# ---- sample_uart_tx_flat ----
--- src/rtl/sample_uart_pkg.sv ---
// Shared types and constants for the sample UART transmitter.
//   uart_state_e : transmitter FSM states (StParity exists only when
//                  SAMPLE_UART_PARITY_EN is defined)
//   DATA_BITS    : serial payload width
//   cnt_width()  : bits needed to hold a counter ranging over 0..n-1
package sample_uart_pkg;

  localparam int unsigned DATA_BITS = 8;

`ifdef SAMPLE_UART_PARITY_EN
  typedef enum logic [2:0] {
    StIdle,
    StStart,
    StData,
    StParity,
    StStop
  } uart_state_e;
`else
  typedef enum logic [2:0] {
    StIdle,
    StStart,
    StData,
    StStop
  } uart_state_e;
`endif

  // Never returns less than one bit so degenerate ranges still get a real vector.
  function automatic int unsigned cnt_width(input int unsigned n);
    return (n <= 32'd2) ? 32'd1 : $clog2(n);
  endfunction

endpackage

--- src/rtl/sample_uart_tx_if.sv ---
// Sample stream plus serial-side status for the sample UART transmitter.
//   in_data  : 8-bit sample from the upstream filter
//   in_valid : one-cycle strobe qualifying in_data
//   tx       : serial line, idle high
//   busy     : frame in progress or samples buffered
//   overflow : sticky, a sample was dropped
// master = upstream producer / observer, slave = transmitter.
interface sample_uart_tx_if;
  import sample_uart_pkg::*;

  logic [DATA_BITS-1:0] in_data;
  logic                 in_valid;
  logic                 tx;
  logic                 busy;
  logic                 overflow;

  modport master (
    output in_data,
    output in_valid,
    input  tx,
    input  busy,
    input  overflow
  );

  modport slave (
    input  in_data,
    input  in_valid,
    output tx,
    output busy,
    output overflow
  );

endinterface

--- src/rtl/sample_fifo.sv ---
// Small synchronous FIFO buffering samples ahead of the serialiser.
// First-word fall-through: o_rdata always shows the head entry.
//   i_clk, i_rst    : clock, synchronous active-low reset
//   i_push, i_wdata : write request and data (ignored when no space after a same-cycle pop)
//   i_pop           : remove head entry (ignored when empty)
//   o_rdata         : head entry
//   o_full, o_empty : occupancy flags
//   o_count         : number of stored entries
// FIFO_DEPTH must be a power of two so the pointers wrap naturally.
module sample_fifo
  import sample_uart_pkg::*;
#(
  parameter int unsigned FIFO_DEPTH = 4,
  parameter int unsigned WIDTH      = 8,
  parameter int unsigned CNT_W      = cnt_width(FIFO_DEPTH + 1)
) (
  input  logic             i_clk,
  input  logic             i_rst,
  input  logic             i_push,
  input  logic [WIDTH-1:0] i_wdata,
  input  logic             i_pop,
  output logic [WIDTH-1:0] o_rdata,
  output logic             o_full,
  output logic             o_empty,
  output logic [CNT_W-1:0] o_count
);

  localparam int unsigned AddrW = cnt_width(FIFO_DEPTH);

  logic [WIDTH-1:0] r_mem [FIFO_DEPTH];
  logic [AddrW-1:0] r_wr_ptr;
  logic [AddrW-1:0] r_rd_ptr;
  logic [CNT_W-1:0] r_count;

  logic w_do_push;
  logic w_do_pop;

  assign o_full  = (r_count == CNT_W'(FIFO_DEPTH));
  assign o_empty = (r_count == '0);
  assign o_count = r_count;
  assign o_rdata = r_mem[r_rd_ptr];

  // A full FIFO can still accept a write in the cycle its head is popped.
  assign w_do_pop  = i_pop && !o_empty;
  assign w_do_push = i_push && (!o_full || w_do_pop);

  always_ff @(posedge i_clk) begin
    if (!i_rst) begin
      r_wr_ptr <= '0;
      r_rd_ptr <= '0;
      r_count  <= '0;
    end else begin
      if (w_do_push) r_wr_ptr <= r_wr_ptr + AddrW'(1);
      if (w_do_pop)  r_rd_ptr <= r_rd_ptr + AddrW'(1);
      r_count <= r_count + CNT_W'(w_do_push) - CNT_W'(w_do_pop);
    end
  end

  // Storage is not reset; only pointers and count define validity.
  always_ff @(posedge i_clk) begin
    if (w_do_push) r_mem[r_wr_ptr] <= i_wdata;
  end

endmodule

--- src/rtl/sample_uart_tx.sv ---
// Buffered UART transmitter for filtered samples: 8N1 frames, LSB first.
//   i_clk  : clock, all logic on the rising edge
//   i_rst  : synchronous active-low reset
//   io_bus : sample_uart_tx_if.slave (in_data/in_valid in, tx/busy/overflow out)
// Build option SAMPLE_UART_PARITY_EN adds an even-parity bit after the data bits.
// All outputs are registered; tx lags the FSM state by one cycle, which gives a
// two-edge latency from an accepted sample to the start bit when idle.
module sample_uart_tx
  import sample_uart_pkg::*;
#(
  parameter int unsigned CLKS_PER_BIT = 16,
  parameter int unsigned FIFO_DEPTH   = 4
) (
  input logic             i_clk,
  input logic             i_rst,
  sample_uart_tx_if.slave io_bus
);

  localparam int unsigned BaudW    = cnt_width(CLKS_PER_BIT);
  localparam int unsigned BitW     = cnt_width(DATA_BITS);
  localparam int unsigned FifoCntW = cnt_width(FIFO_DEPTH + 1);

  localparam logic [BaudW-1:0] BaudLast = BaudW'(CLKS_PER_BIT - 1);
  localparam logic [BitW-1:0]  BitLast  = BitW'(DATA_BITS - 1);

  uart_state_e          r_state;
  logic [BaudW-1:0]     r_baud;
  logic [BitW-1:0]      r_bit;
  logic [DATA_BITS-1:0] r_shift;
  logic                 r_tx;
  logic                 r_busy;
  logic                 r_overflow;
`ifdef SAMPLE_UART_PARITY_EN
  logic                 r_par;
`endif

  logic                 w_baud_end;
  logic                 w_pop;
  logic                 w_push;
  logic                 w_drop;
  logic                 w_full;
  logic                 w_empty;
  logic [FifoCntW-1:0]  w_count;
  logic [DATA_BITS-1:0] w_rdata;

  assign w_baud_end = (r_baud == BaudLast);

  // Pop when idle, or exactly as the stop bit ends, so frames run back-to-back.
  assign w_pop = !w_empty && ((r_state == StIdle) || ((r_state == StStop) && w_baud_end));

  // Space is judged after any same-cycle pop.
  assign w_push = io_bus.in_valid && (!w_full || w_pop);
  assign w_drop = io_bus.in_valid && w_full && !w_pop;

  sample_fifo #(
    .FIFO_DEPTH (FIFO_DEPTH),
    .WIDTH      (DATA_BITS),
    .CNT_W      (FifoCntW)
  ) u_fifo (
    .i_clk   (i_clk),
    .i_rst   (i_rst),
    .i_push  (w_push),
    .i_wdata (io_bus.in_data),
    .i_pop   (w_pop),
    .o_rdata (w_rdata),
    .o_full  (w_full),
    .o_empty (w_empty),
    .o_count (w_count)
  );

  always_ff @(posedge i_clk) begin
    if (!i_rst) begin
      r_state    <= StIdle;
      r_baud     <= '0;
      r_bit      <= '0;
      r_shift    <= '0;
      r_tx       <= 1'b1;
      r_busy     <= 1'b0;
      r_overflow <= 1'b0;
`ifdef SAMPLE_UART_PARITY_EN
      r_par      <= 1'b0;
`endif
    end else begin
      r_busy <= (r_state != StIdle) || (w_count != '0);
      if (w_drop) r_overflow <= 1'b1;

      unique case (r_state)
        StIdle: begin
          r_tx <= 1'b1;
          if (w_pop) begin
            r_shift <= w_rdata;
`ifdef SAMPLE_UART_PARITY_EN
            r_par   <= ^w_rdata;
`endif
            r_baud  <= '0;
            r_state <= StStart;
          end
        end

        StStart: begin
          r_tx <= 1'b0;
          if (w_baud_end) begin
            r_baud  <= '0;
            r_bit   <= '0;
            r_state <= StData;
          end else begin
            r_baud <= r_baud + BaudW'(1);
          end
        end

        StData: begin
          r_tx <= r_shift[0];
          if (w_baud_end) begin
            r_baud  <= '0;
            r_shift <= r_shift >> 1;
            if (r_bit == BitLast) begin
`ifdef SAMPLE_UART_PARITY_EN
              r_state <= StParity;
`else
              r_state <= StStop;
`endif
            end else begin
              r_bit <= r_bit + BitW'(1);
            end
          end else begin
            r_baud <= r_baud + BaudW'(1);
          end
        end

`ifdef SAMPLE_UART_PARITY_EN
        StParity: begin
          r_tx <= r_par;
          if (w_baud_end) begin
            r_baud  <= '0;
            r_state <= StStop;
          end else begin
            r_baud <= r_baud + BaudW'(1);
          end
        end
`endif

        StStop: begin
          r_tx <= 1'b1;
          if (w_baud_end) begin
            r_baud <= '0;
            if (w_pop) begin
              r_shift <= w_rdata;
`ifdef SAMPLE_UART_PARITY_EN
              r_par   <= ^w_rdata;
`endif
              r_state <= StStart;
            end else begin
              r_state <= StIdle;
            end
          end else begin
            r_baud <= r_baud + BaudW'(1);
          end
        end

        default: begin
          r_tx    <= 1'b1;
          r_baud  <= '0;
          r_state <= StIdle;
        end
      endcase
    end
  end

  assign io_bus.tx       = r_tx;
  assign io_bus.busy     = r_busy;
  assign io_bus.overflow = r_overflow;

endmodule

--- src/flat_wrapper.sv ---
// flat-port wrapper written by rule: the top's interface ports become plain ports
module sample_uart_tx_flat import sample_uart_pkg::*;
#(
  parameter int unsigned CLKS_PER_BIT = 16,
  parameter int unsigned FIFO_DEPTH   = 4
)
  (i_clk, i_rst, io_bus_in_data, io_bus_in_valid, io_bus_tx, io_bus_busy, io_bus_overflow);
  sample_uart_tx_if io_bus_i ();
  input logic i_clk;
  input logic i_rst;
  input wire logic [$bits(io_bus_i.in_data)-1:0] io_bus_in_data;
  input wire logic [$bits(io_bus_i.in_valid)-1:0] io_bus_in_valid;
  output wire logic [$bits(io_bus_i.tx)-1:0] io_bus_tx;
  output wire logic [$bits(io_bus_i.busy)-1:0] io_bus_busy;
  output wire logic [$bits(io_bus_i.overflow)-1:0] io_bus_overflow;
  assign io_bus_i.in_data = io_bus_in_data;
  assign io_bus_i.in_valid = io_bus_in_valid;
  assign io_bus_tx = io_bus_i.tx;
  assign io_bus_busy = io_bus_i.busy;
  assign io_bus_overflow = io_bus_i.overflow;
  sample_uart_tx #(.CLKS_PER_BIT(CLKS_PER_BIT), .FIFO_DEPTH(FIFO_DEPTH)) u_core (.i_clk(i_clk), .i_rst(i_rst), .io_bus(io_bus_i));
endmodule
--- config.mk ---
export PLATFORM = sky130hd
export DESIGN_NAME = sample_uart_tx_flat
export DESIGN_NICKNAME = d
export VERILOG_FILES = /design/src/rtl/sample_uart_pkg.sv /design/src/rtl/sample_uart_tx_if.sv /design/src/rtl/sample_fifo.sv /design/src/rtl/sample_uart_tx.sv /design/src/flat_wrapper.sv
export SDC_FILE = /design/constraint.sdc
export NUM_CORES = 1
export LEC_CHECK = 0
export CAP_MARGIN = 40
export CORE_MARGIN = 2
export CORE_UTILIZATION = 50
export CTS_CLUSTER_DIAMETER = 80
export CTS_CLUSTER_SIZE = 24
export DETAILED_ROUTE_END_ITERATION = 12
export PLACE_DENSITY = 0.68
export SLEW_MARGIN = 20
export SYNTH_ARGS = -nofsm -noshare
export SYNTH_HDL_FRONTEND = slang
export SYNTH_SLANG_ARGS = --single-unit
--- constraint.sdc ---
create_clock -name i_clk -period 6.1 [get_ports i_clk]
set_input_delay 0.61 -clock i_clk [delete_from_list [all_inputs] [get_ports i_clk]]
set_output_delay 0.61 -clock i_clk [all_outputs]
set_load 0.02 [all_outputs]
# ---- spi_controller ----
<file path="src/rtl/spi_pkg.sv">
// Shared definitions for the register-write SPI link: frame layout,
// register map and controller state encoding.
package spi_pkg;

    localparam int FRAME_W  = 16;
    localparam int ADDR_W   = 7;
    localparam int DATA_W   = 8;

    localparam int RW_BIT   = 15;
    localparam int ADDR_MSB = 14;
    localparam int ADDR_LSB = 8;

    localparam logic RW_WRITE = 1'b1;

    localparam logic [ADDR_W-1:0] REG_OUT_7_0  = 7'h00;
    localparam logic [ADDR_W-1:0] REG_OUT_15_8 = 7'h01;
    localparam logic [ADDR_W-1:0] REG_PWM_7_0  = 7'h02;
    localparam logic [ADDR_W-1:0] REG_PWM_15_8 = 7'h03;
    localparam logic [ADDR_W-1:0] REG_PWM_DUTY = 7'h04;

    typedef enum logic [2:0] {
        IDLE,
        SETUP,
        SHIFT_HI,
        SHIFT_LO,
        HOLD,
        GAP
    } spi_state_t;

endpackage

</file>
<file path="src/rtl/spi_clk_div.sv">
// Half-period timer for sclk: tick marks the last cycle of each
// CLK_DIV-cycle phase, after which the count restarts from zero.
module spi_clk_div #(
    parameter int CLK_DIV = 4
) (
    input  logic counter_clock,
    input  logic rstn,
    input  logic clear,
    input  logic enable,
    output logic tick
);

    localparam int CW = $clog2(CLK_DIV) + 1;
    localparam logic [CW-1:0] LAST = CW'(CLK_DIV - 1);

    logic [CW-1:0] div_cnt;

    assign tick = enable && (div_cnt == LAST);

    // Every tick coincides with a state change, so wrapping here is the restart.
    always_ff @(posedge counter_clock) begin
        if (!rstn) begin
            div_cnt <= '0;
        end else if (clear || tick) begin
            div_cnt <= '0;
        end else if (enable) begin
            div_cnt <= div_cnt + 1'b1;
        end
    end

endmodule

</file>
<file path="src/rtl/spi_controller.sv">
// SPI mode-0 initiator: shifts one {rw, addr, data} frame MSB first per
// accepted start, capturing cipo on every sclk rise.
//
// state    | meaning
// IDLE     | ncs high, waiting for start
// SETUP    | ncs low, sclk low, first bit set up on copi
// SHIFT_HI | sclk high, cipo captured on entry
// SHIFT_LO | sclk low, next bit presented on copi
// HOLD     | sclk low after last bit, ncs still low
// GAP      | ncs high, minimum deselect time before done
module spi_controller
    import spi_pkg::*;
#(
    parameter int CLK_DIV = 4
) (
    input  logic       counter_clock,
    input  logic       rstn,
    input  logic       start,
    input  logic       rw,
    input  logic [6:0] addr,
    input  logic [7:0] wdata,
    input  logic       cipo,
    output logic       busy,
    output logic       done,
    output logic [7:0] rdata,
    output logic       ncs,
    output logic       sclk,
    output logic       copi
);

    localparam int SHIFT_W = FRAME_W - 1;
    localparam logic [3:0] LAST_BIT = 4'(FRAME_W - 1);

    spi_state_t          state;
    logic [SHIFT_W-1:0]  shift_reg;
    logic [3:0]          bit_cnt;
    logic [DATA_W-1:0]   rx;
    logic                tick;

    spi_clk_div #(
        .CLK_DIV(CLK_DIV)
    ) u_clk_div (
        .counter_clock(counter_clock),
        .rstn         (rstn),
        .clear        (state == IDLE),
        .enable       (state != IDLE),
        .tick         (tick)
    );

    // The rw bit goes straight to copi, so shift_reg only carries addr and data.
    always_ff @(posedge counter_clock) begin
        if (!rstn) begin
            state     <= IDLE;
            shift_reg <= '0;
            bit_cnt   <= '0;
            rx        <= '0;
            busy      <= 1'b0;
            done      <= 1'b0;
            rdata     <= '0;
            ncs       <= 1'b1;
            sclk      <= 1'b0;
            copi      <= 1'b0;
        end else begin
            done <= 1'b0;
            case (state)
                IDLE: begin
                    if (start) begin
                        shift_reg <= {addr, wdata};
                        bit_cnt   <= '0;
                        ncs       <= 1'b0;
                        sclk      <= 1'b0;
                        copi      <= rw;
                        busy      <= 1'b1;
                        state     <= SETUP;
                    end
                end
                SETUP, SHIFT_LO: begin
                    if (tick) begin
                        sclk  <= 1'b1;
                        rx    <= {rx[DATA_W-2:0], cipo};
                        state <= SHIFT_HI;
                    end
                end
                SHIFT_HI: begin
                    if (tick) begin
                        sclk <= 1'b0;
                        if (bit_cnt == LAST_BIT) begin
                            state <= HOLD;
                        end else begin
                            copi      <= shift_reg[SHIFT_W-1];
                            shift_reg <= {shift_reg[SHIFT_W-2:0], 1'b0};
                            bit_cnt   <= bit_cnt + 1'b1;
                            state     <= SHIFT_LO;
                        end
                    end
                end
                HOLD: begin
                    if (tick) begin
                        ncs   <= 1'b1;
                        copi  <= 1'b0;
                        state <= GAP;
                    end
                end
                GAP: begin
                    if (tick) begin
                        busy  <= 1'b0;
                        done  <= 1'b1;
                        rdata <= rx;
                        state <= IDLE;
                    end
                end
                default: begin
                    state <= IDLE;
                end
            endcase
        end
    end

endmodule

</file>
<file path="config.mk">
export PLATFORM = sky130hd
export DESIGN_NAME = spi_controller
export DESIGN_NICKNAME = d
export VERILOG_FILES = /design/src/rtl/spi_pkg.sv /design/src/rtl/spi_clk_div.sv /design/src/rtl/spi_controller.sv
export SDC_FILE = /design/constraint.sdc
export NUM_CORES = 1
export LEC_CHECK = 0
export CAP_MARGIN = 20
export CORE_ASPECT_RATIO = 1.1
export CORE_MARGIN = 2
export CORE_UTILIZATION = 55
export CTS_BUF_LIST = sky130_fd_sc_hd__clkbuf_4
export CTS_CLUSTER_SIZE = 28
export DETAILED_ROUTE_END_ITERATION = 6
export GPL_TIMING_DRIVEN = 0
export PLACE_DENSITY_LB_ADDON = 0.1
export SETUP_SLACK_MARGIN = 0.3
export SLEW_MARGIN = 0
export SYNTH_ARGS = -nofsm -noshare
export SYNTH_HDL_FRONTEND = slang
export SYNTH_SLANG_ARGS = --single-unit
</file>
<file path="constraint.sdc">
create_clock -name counter_clock -period 1.8 [get_ports counter_clock]
set_input_delay 0.36 -clock counter_clock [delete_from_list [all_inputs] [get_ports counter_clock]]
set_output_delay 0.36 -clock counter_clock [all_outputs]
set_load 0.02 [all_outputs]
</file>
Figure 1. Cell classes on the final placement (spi_controller).
Drawn at 6 px/um.
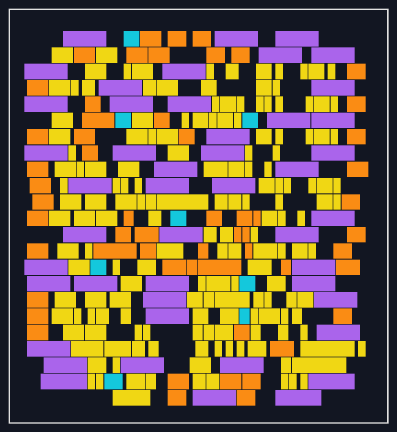
[purple] sequential cells | cells: 46 | share of their area: 35%
[cyan] clock drivers and dummy loads | cells: 8 | share of their area: 2.3%
[yellow] combinational and other logic | cells: 164 | share of their area: 43%
[orange] remaining buffers and delay cells | cells: 56 | share of their area: 19%
row count: 23
Seq area share: 34.6%
Final Util: 73.2%
design area: 0.00267 sq mm

Figure 2. Drive-strength map (spi_controller).
Drawn at 6 px/um.
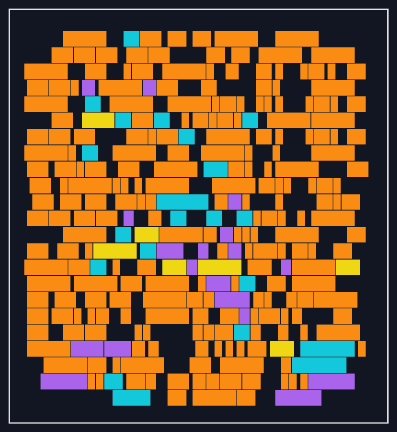
[orange] _0 and _1 cells | cells: 228 | share: 83% | most used: nand2_1
[cyan] _3 and _4 cells | cells: 21 | share: 7.7% | most used: buf_4
[yellow] _6 and larger | cells: 7 | share: 2.6% | most used: buf_6
[purple] _2 cells | cells: 18 | share: 6.6% | most used: buf_2
setup slack after layout: 0.226 ns
bufs w/o clock: 56
Area Growth Syn to Fin: 27.7%

==> impl_metrics.yaml, spi_controller <==
# physical design summary
pwr:
  pwr-share-clk_pct: 26.1
  power_density_mw_per_mm2: 720
  sequentialPowerShare_pct: 57.4
  powerComb_mw: 0.316
critical_path:
  critical_path.max_stage_delay_ns: 0.36
  critPathKind: "flop to flop"
  crit_required_ns: 2.07
  arrival_ns: 1.84
place:
  dp_worst_setup_slack_ns: -0.274
  io_buffers: 32
global_route:
  gr-total-overflow: 0
  antenna_found_initial: 0
clocking:
  cts_root_buffer: "clkbuf_4"
yosys:
  syn_avg_cell_area_sq_um: 9.27
  ys_top_cells_by_area: "dfxtp_1 (44%), nand2_1 (9.9%), mux2i_1 (7.6%)"
  fp_nets: 249
  simple_gate_share_pct: 19.7
  synth_top_flop_cell: "dfxtp_1"
  ys_ff: 46
  top_cell: "nand2_1"
  yosys_cells: 226
timing:
  relSlewSlack_pct: 68.6
  fin_worst_skew_ns: 0.0172
  setup_viol: 0
routing:
  met1Wirelength_um: 1760
  drc_errors: 0
  avgRoutedWirePerCell_um: 12.4
  avgViaCountPerCell: 5.33
final_layout:
  fillers: 298
  logic_gate_count: 160
  mostFrequentLayoutCells: "nand2_1 (52), dfxtp_1 (43), clkdlybuf4s50_1 (18)"
  dominant_cells: "multi-input combinational cells"
  inv_count: 4
status:
  run_status: "complete, no violations"
floorplan:
  chip_area_sq_mm: 0.00432
  pin_count: 33
spi_controller: worst paths after layout:
kind	to	slack [ns]	cells past startpoint
setup / recovery	shift_reg[14]	0.23	7
hold / removal	u_clk_div.div_cnt[0]	0.44	1
setup reg to reg	shift_reg[14]	0.23	7
hold reg to reg	u_clk_div.div_cnt[0]	0.44	1
spi_controller: worst max-delay path, delay by kind of cell, from the launching register on:
family | cells | cell delay [ns]
buffers and inverters | 3 | 0.39
AOI/OAI and AO/OA | 2 | 0.39
DFF | 1 | 0.36
adders and majority gates | 2 | 0.33
spi_controller: per-stage QoR:
stage / cell area (sq um) / total power [mW] / hold WS (ns)
after floorplan: 2130 / 1.31 / 0.408
after global placement: 2510 / 1.41 / 0.412
after detailed placement: 2510 / 1.42 / 0.418
after CTS: 2630 / 1.94 / 0.437
after global routing: 2670 / 2.01 / 0.466
final: 2670 / 1.93 / 0.436
spi_controller: what timing repair did:
item,4_1_cts,5_1_grt
setup buffers,5,3
setup endpoints to repair,44,38
hold buffers,0,0
pin swaps,2,1
resized,25,7
Figure 3. Cell classes on the final placement (sample_uart_tx_flat).
Drawn at 6 px/um.
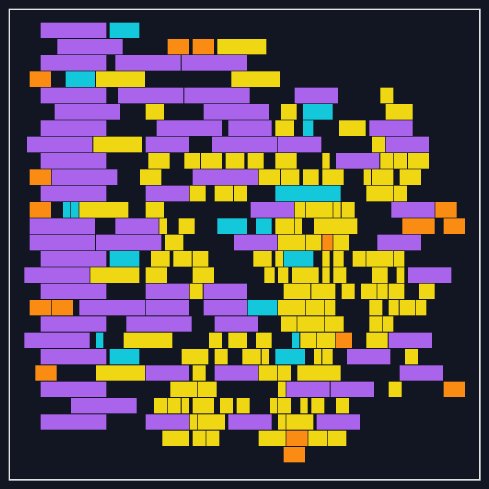
[orange] remaining buffers and delay cells | cells: 16 | share of their area: 5.2%
[cyan] clock drivers and dummy loads | cells: 16 | share of their area: 6.0%
[yellow] combinational and other logic | cells: 133 | share of their area: 38%
[purple] sequential cells | cells: 61 | share of their area: 51%
Final Util: 57.9%
Seq area share: 49.3%
design area: 0.00313 sq mm
row count: 27
core area: 0.00541 sq mm

==> impl_metrics.yaml, sample_uart_tx_flat <==
# physical design summary
status:
  run_status: "complete, no violations"
final_layout:
  final_cell_count_no_fill: 298
  comb_area_sq_mm: 0.00112
  flop_area_sq_mm: 0.00154
  top_register: "u_core.u_fifo.r_mem"
  logic_gate_count: 124
  nets: 248
clocking:
  cts-htree-levels: 3
  cts_tree: "done"
  clk_latency_ns: 0.33
pwr:
  power_leader: "sequential cells"
  pwr-share-clk_pct: 26.1
  power_density_mw_per_mm2: 410
  powerComb_mw: 0.388
  comb_power_share_pct: 30.3
place:
  post-place-cells: 281
  gp_congestion: 0.704
  io_buffers: 13
worst_hold_path:
  hold_path_end: "u_core.r_shift[7]"
  whs_path_depth: 2
  worstHoldPathType: "flop to flop"
timing:
  min_period_ns: 3.05
global_route:
  grt_first_pass_wirelength_um: 7910
  antenna_found_initial: 0
  gr-total-overflow: 0
yosys:
  top_area_cell: "edfxtp_1"
  edf_count: 32
  postSynthSeqShare_pct: 56.0
  simple_gate_share_pct: 10.9
  top_cells_by_count: "edfxtp_1 (32), dfxtp_1 (29), ha_1 (15)"
  syn_avg_cell_area_sq_um: 13.6
routing:
  drtIter0Drc: 64
  wirelength_um: 4680
  postRouteAntennaNets: 0
critical_path:
  crit_required_ns: 6.33
  worstPathMaxFanout: 7
  cp-startpoint: "u_core.r_state[0]"
==> sample_uart_tx_flat: routing by layer <==
| metal | share of wire (%) | routed length, um | vias to the layer above | global-route usage [%] |
|---|---|---|---|---|
| li1 | - | - | 789 | - |
| met1 | 43 | 2020 | 832 | 19.9 |
| met2 | 52 | 2440 | 38 | 29.5 |
| met3 | 3.0 | 142 | 12 | 5.52 |
| met4 | 1.7 | 78 | 0 | 8.60 |
| met5 | 0 | 0 | - | 0 |
==> sample_uart_tx_flat: critical path: stages (launching register included) <==
cell and delay (ns):
dfxtp_1 0.43, ha_1 0.26, a41oi_1 0.22, a31oi_1 0.54
inv_1 0.10, ha_1 0.29, inv_1 0.06, ha_1 0.14
inv_1 0.05, fa_1 0.41, xnor2_1 0.15, xnor2_1 0.13
and2_1 0.15
==> sample_uart_tx_flat: stage by stage <==
step	setup slack (ns)	power, mW
3_3_place_gp	3.06	0.926
2_1_floorplan	3.39	0.867
5_1_grt	2.77	1.36
6_report	3.05	1.28
4_1_cts	3.05	1.29
3_5_place_dp	2.92	0.956

# ---- prime_checker_seq ----
Figure 4. Drive-strength map (prime_checker_seq).
Drawn at 2 px/um.
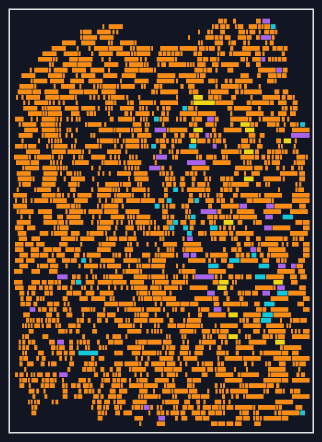

## src/rtl/prime_pkg.sv

```systemverilog
// Shared types and constants for the iterative primality tester.
// The 6k+-1 divisor walk is described by FIRST_DIV and the two step sizes.
package prime_pkg;

    typedef enum logic [2:0] {
        IDLE,
        CHECK,
        DIV,
        STEP,
        DONE
    } state_e;

    localparam logic [2:0] FIRST_DIV  = 3'd3;
    localparam logic [2:0] STEP_SMALL = 3'd2;
    localparam logic [2:0] STEP_LARGE = 3'd4;

    // Increment that takes the current trial divisor to the next one.
    function automatic logic [2:0] nextDivStep(input logic largeStep);
        return largeStep ? STEP_LARGE : STEP_SMALL;
    endfunction

endpackage

```

## src/rtl/prime_mod_seq.sv

```systemverilog
// Restoring bit-serial remainder unit: rem_o = dividend mod divisor.
// done_o pulses for one cycle exactly WIDTH cycles after start_i.
module prime_mod_seq #(
    parameter int WIDTH = 16
) (
    input  logic             clock,
    input  logic             reset_n,
    input  logic             start_i,
    input  logic [WIDTH-1:0] dividend_i,
    input  logic [WIDTH-1:0] divisor_i,
    output logic             done_o,
    output logic [WIDTH-1:0] rem_o
);

    localparam int CW = $clog2(WIDTH);
    localparam logic [CW-1:0] CNT_INIT = CW'(WIDTH - 1);

    logic [WIDTH-1:0] rem_q, rem_d;
    logic [WIDTH-1:0] shift_q, shift_d;
    logic [WIDTH-1:0] divisor_q, divisor_d;
    logic [CW-1:0]    count_q, count_d;
    logic             busy_q, busy_d;
    logic             done_q, done_d;

    function automatic logic [WIDTH-1:0] restoreStep(input logic [WIDTH-1:0] r,
                                                     input logic             b,
                                                     input logic [WIDTH-1:0] dv);
        logic [WIDTH:0] t;
        t = {r, b};
        if (t >= {1'b0, dv}) begin
            t = t - {1'b0, dv};
        end
        return t[WIDTH-1:0];
    endfunction

    // The first quotient bit is resolved on the start edge so the result lands WIDTH cycles later.
    always_comb begin
        rem_d     = rem_q;
        shift_d   = shift_q;
        divisor_d = divisor_q;
        count_d   = count_q;
        busy_d    = busy_q;
        done_d    = 1'b0;
        if (start_i) begin
            rem_d     = restoreStep('0, dividend_i[WIDTH-1], divisor_i);
            shift_d   = {dividend_i[WIDTH-2:0], 1'b0};
            divisor_d = divisor_i;
            count_d   = CNT_INIT;
            busy_d    = 1'b1;
        end else if (busy_q) begin
            rem_d   = restoreStep(rem_q, shift_q[WIDTH-1], divisor_q);
            shift_d = {shift_q[WIDTH-2:0], 1'b0};
            count_d = count_q - CW'(1);
            if (count_q == CW'(1)) begin
                busy_d = 1'b0;
                done_d = 1'b1;
            end
        end
    end

    always_ff @(posedge clock or negedge reset_n) begin
        if (!reset_n) begin
            rem_q     <= '0;
            shift_q   <= '0;
            divisor_q <= '0;
            count_q   <= '0;
            busy_q    <= 1'b0;
            done_q    <= 1'b0;
        end else begin
            rem_q     <= rem_d;
            shift_q   <= shift_d;
            divisor_q <= divisor_d;
            count_q   <= count_d;
            busy_q    <= busy_d;
            done_q    <= done_d;
        end
    end

    assign done_o = done_q;
    assign rem_o  = rem_q;

endmodule

```

## src/rtl/prime_checker_seq.sv

```systemverilog
// Iterative primality tester with valid/ready handshakes and trial division by 3, then 6k+-1.
// Optional cycle counter output enabled with PRIME_CYCLE_COUNT_EN.
module prime_checker_seq
    import prime_pkg::*;
#(
    parameter int WIDTH = 16
`ifdef PRIME_CYCLE_COUNT_EN
    ,
    parameter int CNT_W = 24
`endif
) (
    input  logic             clock,
    input  logic             reset_n,
    input  logic             in_valid_i,
    output logic             in_ready_o,
    input  logic [WIDTH-1:0] in_data_i,
    output logic             out_valid_o,
    input  logic             out_ready_i,
    output logic             out_is_prime_o,
    output logic [WIDTH-1:0] out_factor_o
`ifdef PRIME_CYCLE_COUNT_EN
    ,
    output logic [CNT_W-1:0] out_cycles_o
`endif
);

    localparam int SQ_W = 2 * WIDTH + 2;
    localparam logic [WIDTH:0] DIV_INIT = (WIDTH + 1)'(FIRST_DIV);

    state_e           state_q, state_d;
    logic [WIDTH-1:0] n_q, n_d;
    logic [WIDTH:0]   d_q, d_d;
    logic             large_q, large_d;
    logic             outValid_q, outValid_d;
    logic             isPrime_q, isPrime_d;
    logic [WIDTH-1:0] factor_q, factor_d;

    logic [WIDTH:0]   dNext;
    logic [SQ_W-1:0]  dNextSq;
    logic             divStart;
    logic [WIDTH-1:0] divDivisor;
    logic             divDone;
    logic [WIDTH-1:0] divRem;

    prime_mod_seq #(
        .WIDTH(WIDTH)
    ) u_mod (
        .clock     (clock),
        .reset_n   (reset_n),
        .start_i   (divStart),
        .dividend_i(n_q),
        .divisor_i (divDivisor),
        .done_o    (divDone),
        .rem_o     (divRem)
    );

    // Results are captured on DONE entry; out_valid follows one cycle later and holds until taken.
    always_comb begin
        state_d    = state_q;
        n_d        = n_q;
        d_d        = d_q;
        large_d    = large_q;
        outValid_d = outValid_q;
        isPrime_d  = isPrime_q;
        factor_d   = factor_q;
        divStart   = 1'b0;
        divDivisor = d_q[WIDTH-1:0];
        dNext      = d_q + (WIDTH + 1)'(nextDivStep(large_q));
        dNextSq    = SQ_W'(dNext) * SQ_W'(dNext);
        case (state_q)
            IDLE: begin
                if (in_valid_i) begin
                    n_d     = in_data_i;
                    d_d     = DIV_INIT;
                    large_d = 1'b0;
                    state_d = CHECK;
                end
            end
            CHECK: begin
                if (n_q < WIDTH'(2)) begin
                    isPrime_d = 1'b0;
                    factor_d  = '0;
                    state_d   = DONE;
                end else if (n_q == WIDTH'(2) || n_q == WIDTH'(3)) begin
                    isPrime_d = 1'b1;
                    factor_d  = n_q;
                    state_d   = DONE;
                end else if (!n_q[0]) begin
                    isPrime_d = 1'b0;
                    factor_d  = WIDTH'(2);
                    state_d   = DONE;
                end else begin
                    divStart = 1'b1;
                    state_d  = DIV;
                end
            end
            DIV: begin
                if (divDone) begin
                    if (divRem == '0) begin
                        isPrime_d = 1'b0;
                        factor_d  = d_q[WIDTH-1:0];
                        state_d   = DONE;
                    end else begin
                        state_d = STEP;
                    end
                end
            end
            STEP: begin
                // A surviving d_next never exceeds sqrt(N), so it fits the WIDTH-bit divider port.
                if (dNextSq > SQ_W'(n_q)) begin
                    isPrime_d = 1'b1;
                    factor_d  = n_q;
                    state_d   = DONE;
                end else begin
                    d_d        = dNext;
                    large_d    = (d_q == DIV_INIT) ? 1'b0 : ~large_q;
                    divStart   = 1'b1;
                    divDivisor = dNext[WIDTH-1:0];
                    state_d    = DIV;
                end
            end
            DONE: begin
                if (!outValid_q) begin
                    outValid_d = 1'b1;
                end else if (out_ready_i) begin
                    outValid_d = 1'b0;
                    state_d    = IDLE;
                end
            end
            default: state_d = IDLE;
        endcase
    end

    always_ff @(posedge clock or negedge reset_n) begin
        if (!reset_n) begin
            state_q    <= IDLE;
            n_q        <= '0;
            d_q        <= DIV_INIT;
            large_q    <= 1'b0;
            outValid_q <= 1'b0;
            isPrime_q  <= 1'b0;
            factor_q   <= '0;
        end else begin
            state_q    <= state_d;
            n_q        <= n_d;
            d_q        <= d_d;
            large_q    <= large_d;
            outValid_q <= outValid_d;
            isPrime_q  <= isPrime_d;
            factor_q   <= factor_d;
        end
    end

`ifdef PRIME_CYCLE_COUNT_EN
    logic [CNT_W-1:0] cycles_q;

    // Counts every busy cycle up to and including the DONE-entry edge, saturating at all-ones.
    always_ff @(posedge clock or negedge reset_n) begin
        if (!reset_n) begin
            cycles_q <= '0;
        end else if (state_q == IDLE && in_valid_i) begin
            cycles_q <= '0;
        end else if ((state_q == CHECK || state_q == DIV || state_q == STEP) && cycles_q != '1) begin
            cycles_q <= cycles_q + CNT_W'(1);
        end
    end

    assign out_cycles_o = cycles_q;
`endif

    assign in_ready_o     = (state_q == IDLE);
    assign out_valid_o    = outValid_q;
    assign out_is_prime_o = isPrime_q;
    assign out_factor_o   = factor_q;

endmodule
```

## config.mk

```make
export PLATFORM = sky130hd
export DESIGN_NAME = prime_checker_seq
export DESIGN_NICKNAME = d
export VERILOG_FILES = /design/src/rtl/prime_pkg.sv /design/src/rtl/prime_mod_seq.sv /design/src/rtl/prime_checker_seq.sv
export SDC_FILE = /design/constraint.sdc
export NUM_CORES = 1
export LEC_CHECK = 0
export ABC_AREA = 0
export CORE_ASPECT_RATIO = 1.4
export CORE_MARGIN = 1
export CORE_UTILIZATION = 49
export CTS_BUF_LIST = sky130_fd_sc_hd__clkbuf_8
export DETAILED_ROUTE_END_ITERATION = 16
export HOLD_SLACK_MARGIN = 0.1
export PLACE_DENSITY_LB_ADDON = 0.05
export REMOVE_ABC_BUFFERS = 1
export SLEW_MARGIN = 40
export SYNTH_ARGS = -nofsm -noshare
export SYNTH_HDL_FRONTEND = slang
export SYNTH_SLANG_ARGS = --single-unit
```

## constraint.sdc

```tcl
create_clock -name clock -period 12.8 [get_ports clock]
set_input_delay 3.2 -clock clock [delete_from_list [all_inputs] [get_ports clock]]
set_output_delay 3.2 -clock clock [all_outputs]
set_load 0.01 [all_outputs]
```

# ---- arbitro_rr_4a1 ----
`config.mk`:
```
export PLATFORM = sky130hd
export DESIGN_NAME = arbitro_rr_4a1
export DESIGN_NICKNAME = d
export VERILOG_FILES = /design/src/rtl/arbitro_pkg.sv /design/src/rtl/arbitro_rr_sel.sv /design/src/rtl/arbitro_rr_4a1.sv
export SDC_FILE = /design/constraint.sdc
export NUM_CORES = 1
export LEC_CHECK = 0
export CORE_MARGIN = 8
export CORE_UTILIZATION = 42
export CTS_CLUSTER_DIAMETER = 30
export DETAILED_ROUTE_END_ITERATION = 8
export PLACE_DENSITY = 0.76
export SYNTH_ARGS = -nofsm -noshare
export SYNTH_HDL_FRONTEND = slang
export SYNTH_HIERARCHICAL = 1
export SYNTH_SLANG_ARGS = --single-unit
```
`constraint.sdc`:
```
create_clock -name clk -period 2.48 [get_ports clk]
set_input_delay 0.496 -clock clk [delete_from_list [all_inputs] [get_ports clk]]
set_output_delay 0.496 -clock clk [all_outputs]
set_load 0.02 [all_outputs]
```
`src/rtl/arbitro_pkg.sv`:
```
// arbitro_pkg: shared widths, source count and FSM encoding for the 4:1 round-robin arbiter
package arbitro_pkg;
    localparam int DATA_W = 12;
    localparam int CNT_W  = 8;
    localparam int N_SRC  = 4;
    typedef enum logic [1:0] {ST_RESET = 2'd0, ST_IDLE = 2'd1, ST_ACTIVE = 2'd2} state_t;
endpackage

```
`src/rtl/arbitro_rr_sel.sv`:
```
// arbitro_rr_sel: combinational rotate-priority picker, search order ptr+1, ptr+2, ptr+3, ptr
// ports: ptr last-granted index, req request vector, gnt one-hot grant, gnt_idx granted index
module arbitro_rr_sel
    import arbitro_pkg::*;
(
    input  logic [1:0]       ptr,
    input  logic [N_SRC-1:0] req,
    output logic [N_SRC-1:0] gnt,
    output logic [1:0]       gnt_idx
);
    logic w_any;
    // scan farthest-first so the nearest candidate after ptr overwrites and wins
    always_comb begin
        gnt_idx = ptr;
        w_any   = 1'b0;
        for (int k = N_SRC; k >= 1; k--) begin
            if (req[ptr + 2'(k)]) begin
                gnt_idx = ptr + 2'(k);
                w_any   = 1'b1;
            end
        end
    end
    assign gnt = w_any ? 4'b0001 << gnt_idx : '0;
endmodule

```
`src/rtl/arbitro_rr_4a1.sv`:
```
// arbitro_rr_4a1: 4-to-1 round-robin FIFO merger with per-source word counters
// ports: empty/fifo_out0..3 source FIFO heads, pop one-hot source pop, almost_full destination
//        backpressure, push/data_out registered destination write, grant last source popped,
//        idle FSM idle flag, cnt_sel/cnt_out combinational counter readback
module arbitro_rr_4a1 #(
    parameter int DATA_W = arbitro_pkg::DATA_W,
    parameter int CNT_W  = arbitro_pkg::CNT_W
) (
    input  logic                          clk,
    input  logic                          reset_L,
    input  logic [arbitro_pkg::N_SRC-1:0] empty,
    input  logic [DATA_W-1:0]             fifo_out0,
    input  logic [DATA_W-1:0]             fifo_out1,
    input  logic [DATA_W-1:0]             fifo_out2,
    input  logic [DATA_W-1:0]             fifo_out3,
    input  logic                          almost_full,
    output logic [arbitro_pkg::N_SRC-1:0] pop,
    output logic                          push,
    output logic [DATA_W-1:0]             data_out,
    output logic [1:0]                    grant,
    output logic                          idle,
    input  logic [1:0]                    cnt_sel,
    output logic [CNT_W-1:0]              cnt_out
);
    import arbitro_pkg::*;
    state_t            r_state, w_state_nxt;
    logic [1:0]        r_ptr, w_idx;
    logic [N_SRC-1:0]  w_req, w_gnt;
    logic              w_pop;
    logic [DATA_W-1:0] w_fifo [N_SRC];
    logic [CNT_W-1:0]  r_cnt  [N_SRC];

    assign w_fifo[0] = fifo_out0;
    assign w_fifo[1] = fifo_out1;
    assign w_fifo[2] = fifo_out2;
    assign w_fifo[3] = fifo_out3;

    // almost_full gates pops in the same cycle; one word may still be in flight
    assign w_req = (r_state != ST_RESET && !almost_full) ? ~empty : '0;

    arbitro_rr_sel u_sel (
        .ptr     (r_ptr),
        .req     (w_req),
        .gnt     (w_gnt),
        .gnt_idx (w_idx)
    );

    assign w_pop   = |w_gnt;
    assign pop     = w_gnt;
    assign grant   = r_ptr;
    assign idle    = r_state == ST_IDLE;
    assign cnt_out = r_cnt[cnt_sel];

    always_ff @(posedge clk or negedge reset_L) begin
        if (!reset_L) r_state <= ST_RESET;
        else          r_state <= w_state_nxt;
    end

    always_comb begin
        w_state_nxt = ST_IDLE;
        if (w_pop) w_state_nxt = ST_ACTIVE;
    end

    always_ff @(posedge clk or negedge reset_L) begin
        if (!reset_L) begin
            r_ptr    <= 2'd3;
            push     <= 1'b0;
            data_out <= '0;
            for (int i = 0; i < N_SRC; i++) r_cnt[i] <= '0;
        end else begin
            push <= w_pop;
            if (w_pop) begin
                r_ptr        <= w_idx;
                data_out     <= w_fifo[w_idx];
                r_cnt[w_idx] <= r_cnt[w_idx] + CNT_W'(1);
            end
        end
    end
endmodule

```
# ---- lbcnn_fmap_streamer ----
<file path="src/rtl/lbcnn_pkg.sv">
// Shared constants, geometry helpers and stream FSM encoding for the lbcnn readout path.
// The CSUM state exists only when LBCNN_STREAM_CSUM_EN is defined.
package lbcnn_pkg;

    localparam int DATA_W       = 16;
    localparam int DEF_IMG_SIZE = 15;
    localparam int DEF_KER_SIZE = 3;

    // Four valid 3x3-style stages each shrink the map by (ker-1).
    function automatic int out_dim(input int img, input int ker);
        return img - 4 * ker + 4;
    endfunction

    function automatic int fc_size(input int img, input int ker);
        return out_dim(img, ker) * out_dim(img, ker);
    endfunction

    localparam int DEF_OUT_DIM       = out_dim(DEF_IMG_SIZE, DEF_KER_SIZE);
    localparam int DEF_FC_INPUT_SIZE = fc_size(DEF_IMG_SIZE, DEF_KER_SIZE);

    typedef enum logic [1:0] {
        ST_IDLE,
        ST_SEND,
        ST_DONE
`ifdef LBCNN_STREAM_CSUM_EN
        , ST_CSUM
`endif
    } stream_state_e;

endpackage

</file>
<file path="src/rtl/lbcnn_stream_ctr.sv">
// Beat counter for the flattened map: flat index plus row/col counters that
// yield row-end, last-data-word and last-beat flags without any divider.
module lbcnn_stream_ctr #(
    parameter int OUT_DIM = 7,
    parameter int EXTRA   = 0,
    parameter int IDX_W   = 6
) (
    input  logic             clk,
    input  logic             rst,
    input  logic             clr,
    input  logic             step,
    output logic [IDX_W-1:0] idx_o,
    output logic             row_end_o,
    output logic             data_last_o,
    output logic             last_o
);

    localparam int CW = $clog2(OUT_DIM + 1);
    localparam logic [CW-1:0] COL_MAX = CW'(OUT_DIM - 1);

    logic [CW-1:0]    col_q, col_d, row_q, row_d;
    logic [IDX_W-1:0] idx_q;
    logic             row_end_q, data_last_q, last_q, data_last_d;

    always_comb begin
        col_d       = (col_q == COL_MAX) ? '0 : col_q + 1'b1;
        row_d       = (col_q == COL_MAX) ? row_q + 1'b1 : row_q;
        data_last_d = (row_d == COL_MAX) && (col_d == COL_MAX);
    end

    always_ff @(posedge clk or negedge rst) begin
        if (!rst) begin
            idx_q       <= '0;
            col_q       <= '0;
            row_q       <= '0;
            row_end_q   <= 1'b0;
            data_last_q <= 1'b0;
            last_q      <= 1'b0;
        end else if (clr) begin
            idx_q       <= '0;
            col_q       <= '0;
            row_q       <= '0;
            row_end_q   <= (OUT_DIM == 1);
            data_last_q <= (OUT_DIM == 1);
            last_q      <= (EXTRA == 0) && (OUT_DIM == 1);
        end else if (step) begin
            idx_q       <= idx_q + 1'b1;
            col_q       <= col_d;
            row_q       <= row_d;
            row_end_q   <= (col_d == COL_MAX);
            data_last_q <= data_last_d;
            // With a trailing extra beat, "last" lands one step after the final data word.
            last_q      <= (EXTRA != 0) ? data_last_q : data_last_d;
        end
    end

    assign idx_o       = idx_q;
    assign row_end_o   = row_end_q;
    assign data_last_o = data_last_q;
    assign last_o      = last_q;

endmodule

</file>
<file path="src/rtl/lbcnn_fmap_streamer.sv">
// Snapshots the lbcnn flattened output and streams it one word per beat over valid/ready.
// Define LBCNN_STREAM_CSUM_EN to append a wraparound checksum beat after the last word.
module lbcnn_fmap_streamer
    import lbcnn_pkg::*;
#(
    parameter int  IMG_SIZE      = DEF_IMG_SIZE,
    parameter int  KER_SIZE      = DEF_KER_SIZE,
    parameter int  DATA_W        = lbcnn_pkg::DATA_W,
    localparam int OUT_DIM       = out_dim(IMG_SIZE, KER_SIZE),
    localparam int FC_INPUT_SIZE = OUT_DIM * OUT_DIM,
    localparam int IDX_W         = $clog2(FC_INPUT_SIZE + 1)
) (
    input  logic                     clk,
    input  logic                     rst,
    input  logic                     start,
    input  logic signed [DATA_W-1:0] flat_in [FC_INPUT_SIZE],
    output logic                     busy,
    output logic                     m_valid,
    input  logic                     m_ready,
    output logic signed [DATA_W-1:0] m_data,
    output logic [IDX_W-1:0]         m_index,
    output logic                     m_row_end,
    output logic                     m_last,
    output logic                     done
);

`ifdef LBCNN_STREAM_CSUM_EN
    localparam int EXTRA = 1;
`else
    localparam int EXTRA = 0;
`endif

    stream_state_e            state_q;
    logic signed [DATA_W-1:0] buf_q [FC_INPUT_SIZE];
    logic signed [DATA_W-1:0] m_data_q;
    logic                     m_valid_q, busy_q, done_q;
    logic                     cap, xfer;
    logic [IDX_W-1:0]         cnt_idx, nxt_idx;
    logic                     cnt_row_end, cnt_data_last, cnt_last;
`ifdef LBCNN_STREAM_CSUM_EN
    logic signed [DATA_W-1:0] csum_q;
`endif

    assign cap     = (state_q == ST_IDLE) && start;
    assign xfer    = m_valid_q && m_ready;
    assign nxt_idx = cnt_idx + 1'b1;

    lbcnn_stream_ctr #(
        .OUT_DIM (OUT_DIM),
        .EXTRA   (EXTRA),
        .IDX_W   (IDX_W)
    ) u_ctr (
        .clk         (clk),
        .rst         (rst),
        .clr         (cap),
        .step        (xfer),
        .idx_o       (cnt_idx),
        .row_end_o   (cnt_row_end),
        .data_last_o (cnt_data_last),
        .last_o      (cnt_last)
    );

    // Capture buffer is deliberately left out of reset.
    always_ff @(posedge clk) begin
        if (cap) buf_q <= flat_in;
    end

    always_ff @(posedge clk or negedge rst) begin
        if (!rst) begin
            state_q   <= ST_IDLE;
            m_valid_q <= 1'b0;
            busy_q    <= 1'b0;
            done_q    <= 1'b0;
            m_data_q  <= '0;
`ifdef LBCNN_STREAM_CSUM_EN
            csum_q    <= '0;
`endif
        end else begin
            case (state_q)
                ST_IDLE: begin
                    if (start) begin
                        state_q   <= ST_SEND;
                        m_valid_q <= 1'b1;
                        busy_q    <= 1'b1;
                        // Word 0 comes straight from the input so it is valid next cycle.
                        m_data_q  <= flat_in[0];
`ifdef LBCNN_STREAM_CSUM_EN
                        csum_q    <= '0;
`endif
                    end
                end
                ST_SEND: begin
                    if (xfer) begin
`ifdef LBCNN_STREAM_CSUM_EN
                        csum_q <= csum_q + m_data_q;
                        if (cnt_data_last) begin
                            state_q  <= ST_CSUM;
                            m_data_q <= csum_q + m_data_q;
                        end else begin
                            m_data_q <= buf_q[nxt_idx];
                        end
`else
                        if (cnt_data_last) begin
                            state_q   <= ST_DONE;
                            m_valid_q <= 1'b0;
                            done_q    <= 1'b1;
                        end else begin
                            m_data_q <= buf_q[nxt_idx];
                        end
`endif
                    end
                end
`ifdef LBCNN_STREAM_CSUM_EN
                ST_CSUM: begin
                    if (xfer) begin
                        state_q   <= ST_DONE;
                        m_valid_q <= 1'b0;
                        done_q    <= 1'b1;
                    end
                end
`endif
                ST_DONE: begin
                    state_q <= ST_IDLE;
                    done_q  <= 1'b0;
                    busy_q  <= 1'b0;
                end
                default: state_q <= ST_IDLE;
            endcase
        end
    end

    assign busy      = busy_q;
    assign m_valid   = m_valid_q;
    assign m_data    = m_data_q;
    assign m_index   = cnt_idx;
    assign m_row_end = m_valid_q && cnt_row_end;
    assign m_last    = m_valid_q && cnt_last;
    assign done      = done_q;

endmodule

</file>
<file path="config.mk">
export PLATFORM = sky130hd
export DESIGN_NAME = lbcnn_fmap_streamer
export DESIGN_NICKNAME = d
export VERILOG_FILES = /design/src/rtl/lbcnn_pkg.sv /design/src/rtl/lbcnn_stream_ctr.sv /design/src/rtl/lbcnn_fmap_streamer.sv
export SDC_FILE = /design/constraint.sdc
export NUM_CORES = 1
export LEC_CHECK = 0
export CAP_MARGIN = 25
export CORE_AREA = 2 2 318 320
export CTS_BUF_LIST = sky130_fd_sc_hd__clkbuf_8
export DETAILED_ROUTE_END_ITERATION = 10
export DIE_AREA = 0 0 320 322
export DONT_BUFFER_PORTS = 1
export PLACE_DENSITY_LB_ADDON = 0.05
export SYNTH_ARGS = -nofsm -noshare
export SYNTH_HDL_FRONTEND = slang
export SYNTH_HIERARCHICAL = 1
export SYNTH_SLANG_ARGS = --single-unit
</file>
<file path="constraint.sdc">
create_clock -name clk -period 50.3 [get_ports clk]
set_input_delay 5.03 -clock clk [delete_from_list [all_inputs] [get_ports clk]]
set_output_delay 5.03 -clock clk [all_outputs]
set_load 0.03 [all_outputs]
</file>
# ---- sobel_stream ----
**src/rtl/sobel_pkg.sv**
```systemverilog
`default_nettype none
`timescale 1ns/1ps
// ============================================================================
//  sobel_pkg
//  Shared mode encoding, control-state enum and gradient width helper.
//  Revision: 1.0
// ============================================================================
package sobel_pkg;

   localparam logic [1:0] c_mode_sum = 2'd0;
   localparam logic [1:0] c_mode_gx  = 2'd1;
   localparam logic [1:0] c_mode_gy  = 2'd2;
   localparam logic [1:0] c_mode_thr = 2'd3;

   typedef enum logic [1:0] {
      ST_IDLE   = 2'd0,
      ST_ACTIVE = 2'd1,
      ST_DRAIN  = 2'd2
   } state_t;

   // Signed gradients of a 1,2,1 kernel difference need three extra bits.
   function automatic int grad_width(input int pix_width);
      return pix_width + 3;
   endfunction

endpackage
`default_nettype wire

```
**src/rtl/sobel_line_buf.sv**
```systemverilog
`default_nettype none
`timescale 1ns/1ps
// ============================================================================
//  sobel_line_buf
//  One image line of storage: synchronous write, combinational read.
//  Revision: 1.0
// ============================================================================
module sobel_line_buf
   import sobel_pkg::*;
#(
   parameter int DEPTH = 256,
   parameter int WIDTH = 8,
   localparam int AW   = (DEPTH > 1) ? $clog2(DEPTH) : 1
) (
   input  logic             clk,
   input  logic             wr_en,
   input  logic [AW-1:0]    addr,
   input  logic [WIDTH-1:0] wr_data,
   output logic [WIDTH-1:0] rd_data
);

   logic [WIDTH-1:0] r_mem [DEPTH];

   always_ff @(posedge clk) begin
      if (wr_en) begin
         r_mem[addr] <= wr_data;
      end
   end

   // Read-before-write at the same address returns the previous line's pixel.
   assign rd_data = r_mem[addr];

endmodule
`default_nettype wire

```
**src/rtl/sobel_stream.sv**
```systemverilog
`default_nettype none
`timescale 1ns/1ps
// ============================================================================
//  sobel_stream
//  Streaming 3x3 Sobel edge filter, two-stage pipeline with valid/ready.
//  Optional threshold mode compiled in with SOBEL_THRESH_EN.
//  Revision: 1.0
// ============================================================================
module sobel_stream
   import sobel_pkg::*;
#(
   parameter int WIDTH      = 8,
   parameter int IMG_WIDTH  = 256,
   parameter int IMG_HEIGHT = 256
) (
   input  logic             clk,
   input  logic             rst_n,
   input  logic             s_valid,
   output logic             s_ready,
   input  logic [WIDTH-1:0] s_data,
   input  logic             s_sof,
   input  logic [1:0]       mode,
   input  logic [WIDTH+2:0] thresh,
   output logic             m_valid,
   input  logic             m_ready,
   output logic [WIDTH-1:0] m_data,
   output logic             m_last,
   output logic             done,
   output logic             err
);

   localparam int GW = grad_width(WIDTH);
   localparam int CW = $clog2(IMG_WIDTH);
   localparam int RW = $clog2(IMG_HEIGHT);

   localparam logic [CW-1:0] c_col_last = CW'(IMG_WIDTH - 1);
   localparam logic [RW-1:0] c_row_last = RW'(IMG_HEIGHT - 1);

   state_t          r_state;
   logic [CW-1:0]   r_col;
   logic [RW-1:0]   r_row;
   logic [1:0]      r_mode;
`ifdef SOBEL_THRESH_EN
   logic [GW-1:0]   r_thresh;
`else
   logic            w_unused_thresh;
   assign w_unused_thresh = ^thresh;
`endif

   logic            w_advance;
   logic            w_hs;
   logic            w_sof_hs;
   logic            w_acc;
   logic [CW-1:0]   w_addr;
   logic [WIDTH-1:0] w_lb0_rd;
   logic [WIDTH-1:0] w_lb1_rd;

   // Window: t/m/b = rows r-2, r-1, r; index 0 = column c-2, 1 = column c-1.
   logic [WIDTH-1:0] r_t0, r_t1, r_m0, r_m1, r_b0, r_b1;

   logic [GW-1:0]        w_xl, w_xr, w_yt, w_yb;
   logic signed [GW-1:0] w_gx, w_gy;

   logic                 r_s1_valid;
   logic                 r_s1_last;
   logic signed [GW-1:0] r_gx, r_gy;

   logic [GW-1:0]        w_ax, w_ay, w_sum, w_mag;
   logic [WIDTH-1:0]     w_pix;

   assign w_advance = !m_valid || m_ready;
   assign s_ready   = w_advance && (r_state != ST_DRAIN);
   assign w_hs      = s_valid && s_ready;
   assign w_sof_hs  = w_hs && s_sof;
   assign w_acc     = w_hs && ((r_state == ST_ACTIVE) || s_sof);
   assign w_addr    = w_sof_hs ? '0 : r_col;

   sobel_line_buf #(
      .DEPTH   (IMG_WIDTH),
      .WIDTH   (WIDTH)
   ) u_lb0 (
      .clk     (clk),
      .wr_en   (w_acc),
      .addr    (w_addr),
      .wr_data (s_data),
      .rd_data (w_lb0_rd)
   );

   sobel_line_buf #(
      .DEPTH   (IMG_WIDTH),
      .WIDTH   (WIDTH)
   ) u_lb1 (
      .clk     (clk),
      .wr_en   (w_acc),
      .addr    (w_addr),
      .wr_data (w_lb0_rd),
      .rd_data (w_lb1_rd)
   );

   function automatic logic [GW-1:0] wsum(input logic [WIDTH-1:0] a,
                                          input logic [WIDTH-1:0] b,
                                          input logic [WIDTH-1:0] c);
      return GW'(a) + (GW'(b) << 1) + GW'(c);
   endfunction

   // Gradients use the window as it will look after this pixel shifts in.
   assign w_xl = wsum(r_t0, r_m0, r_b0);
   assign w_xr = wsum(w_lb1_rd, w_lb0_rd, s_data);
   assign w_yt = wsum(r_t0, r_t1, w_lb1_rd);
   assign w_yb = wsum(r_b0, r_b1, s_data);
   assign w_gx = $signed(w_xr - w_xl);
   assign w_gy = $signed(w_yb - w_yt);

   assign w_ax = r_gx[GW-1] ? $unsigned(-r_gx) : $unsigned(r_gx);
   assign w_ay = r_gy[GW-1] ? $unsigned(-r_gy) : $unsigned(r_gy);

   always_comb begin
      w_sum = w_ax + w_ay;
      case (r_mode)
         c_mode_gx: w_mag = w_ax;
         c_mode_gy: w_mag = w_ay;
         default:   w_mag = w_sum;
      endcase
      w_pix = (|w_mag[GW-1:WIDTH]) ? '1 : w_mag[WIDTH-1:0];
`ifdef SOBEL_THRESH_EN
      if (r_mode == c_mode_thr) begin
         w_pix = (w_sum >= r_thresh) ? '1 : '0;
      end
`endif
   end

   always_ff @(posedge clk) begin
      if (w_acc) begin
         r_t0 <= r_t1;
         r_t1 <= w_lb1_rd;
         r_m0 <= r_m1;
         r_m1 <= w_lb0_rd;
         r_b0 <= r_b1;
         r_b1 <= s_data;
      end
   end

   always_ff @(posedge clk or negedge rst_n) begin
      if (!rst_n) begin
         r_state    <= ST_IDLE;
         r_col      <= '0;
         r_row      <= '0;
         r_mode     <= c_mode_sum;
`ifdef SOBEL_THRESH_EN
         r_thresh   <= '0;
`endif
         r_s1_valid <= 1'b0;
         r_s1_last  <= 1'b0;
         r_gx       <= '0;
         r_gy       <= '0;
         m_valid    <= 1'b0;
         m_data     <= '0;
         m_last     <= 1'b0;
         done       <= 1'b0;
         err        <= 1'b0;
      end else begin
         done <= 1'b0;
         err  <= 1'b0;

         if (w_sof_hs) begin
            r_mode   <= mode;
`ifdef SOBEL_THRESH_EN
            r_thresh <= thresh;
`endif
         end

         case (r_state)
            ST_IDLE: begin
               if (w_sof_hs) begin
                  r_state <= ST_ACTIVE;
                  r_col   <= CW'(1);
                  r_row   <= '0;
               end
            end
            ST_ACTIVE: begin
               if (w_sof_hs) begin
                  err   <= 1'b1;
                  r_col <= CW'(1);
                  r_row <= '0;
               end else if (w_hs) begin
                  if (r_col == c_col_last) begin
                     r_col <= '0;
                     if (r_row == c_row_last) begin
                        r_row   <= '0;
                        r_state <= ST_DRAIN;
                     end else begin
                        r_row <= r_row + 1'b1;
                     end
                  end else begin
                     r_col <= r_col + 1'b1;
                  end
               end
            end
            ST_DRAIN: begin
               if (m_valid && m_ready && m_last) begin
                  r_state <= ST_IDLE;
                  done    <= 1'b1;
               end
            end
            default: r_state <= ST_IDLE;
         endcase

         // A new frame start flushes whatever the pipeline still holds.
         if (w_advance) begin
            r_s1_valid <= w_acc && !w_sof_hs && (r_row >= RW'(2)) && (r_col >= CW'(2));
            r_s1_last  <= (r_row == c_row_last) && (r_col == c_col_last);
            r_gx       <= w_gx;
            r_gy       <= w_gy;
            m_valid    <= r_s1_valid && !w_sof_hs;
            m_last     <= r_s1_valid && r_s1_last && !w_sof_hs;
            m_data     <= w_pix;
         end
      end
   end

endmodule
`default_nettype wire

```
**config.mk**
```make
export PLATFORM = sky130hd
export DESIGN_NAME = sobel_stream
export DESIGN_NICKNAME = d
export VERILOG_FILES = /design/src/rtl/sobel_pkg.sv /design/src/rtl/sobel_line_buf.sv /design/src/rtl/sobel_stream.sv
export SDC_FILE = /design/constraint.sdc
export NUM_CORES = 2
export LEC_CHECK = 0
export CORE_MARGIN = 8
export CORE_UTILIZATION = 45
export CTS_CLUSTER_DIAMETER = 100
export CTS_CLUSTER_SIZE = 30
export DETAILED_ROUTE_END_ITERATION = 8
export HOLD_SLACK_MARGIN = 0.15
export PLACE_DENSITY = 0.65
export SLEW_MARGIN = 30
export SYNTH_ARGS = -nofsm -noshare
export SYNTH_HDL_FRONTEND = slang
export SYNTH_SLANG_ARGS = --single-unit
```
**constraint.sdc**
```tcl
create_clock -name clk -period 22.7 [get_ports clk]
set_clock_uncertainty 0.2 [all_clocks]
set_input_delay 3.405 -clock clk [delete_from_list [all_inputs] [get_ports clk]]
set_output_delay 3.405 -clock clk [all_outputs]
set_load 0.02 [all_outputs]
```

==> gallery <==
Cell classes on the final placement.
(a)
Drawn at 1 px/um.
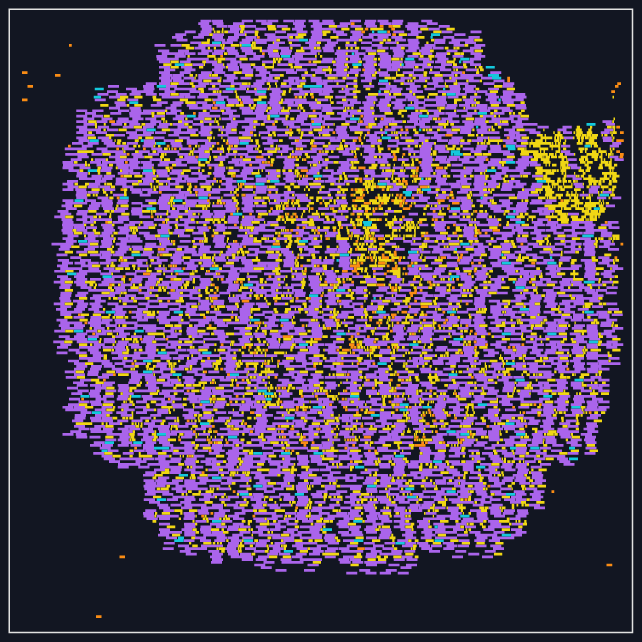
(b)
Drawn at 4 px/um.
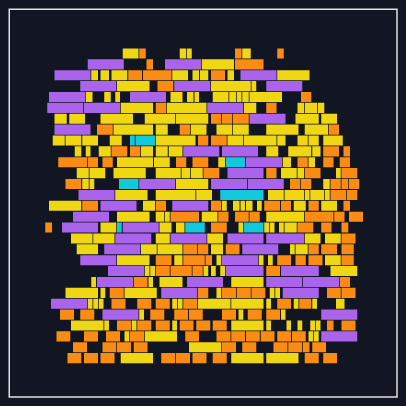
(c)
Drawn at 2 px/um.
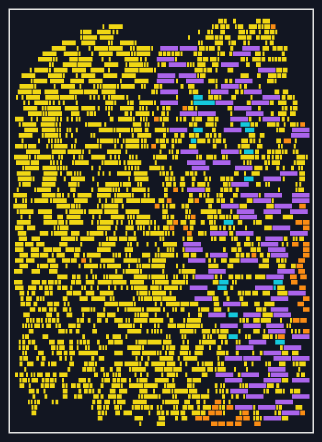
(d)
Drawn at 1.5 px/um.
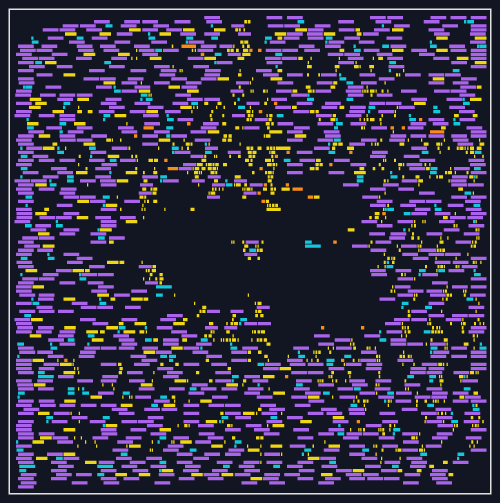
Of these, fewest cells: (b)
Of these, highest utilization: (b)
- (b) = arbitro_rr_4a1
- (a) = sobel_stream
- (d) = lbcnn_fmap_streamer
- (c) = prime_checker_seq

Key to (d):
[cyan] clock drivers and dummy loads | cells: 258 | share of their area: 7.9%
[orange] remaining buffers and delay cells | cells: 34 | share of their area: 0.97%
[purple] sequential cells | cells: 819 | share of their area: 71%
[yellow] combinational and other logic | cells: 889 | share of their area: 21%

Figure 5. M3 wires (lbcnn_fmap_streamer).
Drawn at 1 px/um.
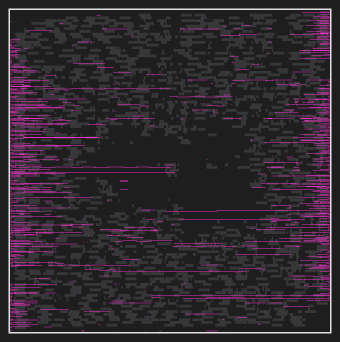
nets with wire on the layer: 499
longest straight run: 178 um
wire length on this layer: 10200 um
main direction: horizontal
share of all routed wire: 9.4%
met3 Use GR: 9.14%
via count: 17270
drt total wl: 109000 um

Figure 6. Placement view (lbcnn_fmap_streamer).
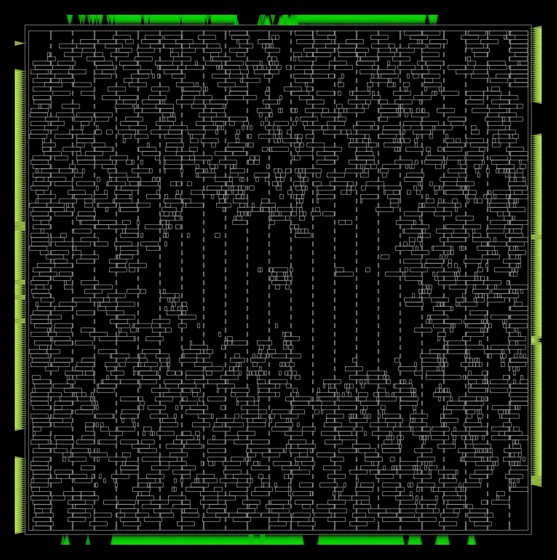
Non-Filler Instances: 3339
core area: 0.0996 sq mm
row count: 116
Final Util: 36.5%
Seq area share: 67.2%

==> impl_metrics.yaml, lbcnn_fmap_streamer <==
# physical design summary
clocking:
  clk_latency_ns: 0.81
  clkTransAtPathRegs_ns: 0.05
  cts_resized: 0
  cts_tree: "done"
critical_path:
  critPathKind: "primary input to flop"
  worst-path-buf-inv: 5
  cp-startpoint: "start"
pwr:
  powerComb_mw: 0.771
  fin_total_pwr_mw: 2.19
routing:
  first_pass_iters: 5
timing:
  relSlewSlack_pct: 21.4
  tns_ns: 0
  min_period_ns: 8.99
  setup_viol: 0
yosys:
  syn-instance-count: 1815
  synth_top_flop_cell: "edfxtp_1"
  synth_top_area_share_pct: 73.7
  ys_top_cells_by_area: "edfxtp_1 (74%), mux4_2 (8.7%), nand2_1 (3.7%)"
final_layout:
  nets: 2685
  flop-count: 819
  nClkBuffers: 156
  area_share_clock_buf_inv_pct: 7.48
  mostFrequentLayoutCells: "edfxtp_1 (784), nand2_1 (317), clkbuf_8 (156)"
  stdcell_area_sq_mm: 0.0363
  inv_count: 5
floorplan:
  die_h_um: 322
place:
  io_buffers: 0
status:
  run_status: "complete, no violations"
global_route:
  gr-total-overflow: 0
worst_hold_path:
  worstHoldPathType: "flop to flop"
==> lbcnn_fmap_streamer: sequential cells by signal, summed over array words and instances (netlist names) <==
name,cells
busy,1
u_ctr/idx_o,6
done,1
m_data,16
u_ctr/row_end_o,1
u_ctr/data_last_o,1
m_valid,1
buf_q,784
u_ctr/row_q,3
state_q,2
u_ctr/col_q,3
==> lbcnn_fmap_streamer: Yosys cell counts (all sizes together) (3+ instances only) <==
cell	n
mux2i	60
a21o	25
nor2	31
o32ai	4
nand2	318
a32oi	20
and2	4
a31o	4
edfxtp	784
nand2b	3
inv	5
a221oi	16
nand3b	4
xor2	6
a31oi	16
nor3	5
nand4	25
a22oi	16
mux4	124
a211oi	3
xnor2	8
ha	3
nor2b	7
nand4b	5
clkbuf	44
a32o	4
buf	63
a311oi	3
o21ai	47
and3	4
dfrtp	35
nand3	84
a21oi	17
==> lbcnn_fmap_streamer: routing by layer <==
metal  wire, um  share of wire [%]  track usage, %
met1      40900                 38            23.5
met2      54600                 50            34.4
met3      10200                9.4            9.14
met4       2710                2.5            7.65
met5        447               0.41               0
Figure 7. M3 wires (arbitro_rr_4a1).
Drawn at 3 px/um.
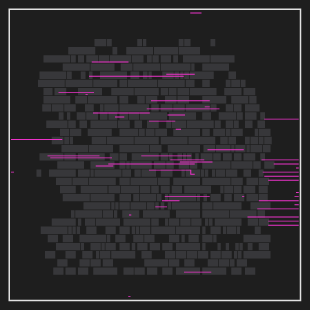
longest straight run: 31.3 um
share of all routed wire: 5.1%
main direction: horizontal
nets with wire on the layer: 41
via count: 2504
drt total wl: 9120 um
met3 Use GR: 2.55%

==> impl_metrics.yaml, arbitro_rr_4a1 <==
# physical design summary
pwr:
  fin_total_pwr_mw: 7.06
  p_sw_share_pct: 43.6
timing:
  rsz0062_at_grt: "true"
  setup_viol: 27
  hold_viol_final: 0
  setup_ws_ns: -0.0930
yosys:
  yosys_cells: 244
  syn_area_sq_mm: 0.00273
  ys_warn_count: 6
  top_logic_kind: "multiplexers"
  simple_gate_share_pct: 16.2
  xor_share_pct: 3.72
final_layout:
  final_cell_count_no_fill: 456
  seq-cell-share_pct: 26.0
  layout_top_cell: "clkdlybuf4s50_1"
  final-nonclk-buf-share_pct: 29.2
  area_share_clock_buf_inv_pct: 2.30
  signal_buffers: 142
  fin_util_pct: 73.4
status:
  run_status: "complete, but fails checks"
  violations: "negative setup slack"
critical_path:
  crit_required_ns: 2.67
  regToRegSetupSlack_ns: -0.07
  cp-startpoint: "empty[1]"
clocking:
  cts-htree-levels: 2
  clkTransAtPathRegs_ns: 0.09
arbitro_rr_4a1: cells by family after synthesis:
kind of cell	Yosys count
simple gates	99
fa+ha+maj	1
xor+xnor	9
mux	31
flops	48
buf+inv	18
compound gates	38
arbitro_rr_4a1: timing repair:
action	in CTS	in global routing
setup endpoints to repair	60	56
hold endpoints to repair	0	0
resized	94	30
setup buffers	9	10
cloned	1	0
pin swaps	22	14
hold buffers	0	0
arbitro_rr_4a1: metal layers:
layer  GRT usage, %  vias up  part of all wire [%]
met5              0        -                     0
met2           35.8       71                    55
met3           2.55       11                   5.1
met4           4.79        0                   1.4
li1               -     1140                     -
met1           23.8     1282                    39
arbitro_rr_4a1: how the worst min path moves through the flow:
stage / from / to / slack, ns / cells past startpoint
detailed placement: data_out[4] / data_out[4] / 0.45 / 2
floorplan: reset_L / data_out[0] / 0.20 / 0
global route: reset_L / r_cnt[30] / 0.28 / 1
global placement: data_out[5] / data_out[5] / 0.45 / 2
finish: reset_L / data_out[10] / 0.24 / 1
CTS: reset_L / data_out[4] / 0.26 / 1
arbitro_rr_4a1: state kept, by name (all words and copies together), names as in the netlist:
signal,flops
r_state,1
grant,2
data_out,12
r_cnt,32
push,1
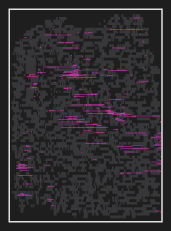
Figure 8: prime_checker_seq, M3 wires.
Drawn at 1 px/um.
nets with wire on the layer: 126
main direction: horizontal
longest straight run: 46.0 um
share of all routed wire: 3.1%
wire length on this layer: 1310 um
via count: 12108
met3 Use GR: 1.81%
drt total wl: 42000 um

Figure 9. Placement view (prime_checker_seq).
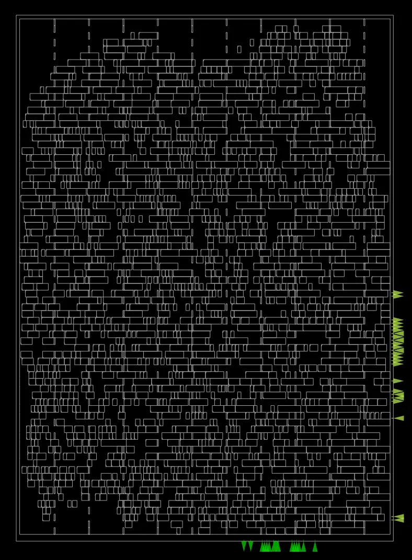
sequential cell count: 108
tally of filler cells in the layout: 2972
row count: 76
core area: 0.0307 sq mm

## Picture notes: Figure 4
[purple] _2 cells | cells: 34 | share: 1.9% | most used: mux2_2
[yellow] _6 and larger | cells: 16 | share: 0.91% | most used: clkbuf_8
[cyan] _3 and _4 cells | cells: 30 | share: 1.7% | most used: buf_4
[orange] _0 and _1 cells | cells: 1677 | share: 95% | most used: inv_1
design area: 0.0161 sq mm
bufs w/o clock: 55
Area Growth Syn to Fin: 5.66%
setup slack after layout: 1.62 ns

==> impl_metrics.yaml, prime_checker_seq <==
# physical design summary
yosys:
  syn-instance-count: 1760
  fa_ha_area_share_pct: 37.0
  edf_count: 0
  syn_area_sq_mm: 0.0153
  postSynthSeqShare_pct: 17.7
clocking:
  cts-htree-levels: 3
  cts_tree: "done"
  cts_made_buffers: 9
critical_path:
  r2r_cells: 40
  cp-endpoint: "u_mod.rem_o[9]"
  end_kind: "flop"
  worstReg2RegStart: "d_q[1]"
final_layout:
  mostFrequentLayoutCells: "inv_1 (338), nand2_1 (205), fa_1 (195)"
  diodes: 0
flow_run:
  warning_count: 31
routing:
  met1Wirelength_um: 16100
  drtIter0Drc: 528
timing:
  fin_crit_sh_pct: 87.3
  max_freq_mhz: 89.5
  hold_ws_ns: 0.507
  relSlewSlack_pct: 44.2
  setup_viol: 0
place:
  post-place-cells: 2131
  gp_congestion: 0.898
  hpwlAfterDp_um: 34700
status:
  run_status: "complete, no violations"
global_route:
  grt_usage_pct: 28.1
  gr-total-overflow: 0
[prime_checker_seq: synthesized netlist by cell type, types with 6 or more instances]
library cell  count  share of area (%)
dfrtp_1         106                 17
a21o_1           21                1.0
a22o_1           13               0.75
xnor2_1          35                2.0
o22ai_1           6               0.25
nand3_1          28               0.92
fa_1            196                 26
mux2_2           10               0.74
nand4_1          21               0.86
and2_1           15               0.61
mux2i_1          25                1.6
xor2_1           18                1.0
nor2b_1          17               0.70
and3_1           12               0.49
o211ai_1         13               0.64
a211oi_1         14               0.69
o21a_1            9               0.44
nand2b_1         13               0.53
buf_6             7               0.52
clkbuf_1         46                1.1
ha_1            138                 11
nor4_1           18               0.74
a21oi_1          64                2.1
o31ai_1           8               0.39
inv_1           337                8.3
buf_2            12               0.39
nand2_1         205                5.0
a31oi_1          15               0.61
nor2_1          134                3.3
o21ai_0          81                2.7
nor3_1           14               0.46
mux2_4            9               0.88
[prime_checker_seq: power breakdown]
part           leakage, nW  switching (mW)  internal [mW]  total [mW]
Clock                0.117           0.117          0.112       0.229
Combinational         6.83            1.40          0.928        2.33
Sequential            1.37           0.164          0.478       0.642
Total                 8.32            1.68           1.52        3.20
Figure 10. M3 wires (sobel_stream).
Drawn at 1 px/um.
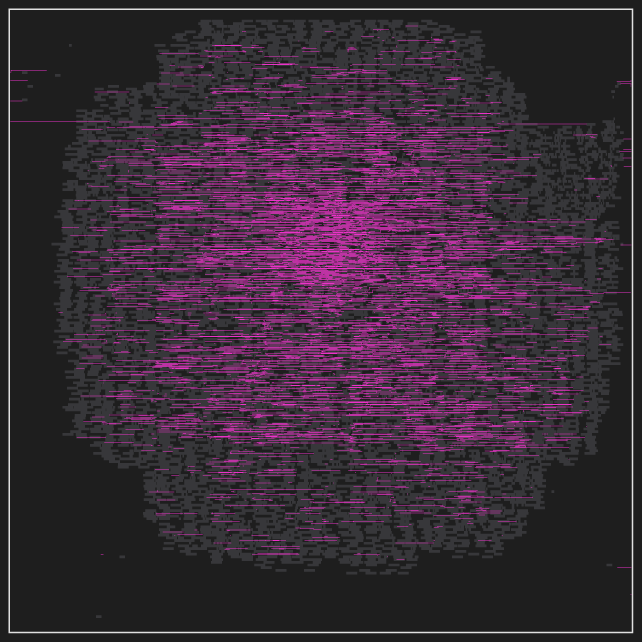
share of all routed wire: 14%
main direction: horizontal
via count: 95167
met3 Use GR: 7.94%
drt total wl: 528000 um

Figure 11. Placement view (sobel_stream).
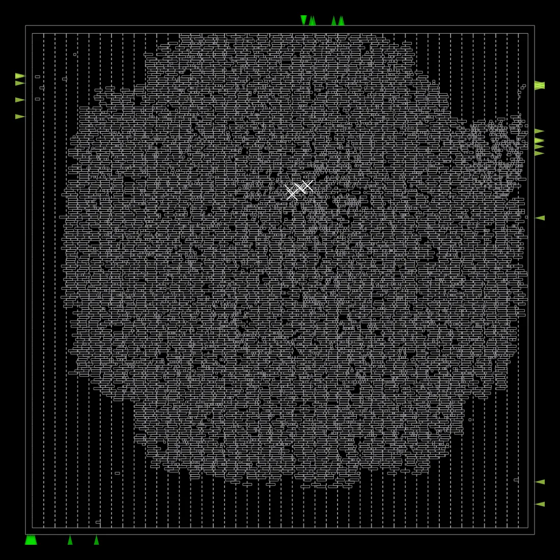
core area: 0.366 sq mm
tally of filler cells in the layout: 29713

==> impl_metrics.yaml, sobel_stream <==
# physical design summary
final_layout:
  inv_count: 107
  comb_share_pct: 20.4
  flop_area_sq_mm: 0.126
clocking:
  cts-htree-levels: 4
yosys:
  syn_area_sq_mm: 0.165
  postSynthSeqShare_pct: 76.2
  ys_top_cells_by_area: "edfxtp_1 (75%), mux4_2 (5.6%), mux2i_1 (2.9%)"
  syn_avg_cell_area_sq_um: 17.9
timing:
  setup_ws_ns: 10.04
  hold_ws_ns: 0.236
  min_period_ns: 12.66
place:
  hpwlAfterDp_um: 320000
  dp_worst_setup_slack_ns: 9.61
routing:
  drc_errors: 26
  postRouteAntennaNets: 0
status:
  run_status: "complete, but fails checks"
  violations: "design-rule violations"
pwr:
  power_density_mw_per_mm2: 111
critical_path:
  cp-endpoint: "r_gx[9]"
sobel_stream: where the power goes:
part / internal, mW / leakage (nW) / total [mW] / switching, mW
sequential: 9.49 / 37.9 / 9.58 / 0.0927
combinational: 1.93 / 15.9 / 6.46 / 4.54
clock: 1.40 / 2.24 / 3.70 / 2.30
total: 12.8 / 56.0 / 19.7 / 6.93
sobel_stream: critical path, delay by kind of cell:
family          cells  cell delay, ns
fa+ha+maj           5            2.12
compound gates      9            2.71
buf+inv             6            2.30
simple gates        6            2.54
sobel_stream: layer usage:
metal / vias to the layer above / GRT usage [%] / routed length [um]
li1: 37286 / - / -
met1: 49335 / 34.5 / 190000
met2: 7130 / 39.0 / 230000
met3: 1400 / 7.94 / 72100
met4: 16 / 14.6 / 35300
met5: - / 0.210 / 148
sobel_stream: flip-flops by register name (all words and copies together) (netlist names), 2 cells and up:
signal and flops:
r_m1 8, r_mode 2, r_b0 8, r_state 2
r_b1 8, r_gy 11, r_t0 8, r_m0 8
r_gx 11, u_lb0.r_mem 2048, r_t1 8, r_col 8
m_data 8, u_lb1.r_mem 2048, r_row 8


==> notes/layouts.md <==
Pictures saved along the way, in no particular order.

Register map, names as in the netlist.
picture 1
Drawn at 1 px/um.
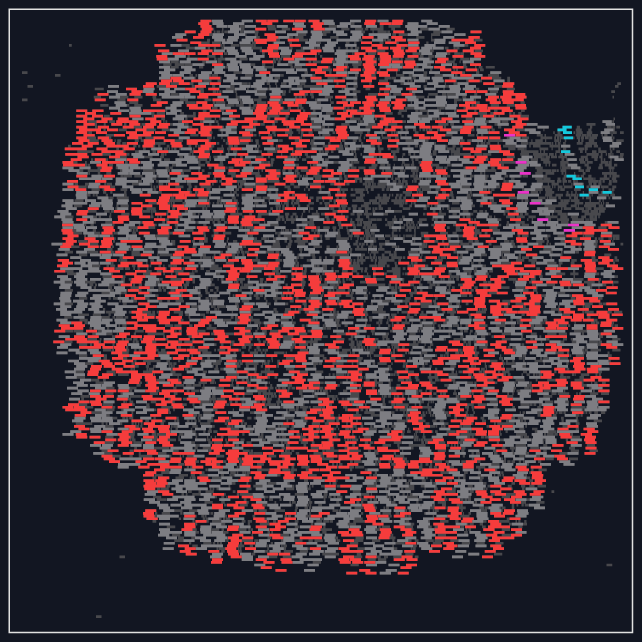
picture 2
Drawn at 4 px/um.
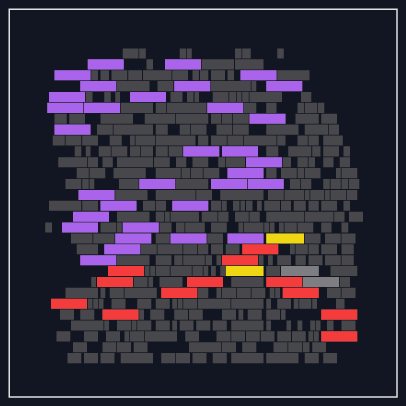
picture 3
Drawn at 2 px/um.
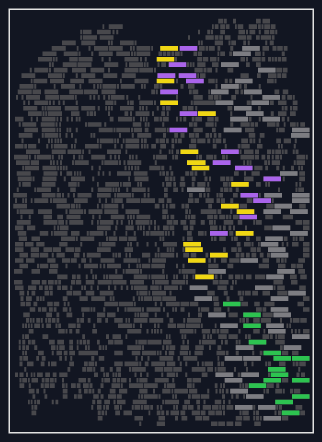
picture 4
Drawn at 4 px/um.
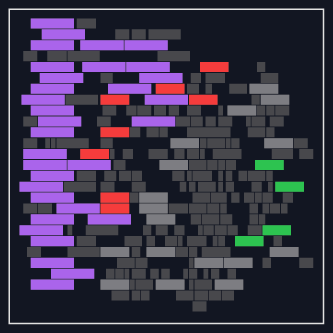
picture 5
Drawn at 1 px/um.
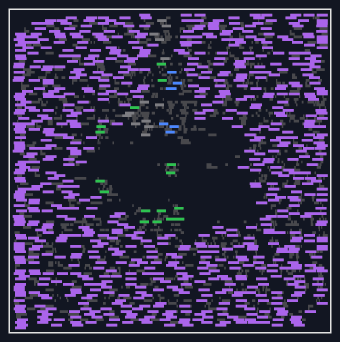
picture 6
Drawn at 6 px/um.
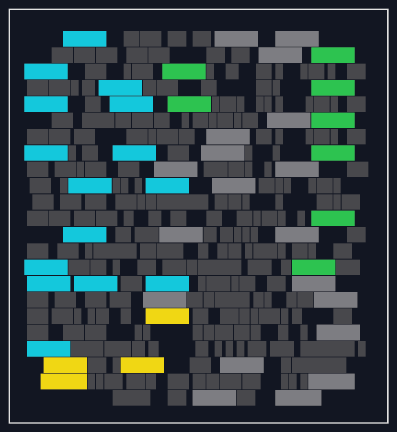
picture 3: prime_checker_seq
picture 2: arbitro_rr_4a1
picture 4: sample_uart_tx_flat
picture 5: lbcnn_fmap_streamer
picture 6: spi_controller
picture 1: sobel_stream
- most sequential cells: picture 1
- largest die: picture 1

Key to picture 5:
[blue] `u_ctr/idx_o` | sequential cells: 6
[purple] `buf_q` | sequential cells: 784 | where: widely spread
[green] `m_data` | sequential cells: 16


==> screenshots <==
Placement view.
panel A
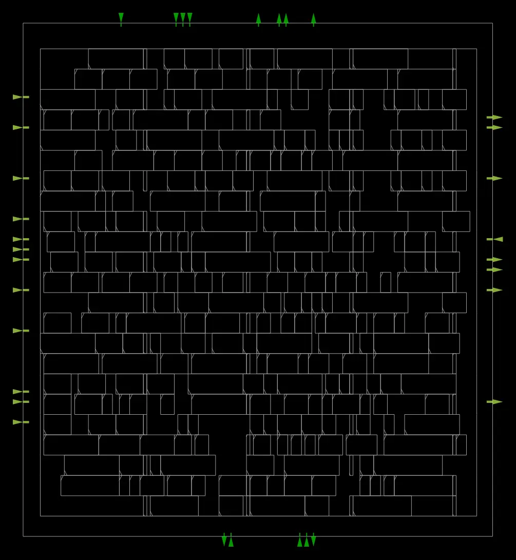
panel B
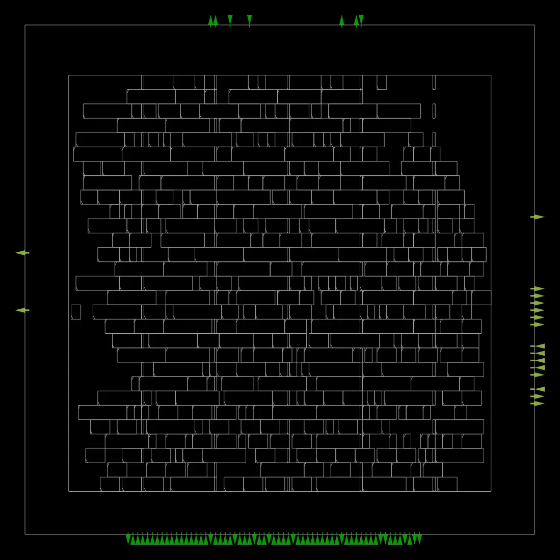
panel C
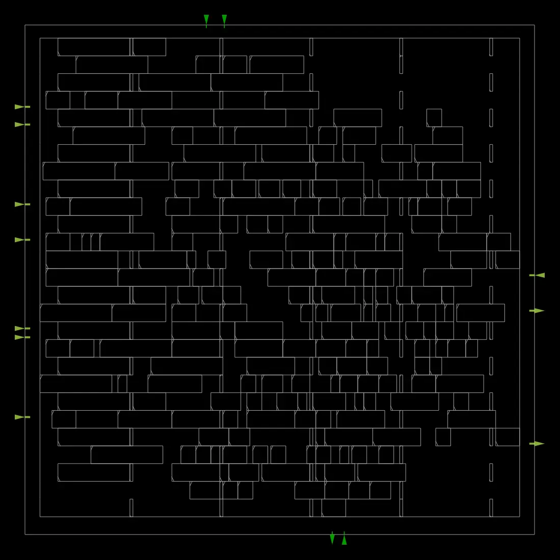
The one with the most sequential cells is panel C.
The one with the most cells is panel B.
spi_controller is panel A.
arbitro_rr_4a1 is panel B.
sample_uart_tx_flat is panel C.

Power figures rest on the tool's default switching activity, not on a simulated workload.
